# mb32_booth_enc_flat

$ cat src/rtl/mb32_booth_enc_if.sv
// Operand/result bundle for the radix-8 Booth encoder.
// master drives operands and out_ready; slave is the encoder.
interface mb32_booth_enc_if #(
    parameter int WIDTH = 32
);
    localparam int GC = (WIDTH >> 2) + 3;

    logic             in_valid;
    logic             in_ready;
    logic [WIDTH-1:0] x;
    logic [WIDTH-1:0] y;
    logic             out_valid;
    logic             out_ready;
    logic [GC-1:0]    s;
    logic [GC-1:0]    d;
    logic [GC-1:0]    t;
    logic [GC-1:0]    q;
    logic [GC-1:0]    n;
    logic [WIDTH-1:0] my;
    logic [WIDTH+1:0] tmy;

    modport master (
        output in_valid, x, y, out_ready,
        input  in_ready, out_valid,
        input  s, d, t, q, n, my, tmy
    );

    modport slave (
        input  in_valid, x, y, out_ready,
        output in_ready, out_valid,
        output s, d, t, q, n, my, tmy
    );
endinterface

$ cat src/rtl/mb32_booth_enc.sv
// Two-stage radix-8 Booth recoder with 3*y precompute.
// Define MB32_BOOTH_SIGNED_EN for two's-complement operands.
module mb32_booth_enc #(
    parameter int WIDTH = 32
) (
    input  logic            CLK,
    input  logic            RST,
    mb32_booth_enc_if.slave bus
);
    localparam int GC = (WIDTH >> 2) + 3;
    localparam int XW = GC * 3 + 1;
    localparam int LW = WIDTH / 2;
    localparam int HW = WIDTH - LW;

    logic             s1_v;
    logic [WIDTH-1:0] s1_x;
    logic [WIDTH-1:0] s1_y;
    logic [LW+1:0]    s1_lo;

    logic             s1_adv;
    logic             s2_adv;
    logic [LW+1:0]    lo_sum;
    logic [HW+1:0]    yh_ext;
    logic [HW+1:0]    hi_sum;
    logic             ext;
    logic [XW-1:0]    xe;

    logic [GC-1:0]    s_c;
    logic [GC-1:0]    d_c;
    logic [GC-1:0]    t_c;
    logic [GC-1:0]    q_c;
    logic [GC-1:0]    n_c;

    assign s2_adv       = !bus.out_valid || bus.out_ready;
    assign s1_adv       = !s1_v || s2_adv;
    assign bus.in_ready = !RST && s1_adv;

    assign lo_sum = ({2'b00, bus.y[LW-1:0]} << 1)
                  + {2'b00, bus.y[LW-1:0]};

`ifdef MB32_BOOTH_SIGNED_EN
    assign ext    = s1_x[WIDTH-1];
    assign yh_ext = {{2{s1_y[WIDTH-1]}}, s1_y[WIDTH-1:LW]};
`else
    assign ext    = 1'b0;
    assign yh_ext = {2'b00, s1_y[WIDTH-1:LW]};
`endif

    // the low half's two carry bits fold into the upper half here
    assign hi_sum = (yh_ext << 1) + yh_ext
                  + {{HW{1'b0}}, s1_lo[LW+1:LW]};

    always_comb begin
        xe          = {XW{ext}};
        xe[WIDTH:1] = s1_x;
        xe[0]       = 1'b0;
    end

    always_comb begin
        s_c = '0;
        d_c = '0;
        t_c = '0;
        q_c = '0;
        n_c = '0;
        for (int i = 0; i < GC; i++) begin
            case (xe[3*i +: 4])
                4'b0001, 4'b0010,
                4'b1101, 4'b1110: s_c[i] = 1'b1;
                4'b0011, 4'b0100,
                4'b1011, 4'b1100: d_c[i] = 1'b1;
                4'b0101, 4'b0110,
                4'b1001, 4'b1010: t_c[i] = 1'b1;
                4'b0111, 4'b1000: q_c[i] = 1'b1;
                default:          ;
            endcase
            n_c[i] = xe[3*i+3] && (xe[3*i +: 4] != 4'b1111);
        end
    end

    always_ff @(posedge CLK) begin
        if (RST) begin
            s1_v  <= 1'b0;
            s1_x  <= '0;
            s1_y  <= '0;
            s1_lo <= '0;
        end else if (s1_adv) begin
            s1_v <= bus.in_valid;
            if (bus.in_valid) begin
                s1_x  <= bus.x;
                s1_y  <= bus.y;
                s1_lo <= lo_sum;
            end
        end
    end

    always_ff @(posedge CLK) begin
        if (RST) begin
            bus.out_valid <= 1'b0;
            bus.s         <= '0;
            bus.d         <= '0;
            bus.t         <= '0;
            bus.q         <= '0;
            bus.n         <= '0;
            bus.my        <= '0;
            bus.tmy       <= '0;
        end else if (s2_adv) begin
            bus.out_valid <= s1_v;
            if (s1_v) begin
                bus.s   <= s_c;
                bus.d   <= d_c;
                bus.t   <= t_c;
                bus.q   <= q_c;
                bus.n   <= n_c;
                bus.my  <= s1_y;
                bus.tmy <= {hi_sum, s1_lo[LW-1:0]};
            end
        end
    end
endmodule

$ cat src/flat_wrapper.sv
// flat-port wrapper written by rule: the top's interface ports become plain ports
module mb32_booth_enc_flat 
#(
    parameter int WIDTH = 32
)
  (CLK, RST, bus_in_valid, bus_x, bus_y, bus_out_ready, bus_in_ready, bus_out_valid, bus_s, bus_d, bus_t, bus_q, bus_n, bus_my, bus_tmy);
  mb32_booth_enc_if #(.WIDTH(WIDTH)) bus_i ();
  input  logic CLK;
  input  logic RST;
  input wire logic [$bits(bus_i.in_valid)-1:0] bus_in_valid;
  input wire logic [$bits(bus_i.x)-1:0] bus_x;
  input wire logic [$bits(bus_i.y)-1:0] bus_y;
  input wire logic [$bits(bus_i.out_ready)-1:0] bus_out_ready;
  output wire logic [$bits(bus_i.in_ready)-1:0] bus_in_ready;
  output wire logic [$bits(bus_i.out_valid)-1:0] bus_out_valid;
  output wire logic [$bits(bus_i.s)-1:0] bus_s;
  output wire logic [$bits(bus_i.d)-1:0] bus_d;
  output wire logic [$bits(bus_i.t)-1:0] bus_t;
  output wire logic [$bits(bus_i.q)-1:0] bus_q;
  output wire logic [$bits(bus_i.n)-1:0] bus_n;
  output wire logic [$bits(bus_i.my)-1:0] bus_my;
  output wire logic [$bits(bus_i.tmy)-1:0] bus_tmy;
  assign bus_i.in_valid = bus_in_valid;
  assign bus_i.x = bus_x;
  assign bus_i.y = bus_y;
  assign bus_i.out_ready = bus_out_ready;
  assign bus_in_ready = bus_i.in_ready;
  assign bus_out_valid = bus_i.out_valid;
  assign bus_s = bus_i.s;
  assign bus_d = bus_i.d;
  assign bus_t = bus_i.t;
  assign bus_q = bus_i.q;
  assign bus_n = bus_i.n;
  assign bus_my = bus_i.my;
  assign bus_tmy = bus_i.tmy;
  mb32_booth_enc #(.WIDTH(WIDTH)) u_core (.CLK(CLK), .RST(RST), .bus(bus_i));
endmodule
$ cat config.mk
export PLATFORM = sky130hd
export DESIGN_NAME = mb32_booth_enc_flat
export DESIGN_NICKNAME = d
export VERILOG_FILES = /design/src/rtl/mb32_booth_enc_if.sv /design/src/rtl/mb32_booth_enc.sv /design/src/flat_wrapper.sv
export SDC_FILE = /design/constraint.sdc
export NUM_CORES = 1
export LEC_CHECK = 0
export CAP_MARGIN = 20
export CORE_UTILIZATION = 55
export CTS_CLUSTER_DIAMETER = 200
export DETAILED_ROUTE_END_ITERATION = 7
export DONT_BUFFER_PORTS = 1
export PLACE_DENSITY = 0.68
export SETUP_SLACK_MARGIN = 0.5
export SYNTH_ARGS = -nofsm -noshare
export SYNTH_HDL_FRONTEND = slang
export SYNTH_SLANG_ARGS = --single-unit
$ cat constraint.sdc
create_clock -name CLK -period 4.1 [get_ports CLK]
set_input_delay 0.615 -clock CLK [delete_from_list [all_inputs] [get_ports CLK]]
set_output_delay 0.615 -clock CLK [all_outputs]
set_load 0.01 [all_outputs]
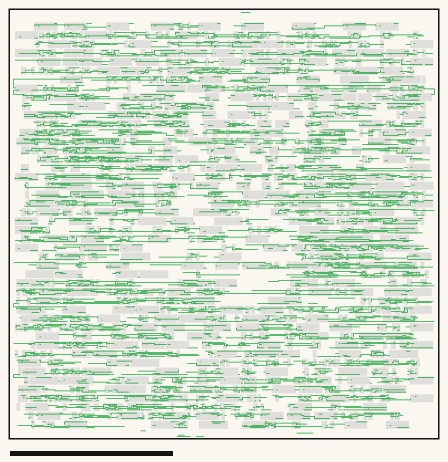
(mb32_booth_enc_flat/met1.png)
Bar = 50 um. Cells faint in the background.
The wires run mostly horizontal. The layer holds 45% of the routed length. The longest straight run is 55.2 um.

==> ci_impl_report.md <==
### Metrics collected by this job

| Metric | Value |
|---|---|
| Sw Ratio | 0.253 |
| Initial antenna violation count | 0 |
| Hold Violations, Final | 0 |
| Cell count after synthesis | 1172 |
| Top cells by count, synth | 300 x nand2_1, 202 x dfxtp_1, 179 x a21oi_1, 96 x nor2_1, 61 x clkbuf_1 |
| Setup WS pre-CTS | 1.21 ns |
| Reg2reg start | u_core.s1_y[16] |
| Top delay family on crit path | AND-OR/OR-AND gates |
| Num CTS Buffers | 22 |
| Status | completed |
| Crit-path max FO | 5 |
| Clk pwr share | 0.437 |
| Worst Hold End | u_core.bus.tmy[12] |
| Die span in x | 132 um |
| Synth Seq Share | 0.438 |
| Met2 global-route usage | 0.404 |
| Layout Area Growth over Synthesis | 8.59% |
| Core Region | 16100 sq um |
| WL per Instance | 16.2 um |
| GRT Total Usage | 0.245 |
| Routed wire length | 21.9 mm |
| Share of post-route cells with drive strength above 1 | 0.0492 |
| Cell accounting for the most synthesized area | dfxtp_1 |
| Stages on worst setup path | 9 |
| Number of vias per cell | 5.71 |
| Cell Area, Synth | 9230 sq um |
| Power per Cell Area | 467 nW/um^2 |
| Clock Latency Late Sink | 0.51 ns |
| CP max stage delay | 0.44 ns |
| Setup crit end | u_core.bus.tmy[31] |
| NetSw | 0.00118 W |
| Fmax | 340 MHz |
| Post-cts resize count | 0 |
| Worst setup EP type | flop |
| Final hold slack | 0.164 ns |
| Finish-stage setup viols | 0 |
| Post-synth regs | 202 |
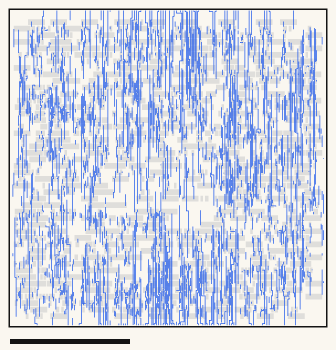
(mb32_booth_enc_flat/met2.png)
Bar = 50 um. Cells faint in the background.
The layer carries 10200 um of wire. The wires run mostly vertical. The layer holds 47% of the routed length.

## state kept, by name, indices dropped and copies added (netlist names)
signal,count
u_core.bus.my,31
u_core.s1_v,1
u_core.bus.s,11
u_core.s1_x,32
u_core.bus.n,10
u_core.bus.q,11
u_core.bus.tmy,34
u_core.s1_lo,18
u_core.bus.t,11
u_core.bus.d,11
u_core.s1_y,31
u_core.bus.out_valid,1
## area by class of cell
cell class	instances	area, sq um
Clock inverter	10	141
Clock buffer	29	617
Tap cell	216	270
Multi-Input combinational cell	881	4860
Inverter	10	37.5
Sequential cell	202	4040
Fill cell	1533	6090
Timing Repair Buffer	6	57.6

# semaforo_ctrl

--- config.mk ---
export PLATFORM = sky130hd
export DESIGN_NAME = semaforo_ctrl
export DESIGN_NICKNAME = d
export VERILOG_FILES = /design/src/rtl/semaforo_pkg.sv /design/src/rtl/semaforo_rr.sv /design/src/rtl/semaforo_ctrl.sv
export SDC_FILE = /design/constraint.sdc
export NUM_CORES = 1
export LEC_CHECK = 0
export CAP_MARGIN = 5
export CORE_ASPECT_RATIO = 1.5
export CORE_MARGIN = 5
export CORE_UTILIZATION = 59
export DETAILED_ROUTE_END_ITERATION = 10
export PLACE_DENSITY_LB_ADDON = 0.25
export SLEW_MARGIN = 20
export SYNTH_ARGS = -nofsm -noshare
export SYNTH_HDL_FRONTEND = slang
export SYNTH_SLANG_ARGS = --single-unit
--- constraint.sdc ---
create_clock -name clk -period 6 [get_ports clk]
set_input_delay 0.9 -clock clk [delete_from_list [all_inputs] [get_ports clk]]
set_output_delay 0.9 -clock clk [all_outputs]
set_load 0.05 [all_outputs]
--- src/rtl/semaforo_pkg.sv ---
// Shared definitions for the traffic-light controller: phase encoding and
// the width helper used to size way indices.
package semaforo_pkg;

  typedef enum logic [1:0] {
    ALLRED = 2'd0,
    GREEN  = 2'd1,
    YELLOW = 2'd2
  } state_t;

  // Ceiling log2, clamped to 1 so a way index is never zero bits wide.
  function automatic int clog2(input int n);
    int r;
    int v;
    r = 0;
    v = n - 1;
    while (v > 0) begin
      r++;
      v = v >> 1;
    end
    return (r < 1) ? 1 : r;
  endfunction

endpackage

--- src/rtl/semaforo_rr.sv ---
// Round-robin approach selector: first requesting way strictly after cur_way,
// wrapping around; cur_way itself has the lowest priority.
module semaforo_rr
  import semaforo_pkg::*;
#(
  parameter int N_WAYS = 4
) (
  input  logic [N_WAYS-1:0]         req,
  input  logic [clog2(N_WAYS)-1:0]  cur_way,
  output logic [clog2(N_WAYS)-1:0]  next_way,
  output logic                      any_req
);

  localparam int WW = clog2(N_WAYS);
  localparam logic [WW-1:0] LAST = WW'(N_WAYS - 1);

  logic [WW-1:0] ptr;
  logic          found;

  always_comb begin
    next_way = cur_way;
    any_req  = |req;
    ptr      = cur_way;
    found    = 1'b0;
    // Walk the ring once; the pointer wraps explicitly so non-power-of-two
    // way counts never index past the last approach.
    for (int i = 0; i < N_WAYS; i++) begin
      ptr = (ptr == LAST) ? '0 : ptr + 1'b1;
      if (!found && req[ptr]) begin
        next_way = ptr;
        found    = 1'b1;
      end
    end
  end

endmodule

--- src/rtl/semaforo_ctrl.sv ---
// Traffic-light phase controller: ALLRED -> GREEN -> YELLOW cycle with green
// extension, round-robin service and emergency preemption. All lamps registered.
module semaforo_ctrl
  import semaforo_pkg::*;
#(
  parameter int N_WAYS   = 4,
  parameter int T_GREEN  = 20,
  parameter int T_YELLOW = 4,
  parameter int T_ALLRED = 2,
  parameter int TW       = 8
) (
  input  logic                      clk,
  input  logic                      rst_n,
  input  logic [N_WAYS-1:0]         req,
  input  logic                      emerg,
  input  logic [clog2(N_WAYS)-1:0]  emerg_way,
  output logic [N_WAYS-1:0]         green,
  output logic [N_WAYS-1:0]         yellow,
  output logic [N_WAYS-1:0]         red,
  output logic [clog2(N_WAYS)-1:0]  cur_way
);

  localparam int WW = clog2(N_WAYS);
  localparam logic [TW-1:0] LD_G = TW'(T_GREEN - 1);
  localparam logic [TW-1:0] LD_Y = TW'(T_YELLOW - 1);
  localparam logic [TW-1:0] LD_A = TW'(T_ALLRED - 1);
  localparam logic [WW-1:0] LAST = WW'(N_WAYS - 1);
  localparam logic [WW:0]   NW   = (WW+1)'(N_WAYS);

  function automatic logic [N_WAYS-1:0] onehot(input logic [WW-1:0] w);
    logic [N_WAYS-1:0] r;
    r    = '0;
    r[w] = 1'b1;
    return r;
  endfunction

  state_t            state, state_nxt;
  logic [TW-1:0]     timer, timer_nxt;
  logic [WW-1:0]     way_nxt;
  logic [WW-1:0]     rr_way;
  logic              rr_any;
  logic              em_ok;
  logic              other_req;
  logic [N_WAYS-1:0] green_nxt, yellow_nxt;

  semaforo_rr #(.N_WAYS(N_WAYS)) u_rr (
    .req      (req),
    .cur_way  (cur_way),
    .next_way (rr_way),
    .any_req  (rr_any)
  );

  // An out-of-range emergency way is treated as no emergency at all.
  assign em_ok     = emerg && ({1'b0, emerg_way} < NW);
  assign other_req = |(req & ~onehot(cur_way));

  always_comb begin
    state_nxt = state;
    timer_nxt = timer;
    way_nxt   = cur_way;
    unique case (state)
      ALLRED: begin
        if (timer != '0) begin
          timer_nxt = timer - 1'b1;
        end else if (em_ok) begin
          state_nxt = GREEN;
          way_nxt   = emerg_way;
          timer_nxt = LD_G;
        end else if (rr_any) begin
          state_nxt = GREEN;
          way_nxt   = rr_way;
          timer_nxt = LD_G;
        end else begin
          timer_nxt = '0;
        end
      end
      GREEN: begin
        if (em_ok && (emerg_way != cur_way)) begin
          state_nxt = YELLOW;
          timer_nxt = LD_Y;
        end else if (timer != '0) begin
          timer_nxt = timer - 1'b1;
        end else if (!em_ok && other_req) begin
          state_nxt = YELLOW;
          timer_nxt = LD_Y;
        end else begin
          // Extension: either nobody else is waiting or the emergency is ours.
          timer_nxt = '0;
        end
      end
      YELLOW: begin
        if (timer != '0) begin
          timer_nxt = timer - 1'b1;
        end else begin
          state_nxt = ALLRED;
          timer_nxt = LD_A;
        end
      end
      default: begin
        state_nxt = ALLRED;
        timer_nxt = LD_A;
      end
    endcase
  end

  // Lamp decode from the next state so the lamps change on the same edge
  // as the phase itself.
  always_comb begin
    green_nxt  = (state_nxt == GREEN)  ? onehot(way_nxt) : '0;
    yellow_nxt = (state_nxt == YELLOW) ? onehot(way_nxt) : '0;
  end

  always_ff @(posedge clk or negedge rst_n) begin
    if (!rst_n) begin
      state   <= ALLRED;
      timer   <= LD_A;
      cur_way <= LAST;
      green   <= '0;
      yellow  <= '0;
      red     <= '1;
    end else begin
      state   <= state_nxt;
      timer   <= timer_nxt;
      cur_way <= way_nxt;
      green   <= green_nxt;
      yellow  <= yellow_nxt;
      red     <= ~(green_nxt | yellow_nxt);
    end
  end

endmodule

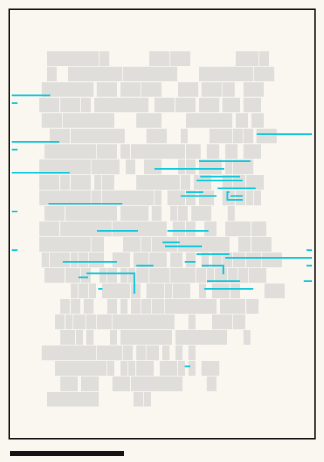
(semaforo_ctrl/met3.png)
Bar = 20 um. Cells faint in the background.
The layer carries 197 um of wire. The wires run mostly horizontal.

==> ci_impl_report.md <==
### Metrics collected by this job

| Metric | Value |
|---|---|
| Status | completed |
| Max Used Layer | met4 |
| Largest Register | timer |
| R2R depth | 8 |
| ANT nets after route | 0 |
| Post-synth regs | 24 |
| Clk buf depth | 2 |
| Final hold slack | 0.580 ns |
| Simple-Gate Fraction of Synth Area | 0.252 |
| Gp weighted congestion | 0.876 |
| Diode count | 0 |
| R2r endpoint | yellow[0] |
| Sw Ratio | 0.451 |
| Mux area share | 0.0599 |
| Post-Place Cell Area | 1880 sq um |
| Max FFs per register | 8 |
| Die H | 75.2 um |
| Tap Cells | 37 |
| Final non-filler cell area | 1950 sq um |
| CP max-delay cell | dfstp_2 |
| Area leader share | 0.255 |
| WHS Path Cells | 1 |
| FILL cells | 222 |
| Die span in x | 53.4 um |
| Non-clock inverters | 12 |
| Pint | 0.000519 W |
| I/O pins | 23 |
| Reg2reg start | cur_way[0] |
| NetSw | 0.000427 W |
| Non-clk buf share | 0.110 |
| DRC Markers | 0 |
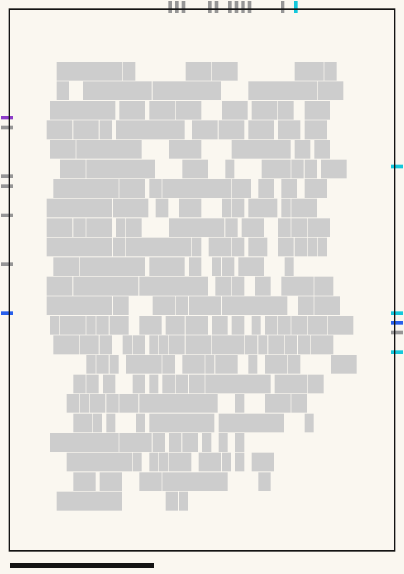
(semaforo_ctrl/pins.png)
Bar = 20 um. Pins as bars across the die edge, other pins in grey.
Purple stands for `clk`, pins 1, direction input, edge left. Blue stands for `emerg_way`, pins 2, direction input, edge 1 right, 1 left. Cyan stands for `req`, pins 4, direction input, edge 3 right, 1 top.

kinds of logic (layout without fill, tap and decap cells):
family / Yosys count / in the layout
AND/OR/NAND/NOR: 76 / 76
multiplexers: 7 / 7
buffers and inverters: 23 / 38
flip-flops: 24 / 24
AND-OR/OR-AND: 41 / 41
XOR/XNOR: 10 / 10
adder cells (fa/ha/maj): 5 / 5
worst max-delay path: cells and delay by family, from the launching register on:
family	cells	cell delay, ns
compound gates	3	0.91
fa+ha+maj	1	0.64
buf+inv	2	0.31
flops	1	0.84
mux	1	0.58
simple gates	1	0.19

# axis_demux_1to2

### src/rtl/axis_demux_1to2_pkg.sv
// Shared constants and types for the packet-aware AXI-Stream 1:2 demultiplexer.
// Holds the routing FSM encoding, route identifiers and skid-buffer depth.
package axis_demux_1to2_pkg;

    typedef enum logic {
        ST_IDLE   = 1'b0,
        ST_LOCKED = 1'b1
    } state_t;

    localparam logic ROUTE_0    = 1'b0;
    localparam logic ROUTE_1    = 1'b1;
    localparam int   SKID_DEPTH = 2;
    localparam int   CNT_W      = 2;

    // A buffer with SKID_DEPTH entries stored can take no further beat.
    function automatic logic fifo_full(input logic [CNT_W-1:0] cnt);
        return (cnt >= CNT_W'(SKID_DEPTH));
    endfunction

endpackage

### src/rtl/axis_skid_fifo2.sv
// Two-entry skid FIFO for one demux output; entry 0 is always the head, so
// the outputs come straight from registers and empty entries hold zero.
module axis_skid_fifo2
    import axis_demux_1to2_pkg::*;
#(
    parameter int DATA_WIDTH = 8
) (
    input  logic                  ACLK,
    input  logic                  ARESET,
    input  logic                  push,
    input  logic [DATA_WIDTH-1:0] din,
    input  logic                  dlast,
    input  logic                  pop,
    output logic [CNT_W-1:0]      count,
    output logic [DATA_WIDTH-1:0] dout,
    output logic                  dlastout,
    output logic                  valid
);

    logic [CNT_W-1:0]      count_r;
    logic [CNT_W-1:0]      count_nxt_s;
    logic [DATA_WIDTH:0]   mem0_r;
    logic [DATA_WIDTH:0]   mem1_r;
    logic [DATA_WIDTH:0]   mem0_nxt_s;
    logic [DATA_WIDTH:0]   mem1_nxt_s;
    logic [DATA_WIDTH:0]   din_s;
    logic                  valid_r;

    assign din_s = {din, dlast};

    // Next entry contents and occupancy for every push/pop combination.
    always_comb begin
        count_nxt_s = count_r;
        mem0_nxt_s  = mem0_r;
        mem1_nxt_s  = mem1_r;
        case ({push, pop})
            2'b10: begin
                count_nxt_s = count_r + 2'd1;
                if (count_r == 2'd0) begin
                    mem0_nxt_s = din_s;
                end else begin
                    mem1_nxt_s = din_s;
                end
            end
            2'b01: begin
                // Shifting up clears the vacated slot so an empty head reads zero.
                count_nxt_s = count_r - 2'd1;
                mem0_nxt_s  = mem1_r;
                mem1_nxt_s  = '0;
            end
            2'b11: begin
                count_nxt_s = count_r;
                if (count_r == 2'd1) begin
                    mem0_nxt_s = din_s;
                end else begin
                    mem0_nxt_s = mem1_r;
                    mem1_nxt_s = din_s;
                end
            end
            default: begin
                count_nxt_s = count_r;
            end
        endcase
    end

    // Buffer storage and occupancy registers.
    always_ff @(posedge ACLK) begin
        if (ARESET) begin
            count_r <= '0;
            mem0_r  <= '0;
            mem1_r  <= '0;
            valid_r <= 1'b0;
        end else begin
            count_r <= count_nxt_s;
            mem0_r  <= mem0_nxt_s;
            mem1_r  <= mem1_nxt_s;
            valid_r <= (count_nxt_s != 2'd0);
        end
    end

    assign count    = count_r;
    assign dout     = mem0_r[DATA_WIDTH:1];
    assign dlastout = mem0_r[0];
    assign valid    = valid_r;

endmodule

### src/rtl/axis_demux_1to2.sv
// Packet-aware AXI-Stream 1:2 demultiplexer: the route is taken from sel on a
// packet's first beat and held until its TLAST beat is accepted.
module axis_demux_1to2
    import axis_demux_1to2_pkg::*;
#(
    parameter int DATA_WIDTH = 8
) (
    input  logic                  ACLK,
    input  logic                  ARESET,
    input  logic [DATA_WIDTH-1:0] DATA_in,
    input  logic                  TVALID_in,
    input  logic                  TLAST_in,
    output logic                  TREADY_in,
    input  logic                  sel,
    output logic [DATA_WIDTH-1:0] DATA_out_0,
    output logic                  TVALID_out_0,
    output logic                  TLAST_out_0,
    input  logic                  TREADY_out_0,
    output logic [DATA_WIDTH-1:0] DATA_out_1,
    output logic                  TVALID_out_1,
    output logic                  TLAST_out_1,
    input  logic                  TREADY_out_1,
    output logic                  pkt_active
);

    state_t           state_r;
    state_t           state_nxt_s;
    logic             route_q_r;
    logic             route_q_nxt_s;
    logic             route_s;
    logic             act_r;
    logic             accept_s;
    logic             ready_s;
    logic             push0_s;
    logic             push1_s;
    logic             pop0_s;
    logic             pop1_s;
    logic [CNT_W-1:0] count0_s;
    logic [CNT_W-1:0] count1_s;

    // Route mux and input ready; ready depends only on buffer occupancy,
    // never on the downstream TREADY inputs.
    always_comb begin
        if (state_r == ST_LOCKED) begin
            route_s = route_q_r;
        end else begin
            route_s = sel;
        end
        if (route_s == ROUTE_1) begin
            ready_s = !fifo_full(count1_s);
        end else begin
            ready_s = !fifo_full(count0_s);
        end
    end

    assign TREADY_in = !ARESET && ready_s;
    assign accept_s  = TVALID_in && TREADY_in;
    assign push0_s   = accept_s && (route_s == ROUTE_0);
    assign push1_s   = accept_s && (route_s == ROUTE_1);
    assign pop0_s    = TVALID_out_0 && TREADY_out_0;
    assign pop1_s    = TVALID_out_1 && TREADY_out_1;

    // Routing FSM next state and route latch.
    always_comb begin
        state_nxt_s   = state_r;
        route_q_nxt_s = route_q_r;
        case (state_r)
            ST_IDLE: begin
                if (accept_s && !TLAST_in) begin
                    state_nxt_s   = ST_LOCKED;
                    route_q_nxt_s = sel;
                end else begin
                    state_nxt_s = ST_IDLE;
                end
            end
            ST_LOCKED: begin
                if (accept_s && TLAST_in) begin
                    state_nxt_s = ST_IDLE;
                end else begin
                    state_nxt_s = ST_LOCKED;
                end
            end
            default: begin
                state_nxt_s = ST_IDLE;
            end
        endcase
    end

    // FSM state, latched route and registered pkt_active.
    always_ff @(posedge ACLK) begin
        if (ARESET) begin
            state_r   <= ST_IDLE;
            route_q_r <= ROUTE_0;
            act_r     <= 1'b0;
        end else begin
            state_r   <= state_nxt_s;
            route_q_r <= route_q_nxt_s;
            act_r     <= (state_nxt_s == ST_LOCKED);
        end
    end

    assign pkt_active = act_r;

    axis_skid_fifo2 #(.DATA_WIDTH(DATA_WIDTH)) u_fifo0 (
        .ACLK     (ACLK),
        .ARESET   (ARESET),
        .push     (push0_s),
        .din      (DATA_in),
        .dlast    (TLAST_in),
        .pop      (pop0_s),
        .count    (count0_s),
        .dout     (DATA_out_0),
        .dlastout (TLAST_out_0),
        .valid    (TVALID_out_0)
    );

    axis_skid_fifo2 #(.DATA_WIDTH(DATA_WIDTH)) u_fifo1 (
        .ACLK     (ACLK),
        .ARESET   (ARESET),
        .push     (push1_s),
        .din      (DATA_in),
        .dlast    (TLAST_in),
        .pop      (pop1_s),
        .count    (count1_s),
        .dout     (DATA_out_1),
        .dlastout (TLAST_out_1),
        .valid    (TVALID_out_1)
    );

endmodule

### config.mk
export PLATFORM = sky130hd
export DESIGN_NAME = axis_demux_1to2
export DESIGN_NICKNAME = d
export VERILOG_FILES = /design/src/rtl/axis_demux_1to2_pkg.sv /design/src/rtl/axis_skid_fifo2.sv /design/src/rtl/axis_demux_1to2.sv
export SDC_FILE = /design/constraint.sdc
export NUM_CORES = 1
export LEC_CHECK = 0
export CAP_MARGIN = 10
export CORE_ASPECT_RATIO = 1.5
export CORE_MARGIN = 3
export CORE_UTILIZATION = 45
export CTS_BUF_LIST = sky130_fd_sc_hd__clkbuf_8
export DETAILED_ROUTE_END_ITERATION = 8
export PLACE_DENSITY = 0.82
export SYNTH_ARGS = -nofsm -noshare
export SYNTH_HDL_FRONTEND = slang
export SYNTH_SLANG_ARGS = --single-unit
### constraint.sdc
create_clock -name ACLK -period 5.1 [get_ports ACLK]
set_input_delay 0.765 -clock ACLK [delete_from_list [all_inputs] [get_ports ACLK]]
set_output_delay 0.765 -clock ACLK [all_outputs]
set_load 0.01 [all_outputs]
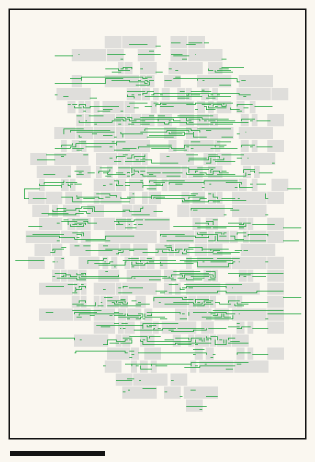
(axis_demux_1to2/met1.png)
Bar = 20 um. Cells faint in the background.
The layer carries 1920 um of wire. The layer holds 41% of the routed length. 273 nets have wire on it. The wires run mostly horizontal. The longest straight run is 17.9 um.

==> ci_impl_report.md <==
### Metrics collected by this job

| Metric | Value |
|---|---|
| Status | completed |
| Setup TNS | 0 ns |
| Post-cts resize count | 0 |
| Final-layout clock buffer total | 5 |
| Setup crit end | u_fifo0.mem1_r[0] |
| Num CTS Buffers | 5 |
| Grt ovf | 0 |
| Clk buf depth | 2 |
| Worst setup EP type | flop |
| Max-Cap Viols | 0 |
| Avg Cell Area, Syn | 8.54 sq um |
| XOR/XNOR Area Share | 0 |
| Share of synthesized registers carrying an async set or reset | 0 |
| GRT met3 Usage | 0.0458 |
| Power per Cell Area | 280 nW/um^2 |
| Clk. pwr | 0.000261 W |
| CP max-delay cell | clkdlybuf4s50_1 |
| NetSw | 0.000175 W |
| Dominant cell type by count on the critical path | a21oi_1 |
| CP max stage delay | 0.78 ns |
| Die H | 89.7 um |
| Period utilization | 0.634 |
| Die span in x | 61.8 um |
| CTS tree | yes |
| #MultiIn Comb | 178 |
| Pint | 0.000549 W |
| Seq_cells | 44 |
| Main area contributors | dfxtp_1 42%, ha_1 9.5%, a221oi_1 7.5%, a21oi_1 6.4%, nand3b_1 5.7% |
| Yosys Chip Area | 2100 sq um |
| Worst-Margin Slew | 0.719 ns |
| Nets | 310 |
| Hold buffer count at cts | 0 |
| Tool warnings | 38 |
| WHS Path Cells | 2 |
| DRC Markers | 0 |
| HP Class | reg2reg |
| Crit-path cells | clkdlybuf4s50_1 -> nor4b_1 -> nand2_1 -> ha_1 -> a21oi_1 -> nand2_2 -> or3_1 -> a21oi_1 |
| Gp weighted congestion | 0.824 |
| Comb. pwr | 0.0000961 W |
| Seq/total area | 0.340 |
| Origin of the worst setup path | ARESET |
| Post-synth regs | 44 |
| Core Region | 4350 sq um |
| CTS Sinks | 44 |
| ANT nets after route | 0 |
| Synth Seq Share | 0.419 |
| Comb gate area | 1130 sq um |
| Mux area share | 0.0304 |
| Cell total in the yosys stat output | 246 |
| Sequential power | 0.000368 W |
| Reg power frac | 0.507 |
| Worst Skew | 0.00817 ns |
| Detail Route met3 WL | 226 um |
| Reg2reg start | u_fifo0.count[0] |
| Signal buffers | 37 |
| Post-Synth Adder-Cell Area | 0.0952 |
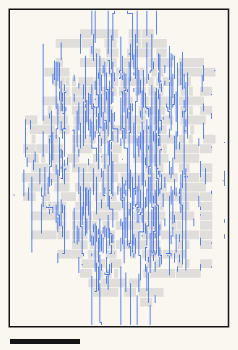
(axis_demux_1to2/met2.png)
Bar = 20 um. Cells faint in the background.
The layer holds 52% of the routed length. The longest straight run is 34.7 um. The layer carries 2450 um of wire.

==> per-stage QoR <==
| step | hold WS, ns | cell area [sq um] | worst slack (ns) |
|---|---|---|---|
| 6_report | 0.458 | 2590 | 1.87 |
| 5_1_grt | 0.483 | 2590 | 1.61 |
| 4_1_cts | 0.458 | 2590 | 1.89 |
| 3_5_place_dp | 0.446 | 2480 | 1.65 |
| 3_3_place_gp | 0.438 | 2480 | 1.72 |
| 2_1_floorplan | 0.432 | 2100 | 2.79 |

# btn_event_array

==> btn_event_array/met1.png <==
Bar = 10 um. Cells faint in the background.
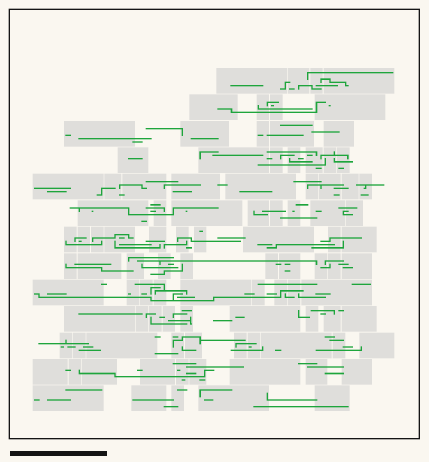
==> btn_event_array/met2.png <==
Bar = 10 um. Cells faint in the background.
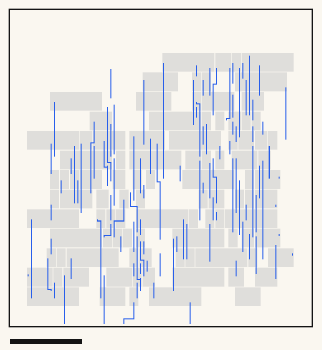
`src/rtl/btn_event_array.sv`:
```
// NUM_BTN-channel push-button front end: synchroniser, polarity mapping and debounce FSM per
// channel, with press/release pulses and a clean level. Optional auto-repeat via BTN_AUTOREPEAT_EN.
module btn_event_array #(
    parameter int unsigned NUM_BTN      = 2,
    parameter int unsigned NUM_SYNC     = 2,
    parameter int unsigned DEBOUNCE     = 16,
    parameter int unsigned BTN_ACTIVE   = 0,
    parameter int unsigned REPEAT_DELAY = 64,
    parameter int unsigned REPEAT_RATE  = 16
) (
    input  logic               clk_i,
    input  logic               rst_i,
    input  logic [NUM_BTN-1:0] btn_i,
    output logic [NUM_BTN-1:0] level_o,
    output logic [NUM_BTN-1:0] press_o,
    output logic [NUM_BTN-1:0] release_o,
    output logic               any_press_o
);

    localparam int unsigned CNT_W = $clog2(DEBOUNCE + 1);
    localparam logic [CNT_W-1:0] CNT_LAST = CNT_W'(DEBOUNCE - 1);

    typedef enum logic {
        ST_IDLE = 1'b0,
        ST_HELD = 1'b1
    } state_e;

    if (NUM_BTN < 1 || NUM_SYNC < 2 || DEBOUNCE < 1 || REPEAT_DELAY < 1 || REPEAT_RATE < 1)
    begin : g_bad_cfg
        $error("btn_event_array: illegal parameter set");
    end

    logic [NUM_BTN-1:0] active;

    // Polarity is normalised before the first synchroniser stage.
    assign active = (BTN_ACTIVE != 0) ? btn_i : ~btn_i;

    for (genvar n = 0; n < NUM_BTN; n++) begin : g_ch
        logic [NUM_SYNC-1:0] sync_q, sync_d;
        logic                s;
        state_e              state_q, state_d;
        logic [CNT_W-1:0]    cnt_q, cnt_d;
        logic                press_q, press_d;
        logic                release_q, release_d;

`ifdef BTN_AUTOREPEAT_EN
        localparam int unsigned REP_MAX = (REPEAT_DELAY > REPEAT_RATE) ? REPEAT_DELAY : REPEAT_RATE;
        localparam int unsigned REP_W   = $clog2(REP_MAX + 1);
        localparam logic [REP_W-1:0] REP_DELAY_LAST = REP_W'(REPEAT_DELAY - 1);
        localparam logic [REP_W-1:0] REP_RATE_LAST  = REP_W'(REPEAT_RATE - 1);

        logic [REP_W-1:0] rep_cnt_q, rep_cnt_d;
        logic             rep_run_q, rep_run_d;
        logic [REP_W-1:0] rep_target;

        // First repeat waits REPEAT_DELAY, later ones REPEAT_RATE.
        assign rep_target = rep_run_q ? REP_RATE_LAST : REP_DELAY_LAST;
`endif

        assign sync_d = {sync_q[NUM_SYNC-2:0], active[n]};
        assign s      = sync_q[NUM_SYNC-1];

        // Debounce next-state: a sample disagreeing with the current state extends the run,
        // an agreeing sample restarts it.
        always_comb begin
            state_d   = state_q;
            cnt_d     = cnt_q;
            press_d   = 1'b0;
            release_d = 1'b0;
`ifdef BTN_AUTOREPEAT_EN
            rep_cnt_d = rep_cnt_q;
            rep_run_d = rep_run_q;
`endif
            if (state_q == ST_IDLE) begin
`ifdef BTN_AUTOREPEAT_EN
                rep_cnt_d = '0;
                rep_run_d = 1'b0;
`endif
                if (s) begin
                    if (cnt_q == CNT_LAST) begin
                        state_d = ST_HELD;
                        press_d = 1'b1;
                        cnt_d   = '0;
                    end else begin
                        cnt_d = cnt_q + CNT_W'(1);
                    end
                end else begin
                    cnt_d = '0;
                end
            end else begin
                if (!s) begin
`ifdef BTN_AUTOREPEAT_EN
                    rep_cnt_d = '0;
                    rep_run_d = 1'b0;
`endif
                    if (cnt_q == CNT_LAST) begin
                        state_d   = ST_IDLE;
                        release_d = 1'b1;
                        cnt_d     = '0;
                    end else begin
                        cnt_d = cnt_q + CNT_W'(1);
                    end
                end else begin
                    cnt_d = '0;
`ifdef BTN_AUTOREPEAT_EN
                    if (rep_cnt_q == rep_target) begin
                        press_d   = 1'b1;
                        rep_cnt_d = '0;
                        rep_run_d = 1'b1;
                    end else begin
                        rep_cnt_d = rep_cnt_q + REP_W'(1);
                    end
`endif
                end
            end
        end

        always_ff @(posedge clk_i) begin
            if (rst_i) begin
                sync_q    <= '0;
                state_q   <= ST_IDLE;
                cnt_q     <= '0;
                press_q   <= 1'b0;
                release_q <= 1'b0;
`ifdef BTN_AUTOREPEAT_EN
                rep_cnt_q <= '0;
                rep_run_q <= 1'b0;
`endif
            end else begin
                sync_q    <= sync_d;
                state_q   <= state_d;
                cnt_q     <= cnt_d;
                press_q   <= press_d;
                release_q <= release_d;
`ifdef BTN_AUTOREPEAT_EN
                rep_cnt_q <= rep_cnt_d;
                rep_run_q <= rep_run_d;
`endif
            end
        end

        assign level_o[n]   = (state_q == ST_HELD);
        assign press_o[n]   = press_q;
        assign release_o[n] = release_q;
    end

    assign any_press_o = |press_o;

endmodule

```
`config.mk`:
```
export PLATFORM = sky130hd
export DESIGN_NAME = btn_event_array
export DESIGN_NICKNAME = d
export VERILOG_FILES = /design/src/rtl/btn_event_array.sv
export SDC_FILE = /design/constraint.sdc
export NUM_CORES = 1
export LEC_CHECK = 0
export ABC_AREA = 1
export CORE_AREA = 2 2 40 42
export CTS_BUF_LIST = sky130_fd_sc_hd__clkbuf_8
export DETAILED_ROUTE_END_ITERATION = 6
export DIE_AREA = 0 0 42 44
export PLACE_DENSITY = 0.85
export SETUP_SLACK_MARGIN = 0.5
export SLEW_MARGIN = 20
export SYNTH_ARGS = -nofsm -noshare
export SYNTH_HDL_FRONTEND = slang
export SYNTH_SLANG_ARGS = --single-unit
```
`constraint.sdc`:
```
create_clock -name clk_i -period 2.7 [get_ports clk_i]
set_clock_uncertainty 0.2 [all_clocks]
set_input_delay 0.54 -clock clk_i [delete_from_list [all_inputs] [get_ports clk_i]]
set_output_delay 0.54 -clock clk_i [all_outputs]
set_load 0.05 [all_outputs]
```
==> ci_impl_report.md <==
### Metrics collected by this job

| Metric | Value |
|---|---|
| DRC Markers | 0 |
| Mux area share | 0 |
| Top delay family on crit path | buffers and inverters |
| Grt ovf | 0 |
| Final hold slack | 0.208 ns |
| Ao+oa area frac | 0.0131 |
| First-pass DRT Iterations | 4 |
| Post-cts resize count | 2 |
| Area leader share | 0.524 |
| Largest net degree at the start of global routing | 11 |
| Sequential power | 0.000300 W |
| WP buf/inv | 1 |
| Tap Cells | 16 |
| Cell accounting for the most synthesized area | dfxtp_1 |
| Reg power frac | 0.609 |
| Initial antenna violation count | 0 |
| Clk pwr share | 0.362 |
| Count of library flops with an enable pin | 0 |
| Top class by area | registers |
| Pint | 0.000404 W |
| Period utilization | 0.792 |
| Power per Cell Area | 562 nW/um^2 |
| Main area contributors | dfxtp_1 52%, nor2_1 9.8%, nand2_1 6.4%, buf_4 5.9%, inv_1 4.9% |
| Layout Area Growth over Synthesis | 14.9% |
| NetSw | 0.0000893 W |
| Logic gate share of total power | 0.029 |
| Pwr Total | 0.000493 W |
| Max-Cap Viols | 0 |
| Clk buf depth | 2 |
| Avg Cell Area, Syn | 8.31 sq um |
| Nets | 107 |
| I/O Buffers | 10 |
| Initial DRC Count | 1 |
| Share of synthesized registers carrying an async set or reset | 0 |
| WHS Path Cells | 2 |
| Setup WS pre-CTS | 0.690 ns |
| #MultiIn Comb | 54 |
| Status | completed |
| Stages on worst setup path | 1 |
| Diode count | 0 |
| CP max stage delay | 0.81 ns |
| Max-slew violations | 0 |
| Cell Area, Synth | 764 sq um |
| Logic share of the area | 0.312 |
## Picture notes: btn_event_array/met1.png
97 nets have wire on it. The layer carries 471 um of wire. The longest straight run is 18.4 um. The layer holds 47% of the routed length.

## Picture notes: btn_event_array/met2.png
The layer carries 496 um of wire. The layer holds 49% of the routed length. 87 nets have wire on it. The longest straight run is 16.0 um.

## layer usage
metal  wire length, um  part of all wire
met3                35             0.035
met4                 0                 0
met2               495              0.49
met1               470              0.47
met5                 0                 0
## per-stage QoR
stage | std cells | util
5_1_grt | 115 | 0.619
6_report | 115 | 0.619
3_3_place_gp | 112 | 0.592
3_5_place_dp | 112 | 0.592
2_1_floorplan | 92 | -
4_1_cts | 115 | 0.619
## registers in the layout (all words and copies together), names as in the netlist, named ones only
register        cells
g_ch.sync_q         4
g_ch.release_q      2
g_ch.cnt_q         10
g_ch.press_q        2

# id_stage_pipelined

==> id_stage_pipelined/met1.png <==
Bar = 100 um. Cells faint in the background.
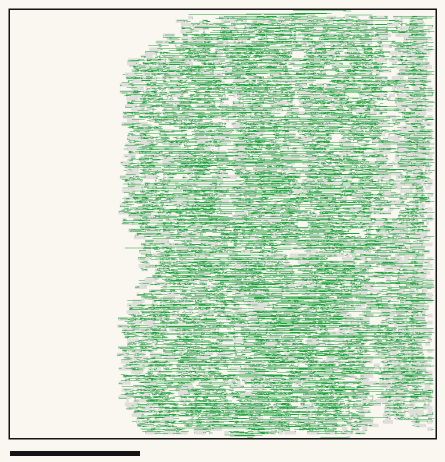
==> id_stage_pipelined/met2.png <==
Bar = 100 um. Cells faint in the background.
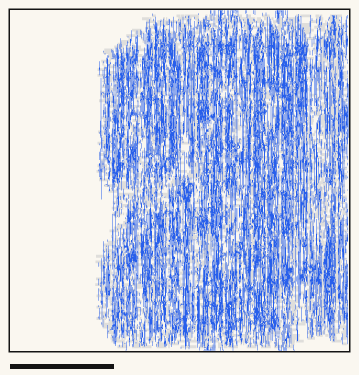
--- config.mk ---
export PLATFORM = sky130hd
export DESIGN_NAME = id_stage_pipelined
export DESIGN_NICKNAME = d
export VERILOG_FILES = /design/src/rtl/id_stage_pipelined.sv
export SDC_FILE = /design/constraint.sdc
export NUM_CORES = 1
export LEC_CHECK = 0
export ABC_AREA = 1
export CAP_MARGIN = 20
export CORE_AREA = 2 2 324 326
export CTS_CLUSTER_DIAMETER = 150
export CTS_CLUSTER_SIZE = 10
export DETAILED_ROUTE_END_ITERATION = 7
export DIE_AREA = 0 0 326 328
export GPL_TIMING_DRIVEN = 1
export SLEW_MARGIN = 20
export SYNTH_ARGS = -nofsm -noshare
export SYNTH_HDL_FRONTEND = slang
export SYNTH_SLANG_ARGS = --single-unit
--- constraint.sdc ---
create_clock -name clk -period 1.54 [get_ports clk]
set_input_delay 0.154 -clock clk [delete_from_list [all_inputs] [get_ports clk]]
set_output_delay 0.154 -clock clk [all_outputs]
set_load 0.03 [all_outputs]
--- src/rtl/id_stage_pipelined.sv ---
// id_stage_pipelined: ARM-subset decode stage with register file, condition check, hazard
// stall and a registered ID/EX boundary. Define ID_FORWARD_EN to stall only on load-use hazards.

module id_stage_pipelined #(
  parameter int DATA_W   = 32,
  parameter int NUM_REGS = 16
) (
  input  logic              clk,
  input  logic              rst,
  input  logic              in_valid,
  output logic              in_ready,
  input  logic [31:0]       in_instr,
  input  logic [DATA_W-1:0] in_pc,
  input  logic [3:0]        status,
  input  logic              wb_en,
  input  logic [3:0]        wb_dest,
  input  logic [DATA_W-1:0] wb_value,
  input  logic              exe_wb_en,
  input  logic              exe_mem_read,
  input  logic [3:0]        exe_dest,
  input  logic              mem_wb_en,
  input  logic [3:0]        mem_dest,
  input  logic              flush,
  output logic              out_valid,
  input  logic              out_ready,
  output logic              out_wb_en,
  output logic              out_mem_read,
  output logic              out_mem_write,
  output logic              out_branch,
  output logic              out_s,
  output logic              out_imm,
  output logic [3:0]        out_exec_cmd,
  output logic [3:0]        out_dest,
  output logic [3:0]        out_src1,
  output logic [3:0]        out_src2,
  output logic [DATA_W-1:0] out_val_rn,
  output logic [DATA_W-1:0] out_val_rm,
  output logic [DATA_W-1:0] out_pc,
  output logic [11:0]       out_shift_op,
  output logic [23:0]       out_simm24
);

  localparam logic [4:0] NUM_REGS_5 = 5'(NUM_REGS);

  localparam logic [3:0] OP_MOV = 4'b1101;
  localparam logic [3:0] OP_MVN = 4'b1111;
  localparam logic [3:0] OP_CMP = 4'b1010;
  localparam logic [3:0] OP_TST = 4'b1000;

  localparam logic [1:0] MODE_ALU = 2'b00;
  localparam logic [1:0] MODE_MEM = 2'b01;
  localparam logic [1:0] MODE_BR  = 2'b10;

  typedef struct packed {
    logic              wb_en;
    logic              mem_read;
    logic              mem_write;
    logic              branch;
    logic              s;
    logic              imm;
    logic [3:0]        exec_cmd;
    logic [3:0]        dest;
    logic [3:0]        src1;
    logic [3:0]        src2;
    logic [DATA_W-1:0] val_rn;
    logic [DATA_W-1:0] val_rm;
    logic [DATA_W-1:0] pc;
    logic [11:0]       shift_op;
    logic [23:0]       simm24;
  } bundle_t;

  function automatic logic in_range(input logic [3:0] idx);
    return ({1'b0, idx} < NUM_REGS_5);
  endfunction

  function automatic logic cond_pass(input logic [3:0] cond, input logic [3:0] nzcv);
    logic n, z, c, v;
    {n, z, c, v} = nzcv;
    case (cond)
      4'b0000: return z;
      4'b0001: return !z;
      4'b0010: return c;
      4'b0011: return !c;
      4'b0100: return n;
      4'b0101: return !n;
      4'b0110: return v;
      4'b0111: return !v;
      4'b1000: return c && !z;
      4'b1001: return !c || z;
      4'b1010: return n == v;
      4'b1011: return n != v;
      4'b1100: return !z && (n == v);
      4'b1101: return z || (n != v);
      4'b1110: return 1'b1;
      default: return 1'b0;
    endcase
  endfunction

  function automatic logic [3:0] alu_cmd(input logic [3:0] opcode);
    case (opcode)
      4'b1101: return 4'b0001;
      4'b1111: return 4'b1001;
      4'b0100: return 4'b0010;
      4'b0101: return 4'b0011;
      4'b0010: return 4'b0100;
      4'b0110: return 4'b0101;
      4'b0000: return 4'b0110;
      4'b1100: return 4'b0111;
      4'b0001: return 4'b1000;
      4'b1010: return 4'b0100;
      4'b1000: return 4'b0110;
      default: return 4'b0000;
    endcase
  endfunction

  // Same-cycle write-back wins over the stored value so a dependent read sees fresh data.
  function automatic logic [DATA_W-1:0] rf_read(input logic [3:0]        idx,
                                                input logic [DATA_W-1:0] stored,
                                                input logic              byp_en,
                                                input logic [3:0]        byp_dest,
                                                input logic [DATA_W-1:0] byp_val);
    if (!in_range(idx)) return '0;
    if (byp_en && (byp_dest == idx)) return byp_val;
    return stored;
  endfunction

  function automatic bundle_t kill_enables(input bundle_t b);
    bundle_t k;
    k           = b;
    k.wb_en     = 1'b0;
    k.mem_read  = 1'b0;
    k.mem_write = 1'b0;
    k.branch    = 1'b0;
    k.s         = 1'b0;
    return k;
  endfunction

  logic [DATA_W-1:0] rf [16];

  logic [1:0] mode;
  logic [3:0] opcode;
  logic       i_bit;
  logic       s_bit;
  logic [3:0] rn;
  logic [3:0] rd;
  logic [3:0] rm;
  logic       is_store;
  logic [3:0] src2_idx;
  logic       uses_src1;
  logic       uses_src2;
  logic       hit1;
  logic       hit2;
  logic       hazard;
  logic       advance;

  bundle_t dec_p0;
  bundle_t bundle_p1;
  logic    vld_p1;

  assign mode     = in_instr[27:26];
  assign i_bit    = in_instr[25];
  assign opcode   = in_instr[24:21];
  assign s_bit    = in_instr[20];
  assign rn       = in_instr[19:16];
  assign rd       = in_instr[15:12];
  assign rm       = in_instr[3:0];
  assign is_store = (mode == MODE_MEM) && !s_bit;
  assign src2_idx = is_store ? rd : rm;

  assign uses_src1 = !(mode == MODE_BR) &&
                     !((mode == MODE_ALU) && ((opcode == OP_MOV) || (opcode == OP_MVN)));
  assign uses_src2 = ((mode == MODE_ALU) && !i_bit) || is_store;

`ifdef ID_FORWARD_EN
  // EXE forwards ALU results; only a load in EXE has no value to forward yet.
  logic unused_fwd;
  assign unused_fwd = ^{exe_wb_en, mem_wb_en, mem_dest};
  assign hit1 = exe_mem_read && (exe_dest == rn);
  assign hit2 = exe_mem_read && (exe_dest == src2_idx);
`else
  logic unused_fwd;
  assign unused_fwd = exe_mem_read;
  assign hit1 = (exe_wb_en && (exe_dest == rn)) || (mem_wb_en && (mem_dest == rn));
  assign hit2 = (exe_wb_en && (exe_dest == src2_idx)) || (mem_wb_en && (mem_dest == src2_idx));
`endif

  assign hazard   = in_valid && ((uses_src1 && hit1) || (uses_src2 && hit2));
  assign advance  = out_ready || !vld_p1;
  assign in_ready = rst && advance && !hazard && !flush;

  // Stage p0: combinational decode and register read
  always_comb begin
    dec_p0          = '0;
    dec_p0.imm      = i_bit;
    dec_p0.dest     = rd;
    dec_p0.src1     = rn;
    dec_p0.src2     = src2_idx;
    dec_p0.val_rn   = rf_read(rn, rf[rn], wb_en, wb_dest, wb_value);
    dec_p0.val_rm   = rf_read(src2_idx, rf[src2_idx], wb_en, wb_dest, wb_value);
    dec_p0.pc       = in_pc;
    dec_p0.shift_op = in_instr[11:0];
    dec_p0.simm24   = in_instr[23:0];
    case (mode)
      MODE_ALU: begin
        dec_p0.exec_cmd = alu_cmd(opcode);
        dec_p0.wb_en    = (alu_cmd(opcode) != 4'b0000) && (opcode != OP_CMP) && (opcode != OP_TST);
        dec_p0.s        = s_bit;
      end
      MODE_MEM: begin
        dec_p0.exec_cmd  = 4'b0010;
        dec_p0.mem_read  = s_bit;
        dec_p0.wb_en     = s_bit;
        dec_p0.mem_write = !s_bit;
      end
      MODE_BR:  dec_p0.branch = 1'b1;
      default:  ;
    endcase
    if (!cond_pass(in_instr[31:28], status)) begin
      dec_p0          = kill_enables(dec_p0);
      dec_p0.exec_cmd = 4'b0000;
    end
  end

  always_ff @(posedge clk or negedge rst) begin
    if (!rst) begin
      for (int i = 0; i < 16; i++) rf[i] <= '0;
    end else if (wb_en && in_range(wb_dest)) begin
      rf[wb_dest] <= wb_value;
    end
  end

  // Stage p1: ID/EX boundary register
  always_ff @(posedge clk or negedge rst) begin
    if (!rst) begin
      vld_p1    <= 1'b0;
      bundle_p1 <= '0;
    end else if (flush) begin
      vld_p1    <= 1'b0;
      bundle_p1 <= kill_enables(bundle_p1);
    end else if (advance) begin
      if (in_valid && !hazard) begin
        vld_p1    <= 1'b1;
        bundle_p1 <= dec_p0;
      end else begin
        vld_p1    <= 1'b0;
        bundle_p1 <= kill_enables(bundle_p1);
      end
    end
  end

  assign out_valid     = vld_p1;
  assign out_wb_en     = bundle_p1.wb_en;
  assign out_mem_read  = bundle_p1.mem_read;
  assign out_mem_write = bundle_p1.mem_write;
  assign out_branch    = bundle_p1.branch;
  assign out_s         = bundle_p1.s;
  assign out_imm       = bundle_p1.imm;
  assign out_exec_cmd  = bundle_p1.exec_cmd;
  assign out_dest      = bundle_p1.dest;
  assign out_src1      = bundle_p1.src1;
  assign out_src2      = bundle_p1.src2;
  assign out_val_rn    = bundle_p1.val_rn;
  assign out_val_rm    = bundle_p1.val_rm;
  assign out_pc        = bundle_p1.pc;
  assign out_shift_op  = bundle_p1.shift_op;
  assign out_simm24    = bundle_p1.simm24;

endmodule

==> ci_impl_report.md <==
### Metrics collected by this job

| Metric | Value |
|---|---|
| WHS Path Cells | 5 |
| Top delay family on crit path | simple AND/OR/NAND/NOR gates |
| Ao+oa area frac | 0.157 |
| Cell Type Count | 33 |
| #MultiIn Comb | 3457 |
| Initial antenna violation count | 4 |
| Worst-Margin Slew | 0.549 ns |
| Seq/total area | 0.340 |
| Sw Ratio | 0.352 |
| Worst Skew | 0.0252 ns |
| Setup crit end | in_ready |
| Worst setup SP type | input port |
| Diode count | 3 |
| First-pass DRT Iterations | 6 |
| Post-Synth Adder-Cell Area | 0.00174 |
| Synth top cell by count | nand2_1 |
| Metal-1 WL | 60.9 mm |
| Number of vias per cell | 5.48 |
| Finish-stage setup viols | 83 |
| Routed wire length | 147 mm |
| Largest net degree at the start of global routing | 75 |
| Worst setup EP type | output pin |
| Core Region | 103000 sq um |
| Post-synth regs | 647 |
| Die H | 328 um |
| ANT nets after route | 0 |
| Count of library flops with an enable pin | 0 |
| Hold Violations, Final | 1 |
| Setup TNS | -2.49 ns |
| Wire length of the first global-routing pass | 218 mm |
| I/O pins | 277 |
| Period minus WS final | 1.76 ns |
| Avg Cell Area, Syn | 7.15 sq um |
| Crit-path max FO | 8 |
| Fmax | 567 MHz |
| Yosys Chip Area | 35900 sq um |
| Final hold slack | -0.000613 ns |
| Utilization of the core after routing | 0.461 |
| Crit-path cells | buf_8 -> inv_8 -> nand3_4 -> nand2_4 -> buf_6 -> nand3_2 -> nand2_1 -> nor2_1 -> nand3_1 -> nand2_1 -> nand2_2 -> nand2_2 -> buf_6 -> a21oi_2 -> buf_6 |
| Met1 GRT Util | 0.358 |
| Placed Cells | 6711 |
| Violated checks | negative hold slack, negative setup slack |
| WP buf/inv | 5 |
| CP max stage delay | 0.19 ns |
| Seq_cells | 647 |
| Max power group | registers |
| Detail Route met3 WL | 14.5 mm |
| Max-slew violations | 0 |
| Largest Register | rf |
| Status | complete, but fails checks |
| Gp weighted congestion | 0.895 |
| Clk cell area share | 0.0406 |
| Cell total in the yosys stat output | 5024 |
| Setup WS post-layout | -0.223 ns |
| Stages on worst setup path | 15 |
| Max FFs per register | 512 |
| Postcts setup bufs | 14 |
## Picture notes: id_stage_pipelined/met1.png
The longest straight run is 69.0 um. The layer holds 41% of the routed length.

## Picture notes: id_stage_pipelined/met2.png
4150 nets have wire on it. The layer holds 45% of the routed length. The wires run mostly vertical.

## metrics by stage
step	hold WS (ns)	cell area [sq um]	total power [W]
floorplan	-0.142	36100	0.0320
global placement	0.0343	43900	0.0387
detailed placement	0.0385	43900	0.0389
CTS	0.00387	46200	0.0544
global route	0.00800	47600	0.0582
finish	-0.000613	47600	0.0552
## cell families (layout without fill, tap and decap cells)
logic type / after synthesis / after routing
and+or+nand+nor: 2329 / 2329
other: 0 / 3
buffers and inverters: 920 / 1368
AOI/OAI and AO/OA: 1117 / 1117
xor gates and xnor gates: 6 / 6
adders and majority gates: 5 / 5
DFF: 647 / 647

# argmax_stream_flat

`src/rtl/elm_pkg.sv`:
```
// elm_pkg: shared ELM output-layer constants and the argmax frame state encoding.
//   SCORE_W   - signed score width produced by the output layer
//   N_CLASSES - number of output classes per frame
//   state_t   - ST_IDLE / ST_COLLECT / ST_DONE
package elm_pkg;
    localparam int SCORE_W = 21;
    localparam int N_CLASSES = 10;
    typedef enum logic [1:0] {ST_IDLE, ST_COLLECT, ST_DONE} state_t;
endpackage

```
`src/rtl/argmax_stream_if.sv`:
```
// argmax_stream_if: control, score stream and result bundle of argmax_stream.
//   master (producer side): drives start, abort, in_valid, in_data;
//                           sees in_ready, busy, result_valid, index, max_value, margin
//   slave  (argmax_stream): the mirror image
interface argmax_stream_if
    import elm_pkg::*;
#(
    parameter int DATA_WIDTH = SCORE_W,
    parameter int NUM_CLASSES = N_CLASSES
);
    localparam int IDX_WIDTH = $clog2(NUM_CLASSES);
    logic start;
    logic abort;
    logic in_valid;
    logic in_ready;
    logic busy;
    logic result_valid;
    logic signed [DATA_WIDTH-1:0] in_data;
    logic signed [DATA_WIDTH-1:0] max_value;
    logic [IDX_WIDTH-1:0] index;
    logic [DATA_WIDTH:0] margin;
    modport master (
        output start, abort, in_valid, in_data,
        input in_ready, busy, result_valid, index, max_value, margin
    );
    modport slave (
        input start, abort, in_valid, in_data,
        output in_ready, busy, result_valid, index, max_value, margin
    );
endinterface

```
`src/rtl/argmax_cmp_update.sv`:
```
// argmax_cmp_update: combinational top-2 update for one candidate score.
//   cand, cand_idx         - incoming score and its class index
//   best, best_idx, second - current leader, its index, current runner-up
//   next_best, next_best_idx, next_second - updated tracking state
module argmax_cmp_update #(
    parameter int DATA_WIDTH = 21,
    parameter int IDX_WIDTH = 4,
    parameter bit TIE_LAST = 1'b1
) (
    input  logic signed [DATA_WIDTH-1:0] cand,
    input  logic        [IDX_WIDTH-1:0]  cand_idx,
    input  logic signed [DATA_WIDTH-1:0] best,
    input  logic        [IDX_WIDTH-1:0]  best_idx,
    input  logic signed [DATA_WIDTH-1:0] second,
    output logic signed [DATA_WIDTH-1:0] next_best,
    output logic        [IDX_WIDTH-1:0]  next_best_idx,
    output logic signed [DATA_WIDTH-1:0] next_second
);
    logic win;
    assign win = TIE_LAST ? (cand >= best) : (cand > best);
    assign next_best = win ? cand : best;
    assign next_best_idx = win ? cand_idx : best_idx;
    // A dethroned leader becomes runner-up; otherwise the candidate may still
    // displace the runner-up (including an equal non-winning score).
    assign next_second = win ? best : ((cand > second) ? cand : second);
endmodule

```
`src/rtl/argmax_stream.sv`:
```
// argmax_stream: streaming argmax over NUM_CLASSES signed scores per frame.
//   clock  - rising-edge clock
//   reset  - asynchronous active-low reset
//   bus    - argmax_stream_if.slave: start/abort control, in_valid/in_data/in_ready
//            score stream (beat k = class k), busy, result_valid strobe and the
//            held result index / max_value / margin (winner minus runner-up)
module argmax_stream
    import elm_pkg::*;
#(
    parameter int DATA_WIDTH = SCORE_W,
    parameter int NUM_CLASSES = N_CLASSES,
    parameter bit TIE_LAST = 1'b1
) (
    input logic clock,
    input logic reset,
    argmax_stream_if.slave bus
);
    localparam int IDX_WIDTH = $clog2(NUM_CLASSES);
    localparam logic signed [DATA_WIDTH-1:0] MOST_NEG = {1'b1, {(DATA_WIDTH-1){1'b0}}};
    localparam logic [IDX_WIDTH:0] LAST_BEAT = (IDX_WIDTH+1)'(NUM_CLASSES - 1);
    state_t state;
    logic [IDX_WIDTH:0] count;
    logic signed [DATA_WIDTH-1:0] best, second, next_best, next_second;
    logic [IDX_WIDTH-1:0] best_idx, next_best_idx;
    assign bus.in_ready = (state == ST_COLLECT);
    assign bus.busy = (state != ST_IDLE);
    argmax_cmp_update #(
        .DATA_WIDTH(DATA_WIDTH),
        .IDX_WIDTH(IDX_WIDTH),
        .TIE_LAST(TIE_LAST)
    ) u_cmp (
        .cand(bus.in_data),
        .cand_idx(count[IDX_WIDTH-1:0]),
        .best(best),
        .best_idx(best_idx),
        .second(second),
        .next_best(next_best),
        .next_best_idx(next_best_idx),
        .next_second(next_second)
    );
    always_ff @(posedge clock or negedge reset) begin
        if (!reset) begin
            state <= ST_IDLE;
            count <= '0;
            best <= '0;
            best_idx <= '0;
            second <= '0;
            bus.result_valid <= 1'b0;
            bus.index <= '0;
            bus.max_value <= '0;
            bus.margin <= '0;
        end else begin
            bus.result_valid <= 1'b0;
            case (state)
                ST_IDLE: begin
                    if (!bus.abort && bus.start) begin
                        state <= ST_COLLECT;
                        count <= '0;
                    end
                end
                ST_COLLECT: begin
                    if (bus.abort) begin
                        state <= ST_IDLE;
                    end else if (bus.in_valid) begin
                        count <= count + 1'b1;
                        // Beat 0 seeds the tracker so stale state from a previous frame never competes.
                        best <= (count == '0) ? bus.in_data : next_best;
                        best_idx <= (count == '0) ? '0 : next_best_idx;
                        second <= (count == '0) ? MOST_NEG : next_second;
                        if (count == LAST_BEAT) state <= ST_DONE;
                    end
                end
                ST_DONE: begin
                    state <= ST_IDLE;
                    if (!bus.abort) begin
                        bus.result_valid <= 1'b1;
                        bus.index <= best_idx;
                        bus.max_value <= best;
                        // One extra sign bit makes the difference exact and non-negative.
                        bus.margin <= {best[DATA_WIDTH-1], best} - {second[DATA_WIDTH-1], second};
                    end
                end
                default: state <= ST_IDLE;
            endcase
        end
    end
endmodule

```
`src/flat_wrapper.sv`:
```
// flat-port wrapper written by rule: the top's interface ports become plain ports
module argmax_stream_flat import elm_pkg::*;
#(
    parameter int DATA_WIDTH = SCORE_W,
    parameter int NUM_CLASSES = N_CLASSES,
    parameter bit TIE_LAST = 1'b1
)
  (clock, reset, bus_start, bus_abort, bus_in_valid, bus_in_data, bus_in_ready, bus_busy, bus_result_valid, bus_index, bus_max_value, bus_margin);
  argmax_stream_if #(.DATA_WIDTH(DATA_WIDTH), .NUM_CLASSES(NUM_CLASSES)) bus_i ();
  input logic clock;
  input logic reset;
  input wire logic [$bits(bus_i.start)-1:0] bus_start;
  input wire logic [$bits(bus_i.abort)-1:0] bus_abort;
  input wire logic [$bits(bus_i.in_valid)-1:0] bus_in_valid;
  input wire logic [$bits(bus_i.in_data)-1:0] bus_in_data;
  output wire logic [$bits(bus_i.in_ready)-1:0] bus_in_ready;
  output wire logic [$bits(bus_i.busy)-1:0] bus_busy;
  output wire logic [$bits(bus_i.result_valid)-1:0] bus_result_valid;
  output wire logic [$bits(bus_i.index)-1:0] bus_index;
  output wire logic [$bits(bus_i.max_value)-1:0] bus_max_value;
  output wire logic [$bits(bus_i.margin)-1:0] bus_margin;
  assign bus_i.start = bus_start;
  assign bus_i.abort = bus_abort;
  assign bus_i.in_valid = bus_in_valid;
  assign bus_i.in_data = bus_in_data;
  assign bus_in_ready = bus_i.in_ready;
  assign bus_busy = bus_i.busy;
  assign bus_result_valid = bus_i.result_valid;
  assign bus_index = bus_i.index;
  assign bus_max_value = bus_i.max_value;
  assign bus_margin = bus_i.margin;
  argmax_stream #(.DATA_WIDTH(DATA_WIDTH), .NUM_CLASSES(NUM_CLASSES), .TIE_LAST(TIE_LAST)) u_core (.clock(clock), .reset(reset), .bus(bus_i));
endmodule
```
`config.mk`:
```
export PLATFORM = sky130hd
export DESIGN_NAME = argmax_stream_flat
export DESIGN_NICKNAME = d
export VERILOG_FILES = /design/src/rtl/elm_pkg.sv /design/src/rtl/argmax_stream_if.sv /design/src/rtl/argmax_cmp_update.sv /design/src/rtl/argmax_stream.sv /design/src/flat_wrapper.sv
export SDC_FILE = /design/constraint.sdc
export NUM_CORES = 1
export LEC_CHECK = 0
export CORE_MARGIN = 4
export CORE_UTILIZATION = 54
export CTS_BUF_LIST = sky130_fd_sc_hd__clkbuf_2 sky130_fd_sc_hd__clkbuf_4 sky130_fd_sc_hd__clkbuf_8
export DETAILED_ROUTE_END_ITERATION = 10
export PLACE_DENSITY = 0.91
export SLEW_MARGIN = 20
export SYNTH_ARGS = -nofsm -noshare
export SYNTH_HDL_FRONTEND = slang
export SYNTH_HIERARCHICAL = 1
export SYNTH_SLANG_ARGS = --single-unit
```
`constraint.sdc`:
```
create_clock -name clock -period 2.7 [get_ports clock]
set_clock_uncertainty 0.1 [all_clocks]
set_input_delay 0.27 -clock clock [delete_from_list [all_inputs] [get_ports clock]]
set_output_delay 0.27 -clock clock [all_outputs]
set_load 0.03 [all_outputs]
```
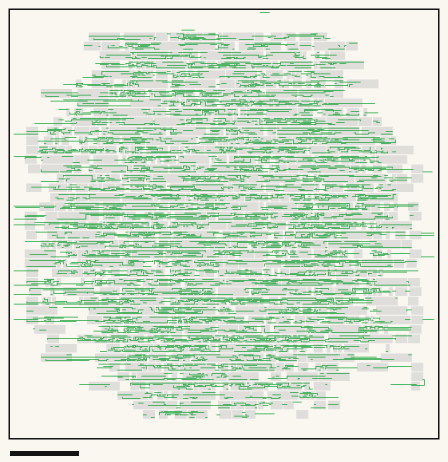
(argmax_stream_flat/met1.png)
Bar = 20 um. Cells faint in the background.
The wires run mostly horizontal. The longest straight run is 38.2 um. The layer carries 9210 um of wire. 988 nets have wire on it. The layer holds 36% of the routed length.

==> ci_impl_report.md <==
### Metrics collected by this job

| Metric | Value |
|---|---|
| Nets | 1061 |
| Primary FF master, synth | dfrtp_1 |
| Ao+oa area frac | 0.138 |
| Finished Layout Cells | 1145 |
| Post-cts resize count | 56 |
| NetSw | 0.00458 W |
| Die area | 15200 sq um |
| Largest logic family | simple AND/OR/NAND/NOR gates |
| Clk pwr share | 0.112 |
| Hold buffer count at cts | 1 |
| Status | complete, but fails checks |
| Power per Cell Area | 1060 nW/um^2 |
| Violated checks | negative setup slack |
| Setup WS pre-CTS | -0.665 ns |
| Finish-stage setup viols | 52 |
| Clk cell area share | 0.0235 |
| Reg2reg start | u_core/best[1] |
| #MultiIn Comb | 584 |
| Setup WS post-layout | -0.434 ns |
| WP buf/inv | 4 |
| Pwr Total | 0.0102 W |
| Post-synth regs | 101 |
| Top class by area | logic gates |
| Setup TNS | -13.86 ns |
| Initial DRC Count | 1208 |
| Sequential power | 0.00193 W |
| HPWL Detailed | 13.8 mm |
-- routing by layer --
layer  track usage  vias up  share of wire  wire, um
li1              -     3102              -         -
met1         0.352     3518           0.36      9210
met2         0.463      622           0.47     11900
met3        0.0558      182          0.092      2320
met4         0.138        0          0.076      1930
met5             0        -              0         0
-- worst register-to-register path, delay by kind of cell, from the launching register on --
family | cells | cell delay (ns)
muxes | 2 | 0.69
and+or+nand+nor | 4 | 0.56
DFF | 1 | 0.42
AOI/OAI and AO/OA | 3 | 0.53
buffers and inverters | 4 | 0.51
adders and majority gates | 1 | 0.20

# alu_issue

==> alu_issue/met1.png <==
Bar = 50 um. Cells faint in the background.
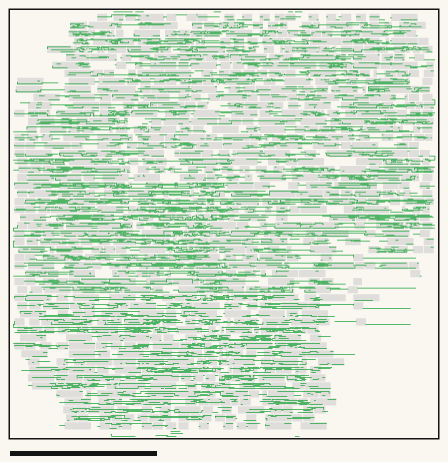
==> alu_issue/met2.png <==
Bar = 50 um. Cells faint in the background.
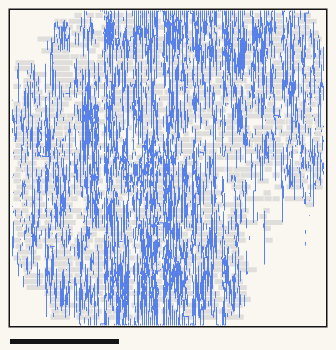
==> alu_issue/met3.png <==
Bar = 50 um. Cells faint in the background.
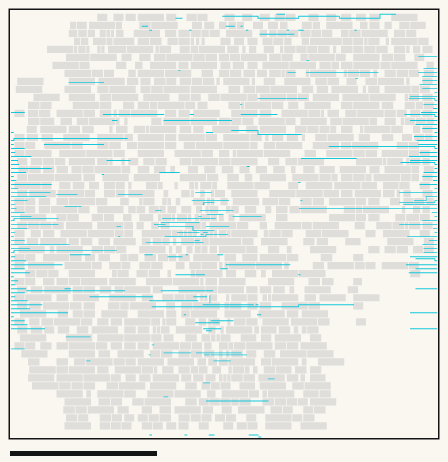
==> src/rtl/alu_pkg.sv <==
// Shared ALU function codes, RV32I opcode/funct7 constants and the issue-buffer entry type.
// No logic beyond the funct3 lookup helper.
package alu_pkg;

    typedef enum logic [3:0] {
        FN_ZERO = 4'd0,
        FN_ADD  = 4'd1,
        FN_SUB  = 4'd2,
        FN_SLL  = 4'd3,
        FN_SLT  = 4'd4,
        FN_XOR  = 4'd5,
        FN_OR   = 4'd6,
        FN_AND  = 4'd7,
        FN_SRL  = 4'd8,
        FN_SRA  = 4'd9,
        FN_SLTU = 4'd10
    } alu_func_e;

    localparam logic [6:0] OPC_OP     = 7'b0110011;
    localparam logic [6:0] OPC_OP_IMM = 7'b0010011;
    localparam logic [6:0] OPC_LUI    = 7'b0110111;
    localparam logic [6:0] OPC_AUIPC  = 7'b0010111;
    localparam logic [6:0] OPC_LOAD   = 7'b0000011;
    localparam logic [6:0] OPC_STORE  = 7'b0100011;

    localparam logic [6:0] F7_BASE = 7'b0000000;
    localparam logic [6:0] F7_ALT  = 7'b0100000;

    typedef struct packed {
        alu_func_e   func;
        logic [31:0] op1;
        logic [31:0] op2;
        logic [31:0] rs2_data;
        logic [4:0]  rd;
        logic        rd_we;
        logic        is_load;
        logic        is_store;
        logic        illegal;
    } issue_ent_t;

    // Base funct3 mapping shared by OP and OP-IMM; funct7 variants are applied by the caller.
    function automatic alu_func_e f3_func(input logic [2:0] f3);
        alu_func_e fn;
        case (f3)
            3'b000:  fn = FN_ADD;
            3'b001:  fn = FN_SLL;
            3'b010:  fn = FN_SLT;
            3'b011:  fn = FN_SLTU;
            3'b100:  fn = FN_XOR;
            3'b101:  fn = FN_SRL;
            3'b110:  fn = FN_OR;
            default: fn = FN_AND;
        endcase
        return fn;
    endfunction

endpackage

==> src/rtl/alu_decode.sv <==
// RV32I to ALU function/operand translation for the issue stage.
// Purely combinational, no handshake.
// Illegal encodings produce a zeroed ZERO-function entry with illegal set.
module alu_decode
    import alu_pkg::*;
(
    input  logic [31:0] instr,
    input  logic [31:0] pc,
    input  logic [31:0] rs1,
    input  logic [31:0] rs2,
    output alu_func_e   func,
    output logic [31:0] op1,
    output logic [31:0] op2,
    output logic [4:0]  rd,
    output logic        rd_we,
    output logic        is_load,
    output logic        is_store,
    output logic        illegal
);

    logic [6:0]  opcode;
    logic [2:0]  f3;
    logic [6:0]  f7;
    logic [31:0] imm_i;
    logic [31:0] imm_s;
    logic [31:0] imm_u;
    logic        legal;

    assign opcode = instr[6:0];
    assign f3     = instr[14:12];
    assign f7     = instr[31:25];
    assign rd     = instr[11:7];
    assign imm_i  = {{20{instr[31]}}, instr[31:20]};
    assign imm_s  = {{20{instr[31]}}, instr[31:25], instr[11:7]};
    assign imm_u  = {instr[31:12], 12'b0};

    always_comb begin
        func     = FN_ZERO;
        op1      = '0;
        op2      = '0;
        rd_we    = 1'b0;
        is_load  = 1'b0;
        is_store = 1'b0;
        legal    = 1'b1;
        case (opcode)
            OPC_OP: begin
                op1   = rs1;
                op2   = rs2;
                rd_we = 1'b1;
                func  = f3_func(f3);
                if (f7 == F7_ALT) begin
                    if (f3 == 3'b000)      func  = FN_SUB;
                    else if (f3 == 3'b101) func  = FN_SRA;
                    else                   legal = 1'b0;
                end else if (f7 != F7_BASE) begin
                    legal = 1'b0;
                end
            end
            OPC_OP_IMM: begin
                op1   = rs1;
                op2   = imm_i;
                rd_we = 1'b1;
                func  = f3_func(f3);
                // Upper bits are only a funct7 field for shifts; elsewhere they are immediate.
                if (f3 == 3'b001 || f3 == 3'b101) begin
                    op2 = {27'b0, instr[24:20]};
                    if (f7 == F7_ALT && f3 == 3'b101) func  = FN_SRA;
                    else if (f7 != F7_BASE)           legal = 1'b0;
                end
            end
            OPC_LUI: begin
                func  = FN_ADD;
                op2   = imm_u;
                rd_we = 1'b1;
            end
            OPC_AUIPC: begin
                func  = FN_ADD;
                op1   = pc;
                op2   = imm_u;
                rd_we = 1'b1;
            end
            OPC_LOAD: begin
                func    = FN_ADD;
                op1     = rs1;
                op2     = imm_i;
                rd_we   = 1'b1;
                is_load = 1'b1;
            end
            OPC_STORE: begin
                func     = FN_ADD;
                op1      = rs1;
                op2      = imm_s;
                is_store = 1'b1;
            end
            default: legal = 1'b0;
        endcase

        if (!legal) begin
            func     = FN_ZERO;
            op1      = '0;
            op2      = '0;
            rd_we    = 1'b0;
            is_load  = 1'b0;
            is_store = 1'b0;
        end
        if (rd == 5'd0) rd_we = 1'b0;
    end

    assign illegal = ~legal;

endmodule

==> src/rtl/alu_issue.sv <==
// Execute-stage issue: decodes an RV32I instruction into ALU func/operands into a 2-entry skid buffer.
// Latency 1 cycle from accept to out_*.
// in_ready is registered (not full), so downstream stalls never form a combinational ready path.
module alu_issue
    import alu_pkg::*;
#(
    parameter int DataWidth = 32
) (
    input  logic                 clk,
    input  logic                 rst_n,
    input  logic                 flush,
    input  logic                 in_valid,
    output logic                 in_ready,
    input  logic [31:0]          in_instr,
    input  logic [DataWidth-1:0] in_pc,
    input  logic [DataWidth-1:0] in_rs1_data,
    input  logic [DataWidth-1:0] in_rs2_data,
    output logic                 out_valid,
    input  logic                 out_ready,
    output logic [3:0]           out_func,
    output logic [DataWidth-1:0] out_op1,
    output logic [DataWidth-1:0] out_op2,
    output logic [DataWidth-1:0] out_rs2_data,
    output logic [4:0]           out_rd,
    output logic                 out_rd_we,
    output logic                 out_is_load,
    output logic                 out_is_store,
    output logic                 out_illegal
);

    alu_func_e   dec_func;
    logic [31:0] dec_op1;
    logic [31:0] dec_op2;
    logic [4:0]  dec_rd;
    logic        dec_rd_we;
    logic        dec_is_load;
    logic        dec_is_store;
    logic        dec_illegal;
    issue_ent_t  dec_ent;

    alu_decode u_decode (
        .instr    (in_instr),
        .pc       (in_pc),
        .rs1      (in_rs1_data),
        .rs2      (in_rs2_data),
        .func     (dec_func),
        .op1      (dec_op1),
        .op2      (dec_op2),
        .rd       (dec_rd),
        .rd_we    (dec_rd_we),
        .is_load  (dec_is_load),
        .is_store (dec_is_store),
        .illegal  (dec_illegal)
    );

    assign dec_ent = '{func: dec_func, op1: dec_op1, op2: dec_op2, rs2_data: in_rs2_data,
                       rd: dec_rd, rd_we: dec_rd_we, is_load: dec_is_load,
                       is_store: dec_is_store, illegal: dec_illegal};

    logic [1:0] count;
    logic [1:0] count_nxt;
    issue_ent_t head_q;
    issue_ent_t tail_q;
    logic       push;
    logic       pop;

    assign push = in_valid & in_ready & ~flush;
    assign pop  = (count != 2'd0) & out_ready;

    always_comb begin
        count_nxt = count;
        if (flush) begin
            count_nxt = 2'd0;
        end else if (push && !pop) begin
            count_nxt = count + 2'd1;
        end else if (pop && !push) begin
            count_nxt = count - 2'd1;
        end
    end

    // Head always drives out_*; the tail only fills when the head is held by a stall.
    always_ff @(posedge clk or negedge rst_n) begin
        if (!rst_n) begin
            count    <= 2'd0;
            in_ready <= 1'b0;
            head_q   <= '0;
            tail_q   <= '0;
        end else begin
            count    <= count_nxt;
            in_ready <= (count_nxt != 2'd2);
            if (!flush) begin
                if (count == 2'd2) begin
                    if (pop) head_q <= tail_q;
                end else if (push && (count == 2'd0 || pop)) begin
                    head_q <= dec_ent;
                end else if (push) begin
                    tail_q <= dec_ent;
                end
            end
        end
    end

    assign out_valid    = (count != 2'd0);
    assign out_func     = head_q.func;
    assign out_op1      = head_q.op1;
    assign out_op2      = head_q.op2;
    assign out_rs2_data = head_q.rs2_data;
    assign out_rd       = head_q.rd;
    assign out_rd_we    = head_q.rd_we;
    assign out_is_load  = head_q.is_load;
    assign out_is_store = head_q.is_store;
    assign out_illegal  = head_q.illegal;

endmodule

==> config.mk <==
export PLATFORM = sky130hd
export DESIGN_NAME = alu_issue
export DESIGN_NICKNAME = d
export VERILOG_FILES = /design/src/rtl/alu_pkg.sv /design/src/rtl/alu_decode.sv /design/src/rtl/alu_issue.sv
export SDC_FILE = /design/constraint.sdc
export NUM_CORES = 1
export LEC_CHECK = 0
export CAP_MARGIN = 5
export CORE_UTILIZATION = 55
export CTS_CLUSTER_DIAMETER = 150
export DETAILED_ROUTE_END_ITERATION = 10
export PLACE_DENSITY = 0.87
export SETUP_SLACK_MARGIN = 0.3
export SYNTH_ARGS = -nofsm -noshare
export SYNTH_HDL_FRONTEND = slang
export SYNTH_HIERARCHICAL = 1
export SYNTH_SLANG_ARGS = --single-unit
==> constraint.sdc <==
create_clock -name clk -period 5.71 [get_ports clk]
set_input_delay 1.713 -clock clk [delete_from_list [all_inputs] [get_ports clk]]
set_output_delay 1.713 -clock clk [all_outputs]
set_load 0.005 [all_outputs]
==> ci_impl_report.md <==
### Metrics collected by this job

| Metric | Value |
|---|---|
| Clk buf depth | 3 |
| Main area contributors | dfrtp_1 49%, mux2_2 31%, mux2_4 2.7%, a22oi_1 2.5%, nor2_1 1.6% |
| Die H | 145 um |
| GRT Total Usage | 0.269 |
| Synth top cell by count | mux2_2 |
| Min-delay src | tail_q[18] |
| Syn_nets | 986 |
| Comb. pwr | 0.00130 W |
| Period utilization | 0.760 |
| Worst Skew | 0.00927 ns |
| CTS Sinks | 221 |
| # rows | 52 |
| Final hold slack | 0.501 ns |
| Area leader share | 0.490 |
| Cell Type Count | 54 |
| Number of vias per cell | 5.83 |
| NetSw | 0.00128 W |
| Clock Latency Late Sink | 0.51 ns |
| Origin of the worst setup path | in_instr[6] |
| FF/Latch Area | 5530 sq um |
| Avg Cell Area, Syn | 13.3 sq um |
| Data arrival, critical path | 4.78 ns |
| Max power group | registers |
| Die area | 21100 sq um |
| Pint | 0.00355 W |
| Diode count | 0 |
| Initial antenna violation count | 0 |
| Finish-stage setup viols | 0 |
| Sw Ratio | 0.266 |
| Cell count after synthesis | 851 |
| Seq_cells | 221 |
| HPWL Detailed | 18.8 mm |
| Number of H-tree levels | 1 |
| ANT nets after route | 0 |
| Worst setup EP type | flop |
| Post-Place Cell Area | 13700 sq um |
| Setup WS post-layout | 1.37 ns |
| Metal-1 WL | 12.0 mm |
| Count of library flops with an enable pin | 0 |
| Top cells by count, synth | 307 x mux2_2, 221 x dfrtp_1, 49 x nor2_1, 38 x a22oi_1, 29 x buf_2 |
| Yosys Chip Area | 11300 sq um |
| Max Used Layer | met4 |
| Num CTS Buffers | 24 |
| Hold Violations, Final | 0 |
| Wire length of the first global-routing pass | 45.2 mm |
| Worst-Margin Slew | 1.21 ns |
| Met2 routed WL | 13.3 mm |
| Cell Area, Synth | 11300 sq um |
| Routed wire length | 28.0 mm |
| Reg2reg start | count[0] |
| WS Path Type | in2reg |
| Die span in x | 145 um |
| Fmax | 231 MHz |
| Cell total in the yosys stat output | 851 |
| CTS tree | yes |
| Status | completed |
| Max-Cap Viols | 0 |
| Flop-to-flop setup slack | 2.80 ns |
| Tap Cells | 270 |
| Clk pwr share | 0.317 |
| Seq/total area | 0.382 |
| Detail Route met3 WL | 1.60 mm |
| Sequential power | 0.00200 W |
| Placed Cells | 1309 |
## Picture notes: alu_issue/met1.png
The wires run mostly horizontal. The layer carries 12000 um of wire. The longest straight run is 52.0 um.

## Picture notes: alu_issue/met2.png
The layer carries 13300 um of wire. The wires run mostly vertical. 1130 nets have wire on it. The layer holds 47% of the routed length. The longest straight run is 60.0 um.

## Picture notes: alu_issue/met3.png
The layer carries 1600 um of wire. The longest straight run is 49.7 um. The wires run mostly horizontal. The layer holds 5.7% of the routed length.

-- critical path: stages --
cell	delay, ns
clkdlybuf4s50_1	0.41
nand4bb_1	0.44
nor2_2	0.19
buf_4	0.41
nand3_1	0.78
a21oi_1	0.48
mux2_2	0.21
mux2_4	0.13
-- cells by family (layout without fill, tap and decap cells) --
family	Yosys count	after routing	synth area share
simple gates	111	111	0.0488
xor+xnor	3	3	0.00355
flops	221	221	0.490
fa+ha+maj	3	3	0.00310
mux	329	329	0.335
compound gates	106	106	0.0724
buf+inv	78	307	0.0478

# bcd_conv_arbiter_amisha

**src/rtl/bcd_conv_arbiter_amisha.sv**
```systemverilog
// Round-robin arbiter sharing one bin2bcd converter among N_REQ clients.
// A watchdog aborts a conversion whose done_tick never arrives.
module bcd_conv_arbiter_amisha #(
  parameter int N_REQ   = 4,
  parameter int TIMEOUT = 64
) (
  input  logic                clk_amisha,
  input  logic                reset_amisha,
  input  logic [N_REQ-1:0]    req_amisha,
  input  logic [13*N_REQ-1:0] bin_in_amisha,
  output logic [N_REQ-1:0]    ack_amisha,
  output logic [N_REQ-1:0]    done_amisha,
  output logic                err_amisha,
  output logic [15:0]         bcd_out_amisha,
  output logic                busy_amisha,
  output logic                conv_start_amisha,
  output logic [12:0]         conv_bin_amisha,
  input  logic                conv_ready_amisha,
  input  logic                conv_done_tick_amisha,
  input  logic [3:0]          conv_bcd3_amisha,
  input  logic [3:0]          conv_bcd2_amisha,
  input  logic [3:0]          conv_bcd1_amisha,
  input  logic [3:0]          conv_bcd0_amisha
);

  localparam int IW = (N_REQ > 1) ? $clog2(N_REQ) : 1;
  localparam int CW = $clog2(TIMEOUT);
  localparam logic [N_REQ-1:0] ONE = N_REQ'(1);

  typedef enum logic [1:0] {
    S_IDLE,
    S_START,
    S_WAIT,
    S_RESP
  } state_t;

  state_t            state_q;
  logic [IW-1:0]     ptr_q;
  logic [IW-1:0]     owner_q;
  logic [CW-1:0]     cnt_q;
  logic [N_REQ-1:0]  ack_q;
  logic [N_REQ-1:0]  done_q;
  logic              err_q;
  logic [15:0]       bcd_q;
  logic              busy_q;
  logic              start_q;
  logic [12:0]       bin_q;

  logic              gnt_vld;
  logic [IW-1:0]     gnt_idx;
  logic [IW-1:0]     owner_nxt;
  logic [12:0]       op_arr [N_REQ];

  for (genvar g = 0; g < N_REQ; g++) begin : g_op
    assign op_arr[g] = bin_in_amisha[13*g +: 13];
  end

  // Scan from the highest offset down so the nearest one to ptr wins.
  always_comb begin
    logic [IW-1:0] idx;
    gnt_vld = 1'b0;
    gnt_idx = '0;
    idx     = '0;
    for (int k = N_REQ - 1; k >= 0; k--) begin
      idx = IW'((int'(ptr_q) + k) % N_REQ);
      if (req_amisha[idx]) begin
        gnt_vld = 1'b1;
        gnt_idx = idx;
      end
    end
  end

  assign owner_nxt = (owner_q == IW'(N_REQ - 1)) ?
                     '0 : owner_q + 1'b1;

  always_ff @(posedge clk_amisha or negedge reset_amisha) begin
    if (!reset_amisha) begin
      state_q <= S_IDLE;
      ptr_q   <= '0;
      owner_q <= '0;
      cnt_q   <= '0;
      ack_q   <= '0;
      done_q  <= '0;
      err_q   <= 1'b0;
      bcd_q   <= '0;
      busy_q  <= 1'b0;
      start_q <= 1'b0;
      bin_q   <= '0;
    end else begin
      ack_q   <= '0;
      done_q  <= '0;
      err_q   <= 1'b0;
      start_q <= 1'b0;
      unique case (state_q)
        S_IDLE, S_RESP: begin
          if (gnt_vld && conv_ready_amisha) begin
            state_q <= S_START;
            owner_q <= gnt_idx;
            bin_q   <= op_arr[gnt_idx];
            ack_q   <= ONE << gnt_idx;
            busy_q  <= 1'b1;
          end else begin
            state_q <= S_IDLE;
            busy_q  <= 1'b0;
          end
        end
        S_START: begin
          start_q <= 1'b1;
          cnt_q   <= '0;
          state_q <= S_WAIT;
        end
        S_WAIT: begin
          if (conv_done_tick_amisha) begin
            bcd_q   <= {conv_bcd3_amisha, conv_bcd2_amisha,
                        conv_bcd1_amisha, conv_bcd0_amisha};
            done_q  <= ONE << owner_q;
            ptr_q   <= owner_nxt;
            state_q <= S_RESP;
          end else if (cnt_q == CW'(TIMEOUT - 1)) begin
            bcd_q   <= '0;
            err_q   <= 1'b1;
            done_q  <= ONE << owner_q;
            ptr_q   <= owner_nxt;
            state_q <= S_RESP;
          end else if (!start_q) begin
            // Watchdog starts counting after the start-pulse cycle.
            cnt_q <= cnt_q + 1'b1;
          end
        end
        default: state_q <= S_IDLE;
      endcase
    end
  end

  assign ack_amisha        = ack_q;
  assign done_amisha       = done_q;
  assign err_amisha        = err_q;
  assign bcd_out_amisha    = bcd_q;
  assign busy_amisha       = busy_q;
  assign conv_start_amisha = start_q;
  assign conv_bin_amisha   = bin_q;

endmodule

```
**config.mk**
```make
export PLATFORM = sky130hd
export DESIGN_NAME = bcd_conv_arbiter_amisha
export DESIGN_NICKNAME = d
export VERILOG_FILES = /design/src/rtl/bcd_conv_arbiter_amisha.sv
export SDC_FILE = /design/constraint.sdc
export NUM_CORES = 1
export LEC_CHECK = 0
export ABC_AREA = 1
export CAP_MARGIN = 30
export CORE_ASPECT_RATIO = 0.6
export CORE_MARGIN = 2
export CORE_UTILIZATION = 44
export DETAILED_ROUTE_END_ITERATION = 16
export PLACE_DENSITY = 0.83
export RECOVER_POWER = 25
export SYNTH_ARGS = -nofsm -noshare
export SYNTH_HDL_FRONTEND = slang
export SYNTH_SLANG_ARGS = --single-unit
```
**constraint.sdc**
```tcl
create_clock -name clk_amisha -period 5 [get_ports clk_amisha]
set_clock_uncertainty 0.1 [all_clocks]
set_input_delay 1 -clock clk_amisha [delete_from_list [all_inputs] [get_ports clk_amisha]]
set_output_delay 1 -clock clk_amisha [all_outputs]
set_load 0.02 [all_outputs]
```
==> ci_impl_report.md <==
### Metrics collected by this job

| Metric | Value |
|---|---|
| Status | complete, but fails checks |
| Violated checks | max-capacitance violations, max-slew violations |
| Metal-1 WL | 3.37 mm |
| Initial core utilization | 0.465 |
| R2r endpoint | conv_bin_amisha[12] |
| Initial antenna violation count | 0 |
| Post-Synth Adder-Cell Area | 0.0301 |
| Area leader share | 0.448 |
| Finished Layout Cells | 592 |
| Worst VDD drop | 0.367 mV |
| GRT Total Usage | 0.220 |
| Sw Ratio | 0.493 |
| Sequential power | 0.000708 W |
| Wire length of the first global-routing pass | 12.6 mm |
| Logic share of the area | 0.301 |
| Max_slew headroom | -0.283 |
| Top cells by count, synth | 134 x nand2_1, 66 x nand3_1, 65 x inv_1, 52 x dfrtp_1, 18 x nor2_1 |
| Utilization of the core after routing | 0.667 |
| DRC Markers | 0 |
| Seq_cells | 52 |
| Commonest Layout Cell | nand2_1 |
| Busiest grt layer | met2 |
| Mux area share | 0 |
| #MultiIn Comb | 262 |
| Pwr Total | 0.00262 W |
| Period utilization | 0.635 |
| Origin of the worst setup path | reset_amisha |
| Cell count after synthesis | 398 |
| Tap Cells | 84 |
| Pint | 0.00133 W |
| RSZ-0062 raised after global routing | no |
| Placed Cells | 584 |
| Layout Area Growth over Synthesis | 43.5% |
| Nets | 590 |
| Number of H-tree levels | 2 |
| Primary FF master, synth | dfrtp_1 |
| Die H | 66.9 um |
| HP Class | reg2reg |
| Stages on worst setup path | 2 |
| Setup WS pre-CTS | 1.77 ns |
| Clk buf depth | 2 |
| Avg Cell Area, Syn | 7.30 sq um |
| R2R depth | 13 |
| WP buf/inv | 2 |
| Final-layout clock buffer total | 5 |
| Top class by area | registers |
| WL per Instance | 12.7 um |
| Syn_nets | 481 |
| Initial DRC Count | 191 |
| Max-Cap Viols | 1 |
| Die span in x | 109 um |
| Clk slew on worst S/H paths | 0.10 ns |
| Main area contributors | dfrtp_1 45%, nand2_1 17%, nand3_1 11%, inv_1 8.4%, ha_1 3.0% |
| Max-slew violations | 37 |
| Reg power frac | 0.271 |
| ANT nets after route | 0 |
| XOR/XNOR Area Share | 0.00301 |
| Setup crit end | ack_amisha[1] |
| Logic gate share of total power | 0.633 |
| Postcts setup bufs | 0 |
| Clk pwr share | 0.097 |
| Post-synth regs | 52 |
| Power per Cell Area | 627 nW/um^2 |
| Worst setup SP type | input port |
| Gp weighted congestion | 0.765 |
-- worst min-delay path by stage --
stage                            from                 to  slack [ns]  depth (start not counted)
floorplan                    cnt_q[2]           cnt_q[2]        0.38                          2
global placement    bcd_out_amisha[9]  bcd_out_amisha[9]        0.35                          2
detailed placement  bcd_out_amisha[4]  bcd_out_amisha[4]        0.36                          2
CTS                 bcd_out_amisha[4]  bcd_out_amisha[4]        0.38                          2
global route        bcd_out_amisha[7]  bcd_out_amisha[7]        0.41                          2
finish              bcd_out_amisha[4]  bcd_out_amisha[4]        0.38                          2
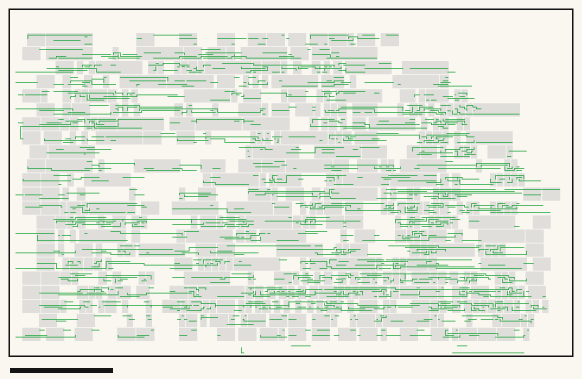
(bcd_conv_arbiter_amisha/met1.png)
Bar = 20 um. Cells faint in the background.
The wires run mostly horizontal. 521 nets have wire on it. The longest straight run is 32.7 um. The layer carries 3370 um of wire. The layer holds 45% of the routed length.

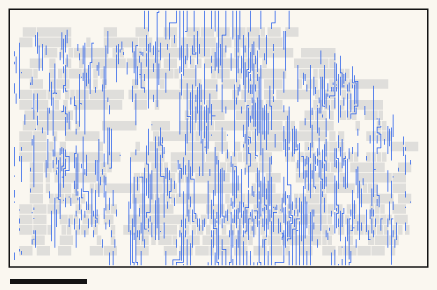
(bcd_conv_arbiter_amisha/met2.png)
Bar = 20 um. Cells faint in the background.
The wires run mostly vertical. The longest straight run is 28.9 um. The layer holds 46% of the routed length. 489 nets have wire on it.


# multicycle_datapath

==> multicycle_datapath/met1.png <==
Bar = 100 um. Cells faint in the background.
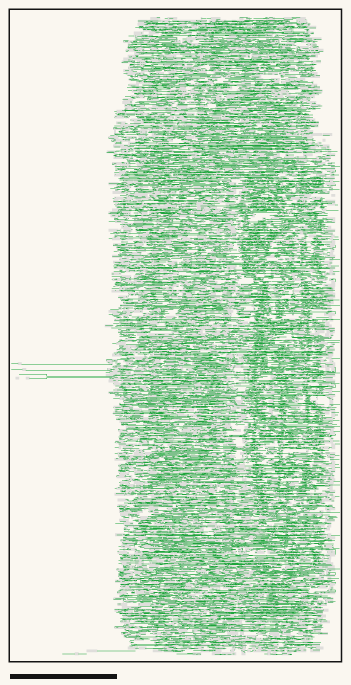
==> multicycle_datapath/met2.png <==
Bar = 100 um. Cells faint in the background.
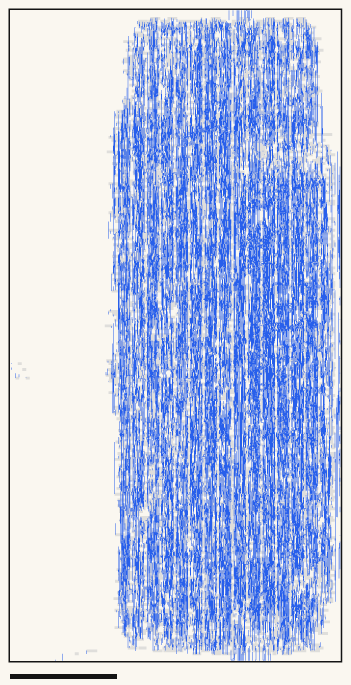
==> multicycle_datapath/met3.png <==
Bar = 100 um. Cells faint in the background.
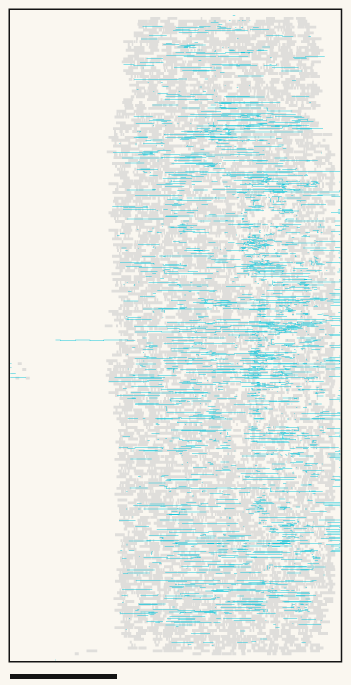
**config.mk**
```make
export PLATFORM = sky130hd
export DESIGN_NAME = multicycle_datapath
export DESIGN_NICKNAME = d
export VERILOG_FILES = /design/src/rtl/multicycle_datapath.sv
export SDC_FILE = /design/constraint.sdc
export NUM_CORES = 2
export LEC_CHECK = 0
export CAP_MARGIN = 15
export CORE_ASPECT_RATIO = 2
export CORE_MARGIN = 5
export CORE_UTILIZATION = 40
export DETAILED_ROUTE_END_ITERATION = 8
export GPL_ROUTABILITY_DRIVEN = 0
export PLACE_DENSITY = 0.64
export SLEW_MARGIN = 40
export SYNTH_ARGS = -nofsm -noshare
export SYNTH_HDL_FRONTEND = slang
export SYNTH_SLANG_ARGS = --single-unit
```
**constraint.sdc**
```tcl
create_clock -name clk -period 4.9 [get_ports clk]
set_input_delay 0.49 -clock clk [delete_from_list [all_inputs] [get_ports clk]]
set_output_delay 0.49 -clock clk [all_outputs]
set_load 0.02 [all_outputs]
```
**src/rtl/multicycle_datapath.sv**
```systemverilog
// rtl/multicycle_datapath.sv - multi-cycle RV32I-subset core with req/ack instruction and data ports
module multicycle_datapath #(
  parameter int XLEN = 32,
  parameter int IADDR_W = 8,
  parameter int DADDR_W = 8,
  parameter logic [XLEN-1:0] RESET_PC = '0
) (
  input  logic               clk,
  input  logic               rst_n,
  output logic               imem_req,
  output logic [IADDR_W-1:0] imem_addr,
  input  logic [31:0]        imem_rdata,
  input  logic               imem_ack,
  output logic               dmem_req,
  output logic               dmem_we,
  output logic [DADDR_W-1:0] dmem_addr,
  output logic [XLEN-1:0]    dmem_wdata,
  input  logic [XLEN-1:0]    dmem_rdata,
  input  logic               dmem_ack,
  output logic [XLEN-1:0]    pc,
  output logic               retire,
  output logic               illegal
);

  typedef enum logic [2:0] {S_FETCH, S_DECODE, S_EXEC, S_MEM, S_WB, S_HALT} state_t;

  state_t          state;
  logic [31:0]     ir;
  logic [XLEN-1:0] regs [32];
  logic [XLEN-1:0] a, b, imm, alu_out, target, mdr;

  logic [6:0] opcode, funct7;
  logic [4:0] rd, rs1, rs2;
  logic [2:0] funct3;
  assign opcode = ir[6:0];
  assign rd     = ir[11:7];
  assign funct3 = ir[14:12];
  assign rs1    = ir[19:15];
  assign rs2    = ir[24:20];
  assign funct7 = ir[31:25];

  logic        is_r, is_addi, is_lw, is_sw, is_beq, is_bge, is_auipc, is_jal, legal;
  logic [31:0] imm32;

  // Instruction classification and immediate assembly from the latched IR
  always_comb begin
    is_r = 1'b0; is_addi = 1'b0; is_lw = 1'b0; is_sw = 1'b0;
    is_beq = 1'b0; is_bge = 1'b0; is_auipc = 1'b0; is_jal = 1'b0;
    imm32 = '0;
    case (opcode)
      7'b0110011: is_r = (funct7 == 7'b0000000 && (funct3 == 3'b000 || funct3 == 3'b111 || funct3 == 3'b110))
                      || (funct7 == 7'b0100000 && funct3 == 3'b000);
      7'b0010011: begin is_addi = (funct3 == 3'b000); imm32 = {{20{ir[31]}}, ir[31:20]}; end
      7'b0000011: begin is_lw = (funct3 == 3'b010); imm32 = {{20{ir[31]}}, ir[31:20]}; end
      7'b0100011: begin is_sw = (funct3 == 3'b010); imm32 = {{20{ir[31]}}, ir[31:25], ir[11:7]}; end
      7'b1100011: begin
        is_beq = (funct3 == 3'b000);
        is_bge = (funct3 == 3'b101);
        imm32  = {{19{ir[31]}}, ir[31], ir[7], ir[30:25], ir[11:8], 1'b0};
      end
      7'b0010111: begin is_auipc = 1'b1; imm32 = {ir[31:12], 12'b0}; end
      7'b1101111: begin is_jal = 1'b1; imm32 = {{11{ir[31]}}, ir[31], ir[19:12], ir[20], ir[30:21], 1'b0}; end
      default: ;
    endcase
    legal = is_r | is_addi | is_lw | is_sw | is_beq | is_bge | is_auipc | is_jal;
  end

  logic [XLEN-1:0] r_result, pc_plus4, br_next, jal_target;
  logic            br_taken;

  // Register-register ALU result and next-PC candidates for the EXEC step
  always_comb begin
    case (funct3)
      3'b111:  r_result = a & b;
      3'b110:  r_result = a | b;
      default: r_result = funct7[5] ? (a - b) : (a + b);
    endcase
    pc_plus4   = pc + XLEN'(4);
    jal_target = pc + imm;
    br_taken   = is_beq ? (a == b) : ($signed(a) >= $signed(b));
    br_next    = br_taken ? (pc + imm) : pc_plus4;
  end

  assign imem_addr  = pc[IADDR_W+1:2];
  assign dmem_addr  = alu_out[DADDR_W+1:2];
  assign dmem_wdata = b;

  // Control FSM with register file, datapath registers and registered handshake outputs
  always_ff @(posedge clk or negedge rst_n) begin
    if (!rst_n) begin
      state    <= S_FETCH;
      pc       <= RESET_PC;
      ir       <= '0;
      a        <= '0;
      b        <= '0;
      imm      <= '0;
      alu_out  <= '0;
      target   <= '0;
      mdr      <= '0;
      imem_req <= 1'b0;
      dmem_req <= 1'b0;
      dmem_we  <= 1'b0;
      retire   <= 1'b0;
      illegal  <= 1'b0;
      for (int i = 0; i < 32; i++) regs[i] <= '0;
    end else begin
      retire <= 1'b0;
      case (state)
        S_FETCH: begin
          if (!imem_req) begin
            imem_req <= 1'b1;
          end else if (imem_ack) begin
            ir       <= imem_rdata;
            imem_req <= 1'b0;
            state    <= S_DECODE;
          end
        end
        S_DECODE: begin
          a   <= regs[rs1];
          b   <= regs[rs2];
          imm <= XLEN'($signed(imm32));
          if (legal) begin
            state <= S_EXEC;
          end else begin
            illegal <= 1'b1;
            state   <= S_HALT;
          end
        end
        S_EXEC: begin
          if (is_beq || is_bge) begin
            if (br_next[1:0] != 2'b00) begin
              illegal <= 1'b1;
              state   <= S_HALT;
            end else begin
              pc       <= br_next;
              retire   <= 1'b1;
              imem_req <= 1'b1;
              state    <= S_FETCH;
            end
          end else if (is_jal) begin
            if (jal_target[1:0] != 2'b00) begin
              illegal <= 1'b1;
              state   <= S_HALT;
            end else begin
              alu_out <= pc_plus4;
              target  <= jal_target;
              state   <= S_WB;
            end
          end else if (is_lw || is_sw) begin
            alu_out  <= a + imm;
            dmem_req <= 1'b1;
            dmem_we  <= is_sw;
            state    <= S_MEM;
          end else if (is_auipc) begin
            alu_out <= pc + imm;
            state   <= S_WB;
          end else if (is_addi) begin
            alu_out <= a + imm;
            state   <= S_WB;
          end else begin
            alu_out <= r_result;
            state   <= S_WB;
          end
        end
        S_MEM: begin
          if (dmem_ack) begin
            dmem_req <= 1'b0;
            dmem_we  <= 1'b0;
            if (is_sw) begin
              pc       <= pc_plus4;
              retire   <= 1'b1;
              imem_req <= 1'b1;
              state    <= S_FETCH;
            end else begin
              mdr   <= dmem_rdata;
              state <= S_WB;
            end
          end
        end
        S_WB: begin
          if (rd != 5'd0) regs[rd] <= is_lw ? mdr : alu_out;
          pc       <= is_jal ? target : pc_plus4;
          retire   <= 1'b1;
          imem_req <= 1'b1;
          state    <= S_FETCH;
        end
        default: ;
      endcase
    end
  end

endmodule

```
==> ci_impl_report.md <==
### Metrics collected by this job

| Metric | Value |
|---|---|
| Status | complete, but fails checks |
| Violated checks | design-rule violations |
| Post-Place Cell Area | 77000 sq um |
| Initial DRC Count | 5965 |
| Main area contributors | dfrtp_1 45%, mux4_2 20%, o21ai_0 5.4%, a21oi_1 4.8%, nand2_1 4.1% |
| HPWL Detailed | 175 mm |
| Largest logic family | multiplexers |
| Max-slew violations | 0 |
| DRC Markers | 2 |
| Logic gate share of total power | 0.016 |
| Detail Route met3 WL | 20.2 mm |
| Setup crit end | pc[24] |
| GRT met3 Usage | 0.0595 |
| Met1 GRT Util | 0.299 |
| Clk buf depth | 3 |
| Post-Synth Adder-Cell Area | 0.0287 |
| Share of post-route cells with drive strength above 1 | 0.190 |
| Count of library flops with an enable pin | 0 |
| Met2 global-route usage | 0.445 |
| Top delay family on crit path | simple AND/OR/NAND/NOR gates |
| Cell accounting for the most synthesized area | dfrtp_1 |
| Signal buffers | 402 |
| Seq_cells | 1288 |
| Finish-stage setup viols | 0 |
| Top cells by count, synth | 1288 x dfrtp_1, 788 x nand2_1, 775 x o21ai_0, 696 x nor2_1, 694 x a21oi_1 |
| I/O Buffers | 152 |
| Setup TNS | 0 ns |
| Avg Cell Area, Syn | 10.7 sq um |
| Core Region | 179000 sq um |
| Static Leakage | 33.4 nW |
| Setup WS pre-CTS | 0.791 ns |
| Tool warnings | 104 |
| Initial antenna violation count | 21 |
| Sequential power | 0.0106 W |
| Power per Cell Area | 251 nW/um^2 |
| Simple-Gate Fraction of Synth Area | 0.0999 |
| Placed Cells | 8825 |
| Yosys Chip Area | 72100 sq um |
| Fmax | 227 MHz |
| WL per Instance | 28.6 um |
| Worst setup SP type | flop |
| Cell Area, Synth | 72100 sq um |
| Largest net degree at the start of global routing | 156 |
| R2R depth | 13 |
Notes on multicycle_datapath/met1.png above:
The wires run mostly horizontal. 6476 nets have wire on it. The layer holds 33% of the routed length.

Notes on multicycle_datapath/met2.png above:
The wires run mostly vertical. The layer holds 48% of the routed length. The longest straight run is 134 um. The layer carries 125 mm of wire. 5530 nets have wire on it.

Notes on multicycle_datapath/met3.png above:
The wires run mostly horizontal. 900 nets have wire on it. The longest straight run is 98.2 um.

sequential cells by signal, summed over array words and instances, names as in the netlist:
name and cells:
ir 32, a 32, regs 1024, state 3
illegal 1, retire 1, target 32, alu_out 32
mdr 32, dmem_req 1, imm 32, imem_req 1
dmem_wdata 32, dmem_we 1, pc 32
worst register-to-register path, delay by kind of cell (launching register included):
family / cells / cell delay [ns]
AND/OR/NAND/NOR: 4 / 1.49
AND-OR/OR-AND: 6 / 1.34
buffers and inverters: 2 / 0.55
adder cells (fa/ha/maj): 1 / 0.48
flip-flops: 1 / 0.43

# hazard_scoreboard

--- config.mk ---
export PLATFORM = sky130hd
export DESIGN_NAME = hazard_scoreboard
export DESIGN_NICKNAME = d
export VERILOG_FILES = /design/src/rtl/hazard_scoreboard.sv
export SDC_FILE = /design/constraint.sdc
export NUM_CORES = 1
export LEC_CHECK = 0
export CAP_MARGIN = 20
export CELL_PAD_IN_SITES_DETAIL_PLACEMENT = 1
export CELL_PAD_IN_SITES_GLOBAL_PLACEMENT = 2
export CORE_MARGIN = 3
export CORE_UTILIZATION = 38
export DETAILED_ROUTE_END_ITERATION = 7
export PLACE_DENSITY = 0.86
export SLEW_MARGIN = 20
export SYNTH_ARGS = -nofsm -noshare
export SYNTH_HDL_FRONTEND = slang
export SYNTH_SLANG_ARGS = --single-unit
export TNS_END_PERCENT = 1
--- constraint.sdc ---
create_clock -name clk -period 7.96 [get_ports clk]
set_clock_uncertainty 0.2 [all_clocks]
set_input_delay 1.592 -clock clk [delete_from_list [all_inputs] [get_ports clk]]
set_output_delay 1.592 -clock clk [all_outputs]
set_load 0.005 [all_outputs]
--- src/rtl/hazard_scoreboard.sv ---
// Per-register write-pending scoreboard driving the decode-stage RAW stall.
// Define WB_BYPASS_EN to let a same-cycle final retire unblock its reader.
module hazard_scoreboard #(
  parameter int NUM_REGS = 16,
  parameter int REG_W    = 4,
  parameter int CNT_W    = 2,
  parameter int PERF_W   = 16
) (
  input  logic                clk,
  input  logic                rst,
  input  logic                issue_valid,
  input  logic                issue_wb_en,
  input  logic [REG_W-1:0]    issue_dest,
  input  logic [REG_W-1:0]    src1,
  input  logic [REG_W-1:0]    src2,
  input  logic                two_src,
  input  logic                retire_valid,
  input  logic [REG_W-1:0]    retire_dest,
  output logic                hazard_out,
  output logic [NUM_REGS-1:0] pending_mask,
  output logic                err_out,
  output logic [PERF_W-1:0]   stall_cnt_out
);

  localparam logic [CNT_W-1:0] CMAX = '1;
  localparam logic [CNT_W-1:0] CONE = CNT_W'(1);

  logic [CNT_W-1:0]    cnt_q [NUM_REGS];
  logic [CNT_W-1:0]    cnt_d [NUM_REGS];
  logic [NUM_REGS-1:0] mask_q, mask_d;
  logic                err_q, err_d;
  logic [PERF_W-1:0]   stall_q, stall_d;
  logic                src1_busy, src2_busy;
  logic                sat, issue_acc, retire_ok;

`ifdef WB_BYPASS_EN
  // Last outstanding write lands this cycle; regfile write-before-read covers it
  logic src1_byp, src2_byp;
  assign src1_byp  = retire_valid & (retire_dest == src1)
                   & (cnt_q[src1] == CONE);
  assign src2_byp  = retire_valid & (retire_dest == src2)
                   & (cnt_q[src2] == CONE);
  assign src1_busy = (cnt_q[src1] != '0) & ~src1_byp;
  assign src2_busy = (cnt_q[src2] != '0) & ~src2_byp;
`else
  assign src1_busy = cnt_q[src1] != '0;
  assign src2_busy = cnt_q[src2] != '0;
`endif

  assign sat        = issue_wb_en & (cnt_q[issue_dest] == CMAX);
  assign hazard_out = src1_busy | (two_src & src2_busy) | sat;
  assign issue_acc  = issue_valid & issue_wb_en & ~hazard_out;
  assign retire_ok  = retire_valid & (cnt_q[retire_dest] != '0);

  always_comb begin
    mask_d = '0;
    for (int r = 0; r < NUM_REGS; r++) begin
      cnt_d[r] = cnt_q[r];
      unique case ({issue_acc & (issue_dest == REG_W'(r)),
                    retire_ok & (retire_dest == REG_W'(r))})
        2'b10:   cnt_d[r] = cnt_q[r] + CONE;
        2'b01:   cnt_d[r] = cnt_q[r] - CONE;
        default: cnt_d[r] = cnt_q[r];
      endcase
      mask_d[r] = cnt_d[r] != '0;
    end
  end

  always_comb begin
    err_d   = err_q | (retire_valid & ~retire_ok);
    stall_d = stall_q;
    if (issue_valid & hazard_out & (stall_q != '1))
      stall_d = stall_q + PERF_W'(1);
  end

  always_ff @(posedge clk or negedge rst) begin
    if (!rst) begin
      for (int r = 0; r < NUM_REGS; r++)
        cnt_q[r] <= '0;
      mask_q  <= '0;
      err_q   <= 1'b0;
      stall_q <= '0;
    end else begin
      cnt_q   <= cnt_d;
      mask_q  <= mask_d;
      err_q   <= err_d;
      stall_q <= stall_d;
    end
  end

  assign pending_mask  = mask_q;
  assign err_out       = err_q;
  assign stall_cnt_out = stall_q;

endmodule
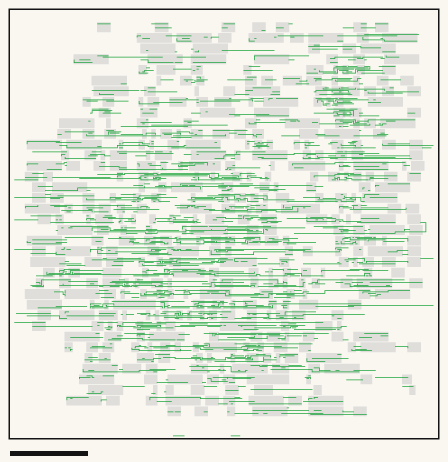
(hazard_scoreboard/met1.png)
Bar = 20 um. Cells faint in the background.
435 nets have wire on it. The layer holds 45% of the routed length. The longest straight run is 42.3 um. The layer carries 5080 um of wire.

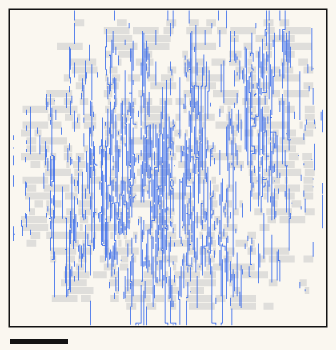
(hazard_scoreboard/met2.png)
Bar = 20 um. Cells faint in the background.
The wires run mostly vertical. The layer holds 48% of the routed length. The longest straight run is 50.7 um.

==> ci_impl_report.md <==
### Metrics collected by this job

| Metric | Value |
|---|---|
| Yosys Chip Area | 4040 sq um |
| Fmax | 156 MHz |
| Stages on worst setup path | 9 |
| Worst VDD drop | 0.158 mV |
| Max-Cap Viols | 0 |
| Max power group | registers |
| CTS tree | yes |
| Static Leakage | 2.08 nW |
| Dominant cell type by count on the critical path | clkdlybuf4s50_1 |
| Commonest cells after routing, fill and taps aside | 65 x dfrtp_1, 54 x clkdlybuf4s50_1, 52 x nor2_1 |
| Max FFs per register | 32 |
| First-pass DRT Iterations | 4 |
| Cell Type Count | 45 |
| ANT nets after route | 0 |
| Post-synth regs | 65 |
| Largest Register | cnt_q |
| Final-layout clock buffer total | 11 |
| Routed wire length | 11.3 mm |
| FILL cells | 1168 |
| Status | completed |
| Num CTS Buffers | 9 |
| Layout Area Growth over Synthesis | 21.8% |
| Clk pwr share | 0.204 |
| DRC Markers | 0 |
| Flop-to-flop setup slack | 4.36 ns |
| Comb. pwr | 0.000595 W |
| Diode count | 0 |
| Grt ovf | 0 |
| WL per Instance | 19.3 um |
| Non-clk buf share | 0.115 |
| Logic gate share of total power | 0.383 |
| Commonest Layout Cell | dfrtp_1 |
| Avg Cell Area, Syn | 10.4 sq um |
| Origin of the worst setup path | issue_dest[0] |
| Clock Latency Late Sink | 0.36 ns |
| Cell count after synthesis | 390 |
| Tap Cells | 136 |
| Share of synthesized registers carrying an async set or reset | 1.00 |
| Min-delay src | err_out |
| Area leader share | 0.403 |
| Sequential power | 0.000642 W |
| Simple-Gate Fraction of Synth Area | 0.209 |
| Period minus WS final | 6.41 ns |
| Synth top cell by count | dfrtp_1 |
| Power per Cell Area | 316 nW/um^2 |
| Gp weighted congestion | 0.881 |
| Largest net degree at the start of global routing | 66 |
| Clk cell area share | 0.0447 |
| I/O pins | 56 |
| Worst setup SP type | input port |
| Die area | 11900 sq um |
| Reg2reg start | cnt_q[4] |
| Cell Area, Synth | 4040 sq um |
| # rows | 37 |
| Top class by area | logic gates |
| Primary FF master, synth | dfrtp_1 |
| XOR/XNOR Area Share | 0.137 |
| Wire length of the first global-routing pass | 18.6 mm |
| Yosys warnings | 0 |
| Core Region | 10300 sq um |
## layer usage
layer	up-vias	track usage	part of all wire
met5	-	0	0
met4	0	0.101	0.031
met3	28	0.0426	0.043
met2	97	0.326	0.48
met1	1646	0.267	0.45
li1	1502	-	-
## through the flow
stage                     worst slack [ns]  total power, W  instances  area, sq um   util
after floorplan                       2.87        0.000959        390         4040      -
after global placement                1.61         0.00122        568         4700  0.455
after detailed placement              1.58         0.00124        568         4700  0.455
after CTS                             1.57         0.00157        584         4920  0.477
after global routing                  1.36         0.00166        584         4920  0.477
final                                 1.55         0.00155        584         4920  0.477

# tick_scheduler

File: src/rtl/tick_scheduler.sv
// Four-channel programmable tick generator: each channel emits a one-cycle pulse
// every div+1 cycles; a two-state handshake FSM writes one channel's config at a time.

module tick_scheduler_ch #(
   parameter int CNT_W = 25
) (
   input  logic             clk_in,
   input  logic             rst,
   input  logic             wr_i,
   input  logic [CNT_W-1:0] div_i,
   input  logic             en_i,
   input  logic             sync_i,
   output logic             tick_o,
   output logic             active_o
);
   logic [CNT_W-1:0] div_q, cnt_q, cnt_d;
   logic             en_q, tick_q, tick_d, hit;

   assign hit = en_q && (cnt_q == div_q);

   // Any restart (write, phase-align, disabled) zeroes the counter and kills the pending tick.
   always_comb begin
      cnt_d  = hit ? '0 : cnt_q + CNT_W'(1);
      tick_d = hit;
      if (wr_i || sync_i || !en_q) begin
         cnt_d  = '0;
         tick_d = 1'b0;
      end
   end

   always_ff @(posedge clk_in) begin
      if (rst) begin
         div_q  <= '0;
         en_q   <= 1'b0;
         cnt_q  <= '0;
         tick_q <= 1'b0;
      end else begin
         if (wr_i) begin
            div_q <= div_i;
            en_q  <= en_i;
         end
         cnt_q  <= cnt_d;
         tick_q <= tick_d;
      end
   end

   assign tick_o   = tick_q;
   assign active_o = en_q;
endmodule

module tick_scheduler #(
   parameter int CNT_W  = 25,
   parameter int NUM_CH = 4
) (
   input  logic              clk_in,
   input  logic              rst,
   input  logic              cfg_valid,
   output logic              cfg_ready,
   input  logic [1:0]        cfg_ch,
   input  logic [CNT_W-1:0]  cfg_div,
   input  logic              cfg_en,
   input  logic              sync_all,
   output logic [NUM_CH-1:0] tick,
   output logic [NUM_CH-1:0] active
);
   typedef enum logic {IDLE, APPLY} state_t;

   state_t           state_q;
   logic             ready_q;
   logic [1:0]       ch_q;
   logic [CNT_W-1:0] div_q;
   logic             en_q;
   logic             accept;
   logic [NUM_CH-1:0] wr;

   assign accept = (state_q == IDLE) && cfg_valid && ready_q;

   // ready_q stays low for the first cycle out of reset, then tracks IDLE.
   always_ff @(posedge clk_in) begin
      if (rst) begin
         state_q <= IDLE;
         ready_q <= 1'b0;
         ch_q    <= '0;
         div_q   <= '0;
         en_q    <= 1'b0;
      end else begin
         case (state_q)
            IDLE: begin
               if (accept) begin
                  ch_q    <= cfg_ch;
                  div_q   <= cfg_div;
                  en_q    <= cfg_en;
                  state_q <= APPLY;
                  ready_q <= 1'b0;
               end else begin
                  ready_q <= 1'b1;
               end
            end
            APPLY: begin
               state_q <= IDLE;
               ready_q <= 1'b1;
            end
            default: begin
               state_q <= IDLE;
               ready_q <= 1'b0;
            end
         endcase
      end
   end

   assign cfg_ready = ready_q;

   for (genvar g = 0; g < NUM_CH; g++) begin : g_ch
      assign wr[g] = (state_q == APPLY) && (ch_q == 2'(g));

      tick_scheduler_ch #(.CNT_W(CNT_W)) u_ch (
         .clk_in   (clk_in),
         .rst      (rst),
         .wr_i     (wr[g]),
         .div_i    (div_q),
         .en_i     (en_q),
         .sync_i   (sync_all),
         .tick_o   (tick[g]),
         .active_o (active[g])
      );
   end
endmodule

File: config.mk
export PLATFORM = sky130hd
export DESIGN_NAME = tick_scheduler
export DESIGN_NICKNAME = d
export VERILOG_FILES = /design/src/rtl/tick_scheduler.sv
export SDC_FILE = /design/constraint.sdc
export NUM_CORES = 1
export LEC_CHECK = 0
export ABC_AREA = 1
export CORE_MARGIN = 3
export CORE_UTILIZATION = 62
export CTS_CLUSTER_SIZE = 40
export DETAILED_ROUTE_END_ITERATION = 12
export GPL_ROUTABILITY_DRIVEN = 0
export PLACE_DENSITY = 0.81
export SLEW_MARGIN = 20
export SYNTH_ARGS = -nofsm -noshare
export SYNTH_HDL_FRONTEND = slang
export SYNTH_SLANG_ARGS = --single-unit
File: constraint.sdc
create_clock -name clk_in -period 1.98 [get_ports clk_in]
set_input_delay 0.198 -clock clk_in [delete_from_list [all_inputs] [get_ports clk_in]]
set_output_delay 0.198 -clock clk_in [all_outputs]
set_load 0.05 [all_outputs]
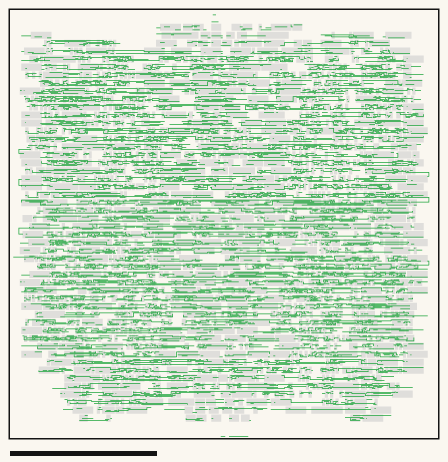
(tick_scheduler/met1.png)
Bar = 50 um. Cells faint in the background.
The layer holds 45% of the routed length. 1824 nets have wire on it.

==> ci_impl_report.md <==
### Metrics collected by this job

| Metric | Value |
|---|---|
| Max-Cap Viols | 0 |
| Commonest Layout Cell | nand2_1 |
| Met2 routed WL | 13.7 mm |
| Status | completed |
| CP max-delay cell | clkdlybuf4s50_1 |
| Syn_nets | 1885 |
| Core Region | 19000 sq um |
| Crit-path max FO | 2 |
| WP buf/inv | 1 |
| Avg Cell Area, Syn | 6.57 sq um |
| Mux area share | 0 |
| Logic gate share of total power | 0.041 |
| Worst setup EP type | output pin |
| Cell count after synthesis | 1849 |
| Fmax | 522 MHz |
| Main area contributors | dfxtp_1 39%, nand2_1 15%, inv_1 9.2%, nor2_1 7.4%, o21ai_0 5.6% |
| Hold Violations, Final | 0 |
| GRT Total Usage | 0.277 |
| Yosys warnings | 0 |
| Die H | 146 um |
| I/O pins | 41 |
| Min-delay src | cfg_div[1] |
| Non-clock inverters | 304 |
| Signal buffers | 53 |
| Count of library flops with an enable pin | 0 |
| Clock Latency Late Sink | 0.52 ns |
[flip-flops by register name, summed over array words and instances, names as in the netlist]
| register | cells |
|---|---|
| ch_q | 2 |
| state_q | 1 |
| en_q | 1 |
| div_q | 25 |
| g_ch.u_ch.tick_o | 4 |
| g_ch.u_ch.cnt_q | 100 |
| cfg_ready | 1 |
| g_ch.u_ch.div_q | 100 |
| g_ch.u_ch.active_o | 4 |

# oam_dma

File: src/rtl/oam_dma.sv
// oam_dma: NES OAM DMA engine, snoops $4014 writes, stalls the CPU and copies one page to $2004.
module oam_dma #(
  parameter logic [15:0] TRIGGER_ADDR = 16'h4014,
  parameter logic [15:0] OAM_ADDR = 16'h2004
) (
  input  logic        CLK,
  input  logic        RESET,
  input  logic        ENABLE,
  input  logic [15:0] CPU_ADDR,
  input  logic [7:0]  CPU_DATA_OUT,
  input  logic        CPU_RW_n,
  input  logic [7:0]  DMA_DATA_IN,
  output logic        CPU_RDY,
  output logic        DMA_ACTIVE,
  output logic [15:0] DMA_ADDR,
  output logic        DMA_RW_n,
  output logic [7:0]  DMA_DATA_OUT
);
  typedef enum logic [2:0] {IDLE, HALT, ALIGN, READ, WRITE} state_t;
  state_t state_q, state_d;
  logic [7:0] page_q, page_d, cnt_q, cnt_d, latch_q, latch_d;
  logic parity_q, parity_d;
  always_ff @(posedge CLK or posedge RESET) begin
    if (RESET) begin
      state_q <= IDLE;
      page_q <= '0;
      cnt_q <= '0;
      latch_q <= '0;
      parity_q <= 1'b0;
    end else if (ENABLE) begin
      state_q <= state_d;
      page_q <= page_d;
      cnt_q <= cnt_d;
      latch_q <= latch_d;
      parity_q <= parity_d;
    end
  end
  always_comb begin
    state_d = state_q;
    page_d = page_q;
    cnt_d = cnt_q;
    latch_d = latch_q;
    parity_d = ~parity_q;
    case (state_q)
      IDLE: if (!CPU_RW_n && CPU_ADDR == TRIGGER_ADDR) begin
        page_d = CPU_DATA_OUT;
        cnt_d = '0;
        state_d = HALT;
      end
      HALT: state_d = parity_q ? READ : ALIGN;
      ALIGN: state_d = READ;
      READ: begin
        latch_d = DMA_DATA_IN;
        state_d = WRITE;
      end
      WRITE: begin
        cnt_d = cnt_q + 8'd1;
        state_d = (cnt_q == 8'hFF) ? IDLE : READ;
      end
      default: state_d = IDLE;
    endcase
  end
  always_comb begin
    DMA_ACTIVE = state_q != IDLE;
    CPU_RDY = state_q == IDLE;
    DMA_RW_n = state_q != WRITE;
    DMA_DATA_OUT = (state_q == WRITE) ? latch_q : 8'h00;
    DMA_ADDR = (state_q == READ) ? {page_q, cnt_q} :
               (state_q == WRITE) ? OAM_ADDR :
               (state_q == HALT || state_q == ALIGN) ? {page_q, 8'h00} : 16'h0000;
  end
endmodule

File: config.mk
export PLATFORM = sky130hd
export DESIGN_NAME = oam_dma
export DESIGN_NICKNAME = d
export VERILOG_FILES = /design/src/rtl/oam_dma.sv
export SDC_FILE = /design/constraint.sdc
export NUM_CORES = 1
export LEC_CHECK = 0
export CORE_ASPECT_RATIO = 1.2
export CORE_MARGIN = 3
export CORE_UTILIZATION = 45
export CTS_BUF_LIST = sky130_fd_sc_hd__clkbuf_4 sky130_fd_sc_hd__clkbuf_8
export DETAILED_ROUTE_END_ITERATION = 8
export PLACE_DENSITY = 0.86
export SETUP_SLACK_MARGIN = 0.15
export SYNTH_ARGS = -nofsm -noshare
export SYNTH_HDL_FRONTEND = slang
export SYNTH_SLANG_ARGS = --single-unit
File: constraint.sdc
create_clock -name CLK -period 4.5 [get_ports CLK]
set_clock_uncertainty 0.2 [all_clocks]
set_input_delay 1.35 -clock CLK [delete_from_list [all_inputs] [get_ports CLK]]
set_output_delay 1.35 -clock CLK [all_outputs]
set_load 0.03 [all_outputs]
==> ci_impl_report.md <==
### Metrics collected by this job

| Metric | Value |
|---|---|
| Clk buf depth | 2 |
| Pwr Total | 0.000965 W |
| Final hold slack | 0.284 ns |
| Num CTS Buffers | 3 |
| Max_slew headroom | 0.303 |
| HP Class | reg2reg |
| Sw Ratio | 0.393 |
| Seq_cells | 28 |
| Worst VDD drop | 0.344 mV |
| Yosys Chip Area | 1460 sq um |
| Setup WS post-layout | 0.581 ns |
| CP max stage delay | 0.67 ns |
| Postcts setup bufs | 0 |
| Tool warnings | 26 |
| Nets | 237 |
| HPWL Detailed | 2.77 mm |
| Seq/total area | 0.325 |
| Period minus WS final | 3.92 ns |
| Comb. pwr | 0.000434 W |
| Flop-to-flop setup slack | 2.29 ns |
| Setup WS pre-CTS | 0.892 ns |
| Synth Seq Share | 0.479 |
| Die H | 68.5 um |
| Fmax | 255 MHz |
| Via count | 1285 |
| Pint | 0.000586 W |
| Core Region | 3080 sq um |
| R2r endpoint | cnt_q[7] |
| Final non-filler cell area | 2150 sq um |
| Post-Place Cell Area | 2120 sq um |
| Min-delay src | parity_q |
| Share of post-route cells with drive strength above 1 | 0.136 |
| Stages on worst setup path | 4 |
| Hold Violations, Final | 0 |
| Post-cts resize count | 0 |
| CTS Sinks | 28 |
| Signal buffers | 62 |
| Post-Synth Adder-Cell Area | 0.00855 |
| #MultiIn Comb | 101 |
| I/O Buffers | 62 |
| Status | completed |
| WHS Path Cells | 1 |
| Clk root buf | clkbuf_4 |
| Number of vias per cell | 5.47 |
| Clk cell area share | 0.0168 |
| Non-clock inverters | 4 |
| Cell count after synthesis | 136 |
| Finished Layout Cells | 235 |
| Sequential power | 0.000411 W |
| Non-clk buf share | 0.288 |
| Commonest Layout Cell | clkdlybuf4s50_1 |
| Yosys warnings | 0 |
| Die span in x | 58.1 um |
| Comb gate area | 737 sq um |
| Setup TNS | 0 ns |
| GRT Total Usage | 0.190 |
| Simple-Gate Fraction of Synth Area | 0.247 |
| Final-layout clock buffer total | 4 |
| Reg2reg start | state_q[2] |
| # rows | 22 |
routing by layer:
layer | global-route usage | share of wire
met3 | 0.0453 | 0.086
met1 | 0.219 | 0.39
met4 | 0.0522 | 0.0080
met5 | 0 | 0
met2 | 0.350 | 0.51
Yosys cell counts (2+ instances only):
master and n:
nand2_2 2, inv_1 4, a21o_1 4, nand3_1 7, nor4b_1 3, clkbuf_1 2
o31ai_1 4, mux2_2 17, o21ai_0 5, and2_1 22, dfrtp_1 28, nand2_1 12
nor2_1 4
flip-flops by register name, indices dropped and copies added, names as in the netlist:
register and cells:
latch_q 8, page_q 8, cnt_q 8, state_q 3, parity_q 1
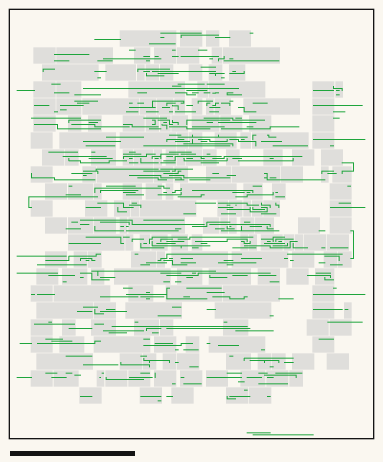
(oam_dma/met1.png)
Bar = 20 um. Cells faint in the background.
The longest straight run is 24.8 um. 202 nets have wire on it. The layer carries 1420 um of wire. The layer holds 39% of the routed length.

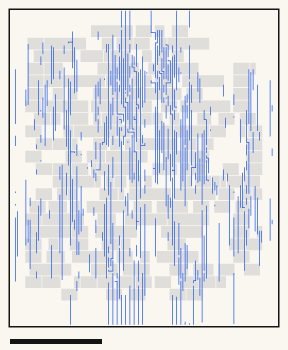
(oam_dma/met2.png)
Bar = 20 um. Cells faint in the background.
The longest straight run is 27.9 um. The layer holds 52% of the routed length. The wires run mostly vertical.



## Gallery

M2 wires.
picture 1
Bar = 20 um. Cells faint in the background.
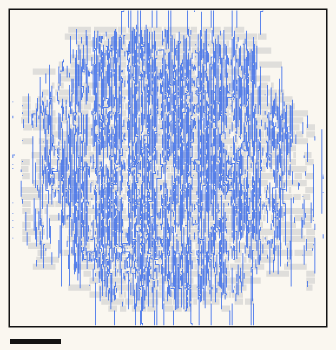
picture 2
Bar = 20 um. Cells faint in the background.
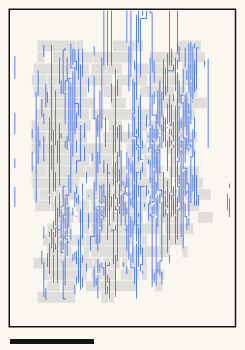
picture 3
Bar = 50 um. Cells faint in the background.
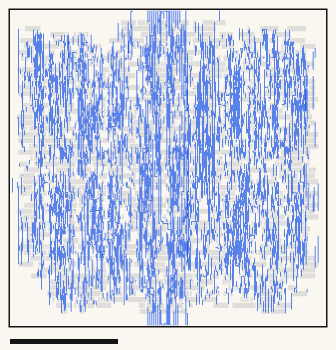
Picture 2 is semaforo_ctrl.
Picture 1 is argmax_stream_flat.
Picture 3 is tick_scheduler.
- largest die: picture 3
- smallest die: picture 2

Key to picture 1:
The wires run mostly vertical. The layer holds 47% of the routed length. The longest straight run is 55.2 um. The layer carries 11900 um of wire. 964 nets have wire on it.


==> screenshots <==
I/O pins on the die edge.
shot_01.png
Bar = 10 um. Pins as bars across the die edge, other pins in grey.
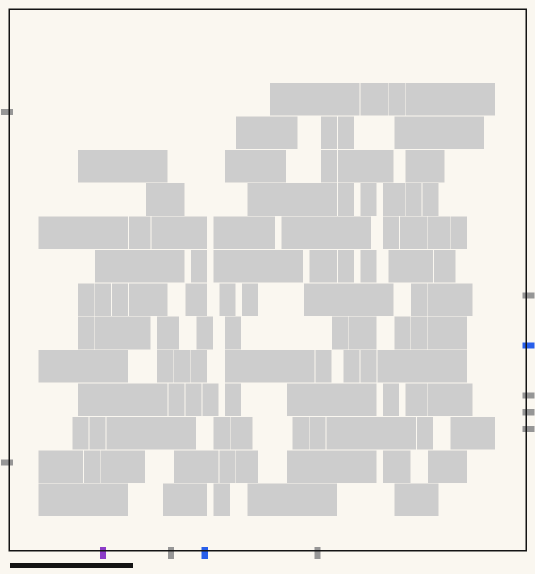
shot_02.png
Bar = 20 um. Pins as bars across the die edge, other pins in grey.
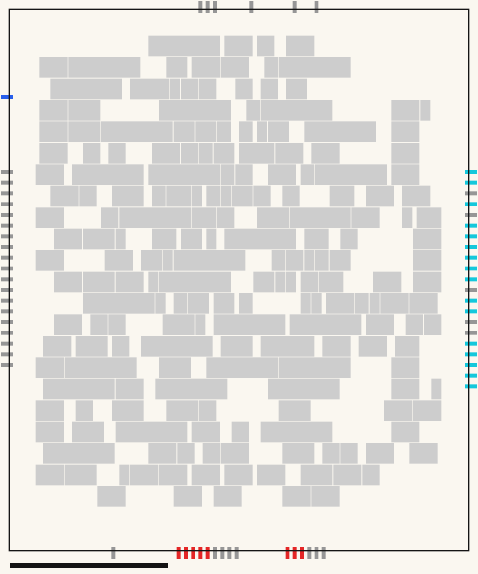
shot_03.png
Bar = 20 um. Pins as bars across the die edge, other pins in grey.
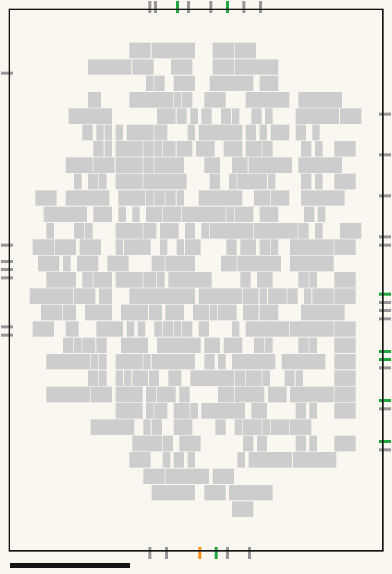
shot_04.png
Bar = 20 um. Pins as bars across the die edge, other pins in grey.
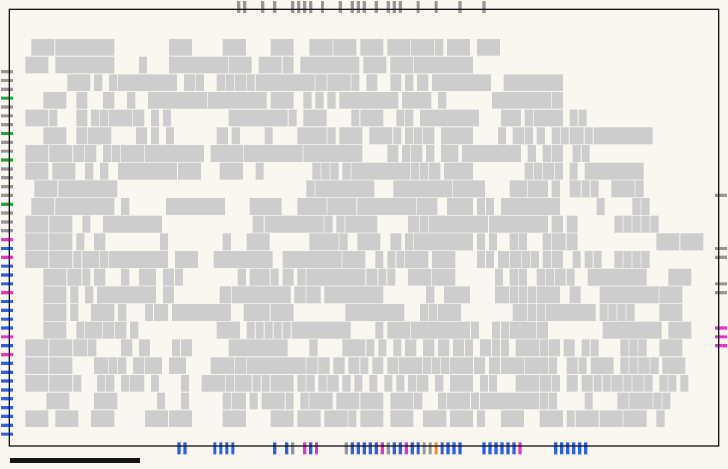
btn_event_array: shot_01.png
bcd_conv_arbiter_amisha: shot_04.png
oam_dma: shot_02.png
axis_demux_1to2: shot_03.png
Of these, largest die: shot_04.png

Key to shot_02.png:
Red stands for `CPU_DATA_OUT`, pins 8, direction input, edge bottom. Blue stands for `CLK`, pins 1, direction input, edge left. Cyan stands for `CPU_ADDR`, pins 16, direction input, edge right.

Power figures rest on the tool's default switching activity, not on a simulated workload.
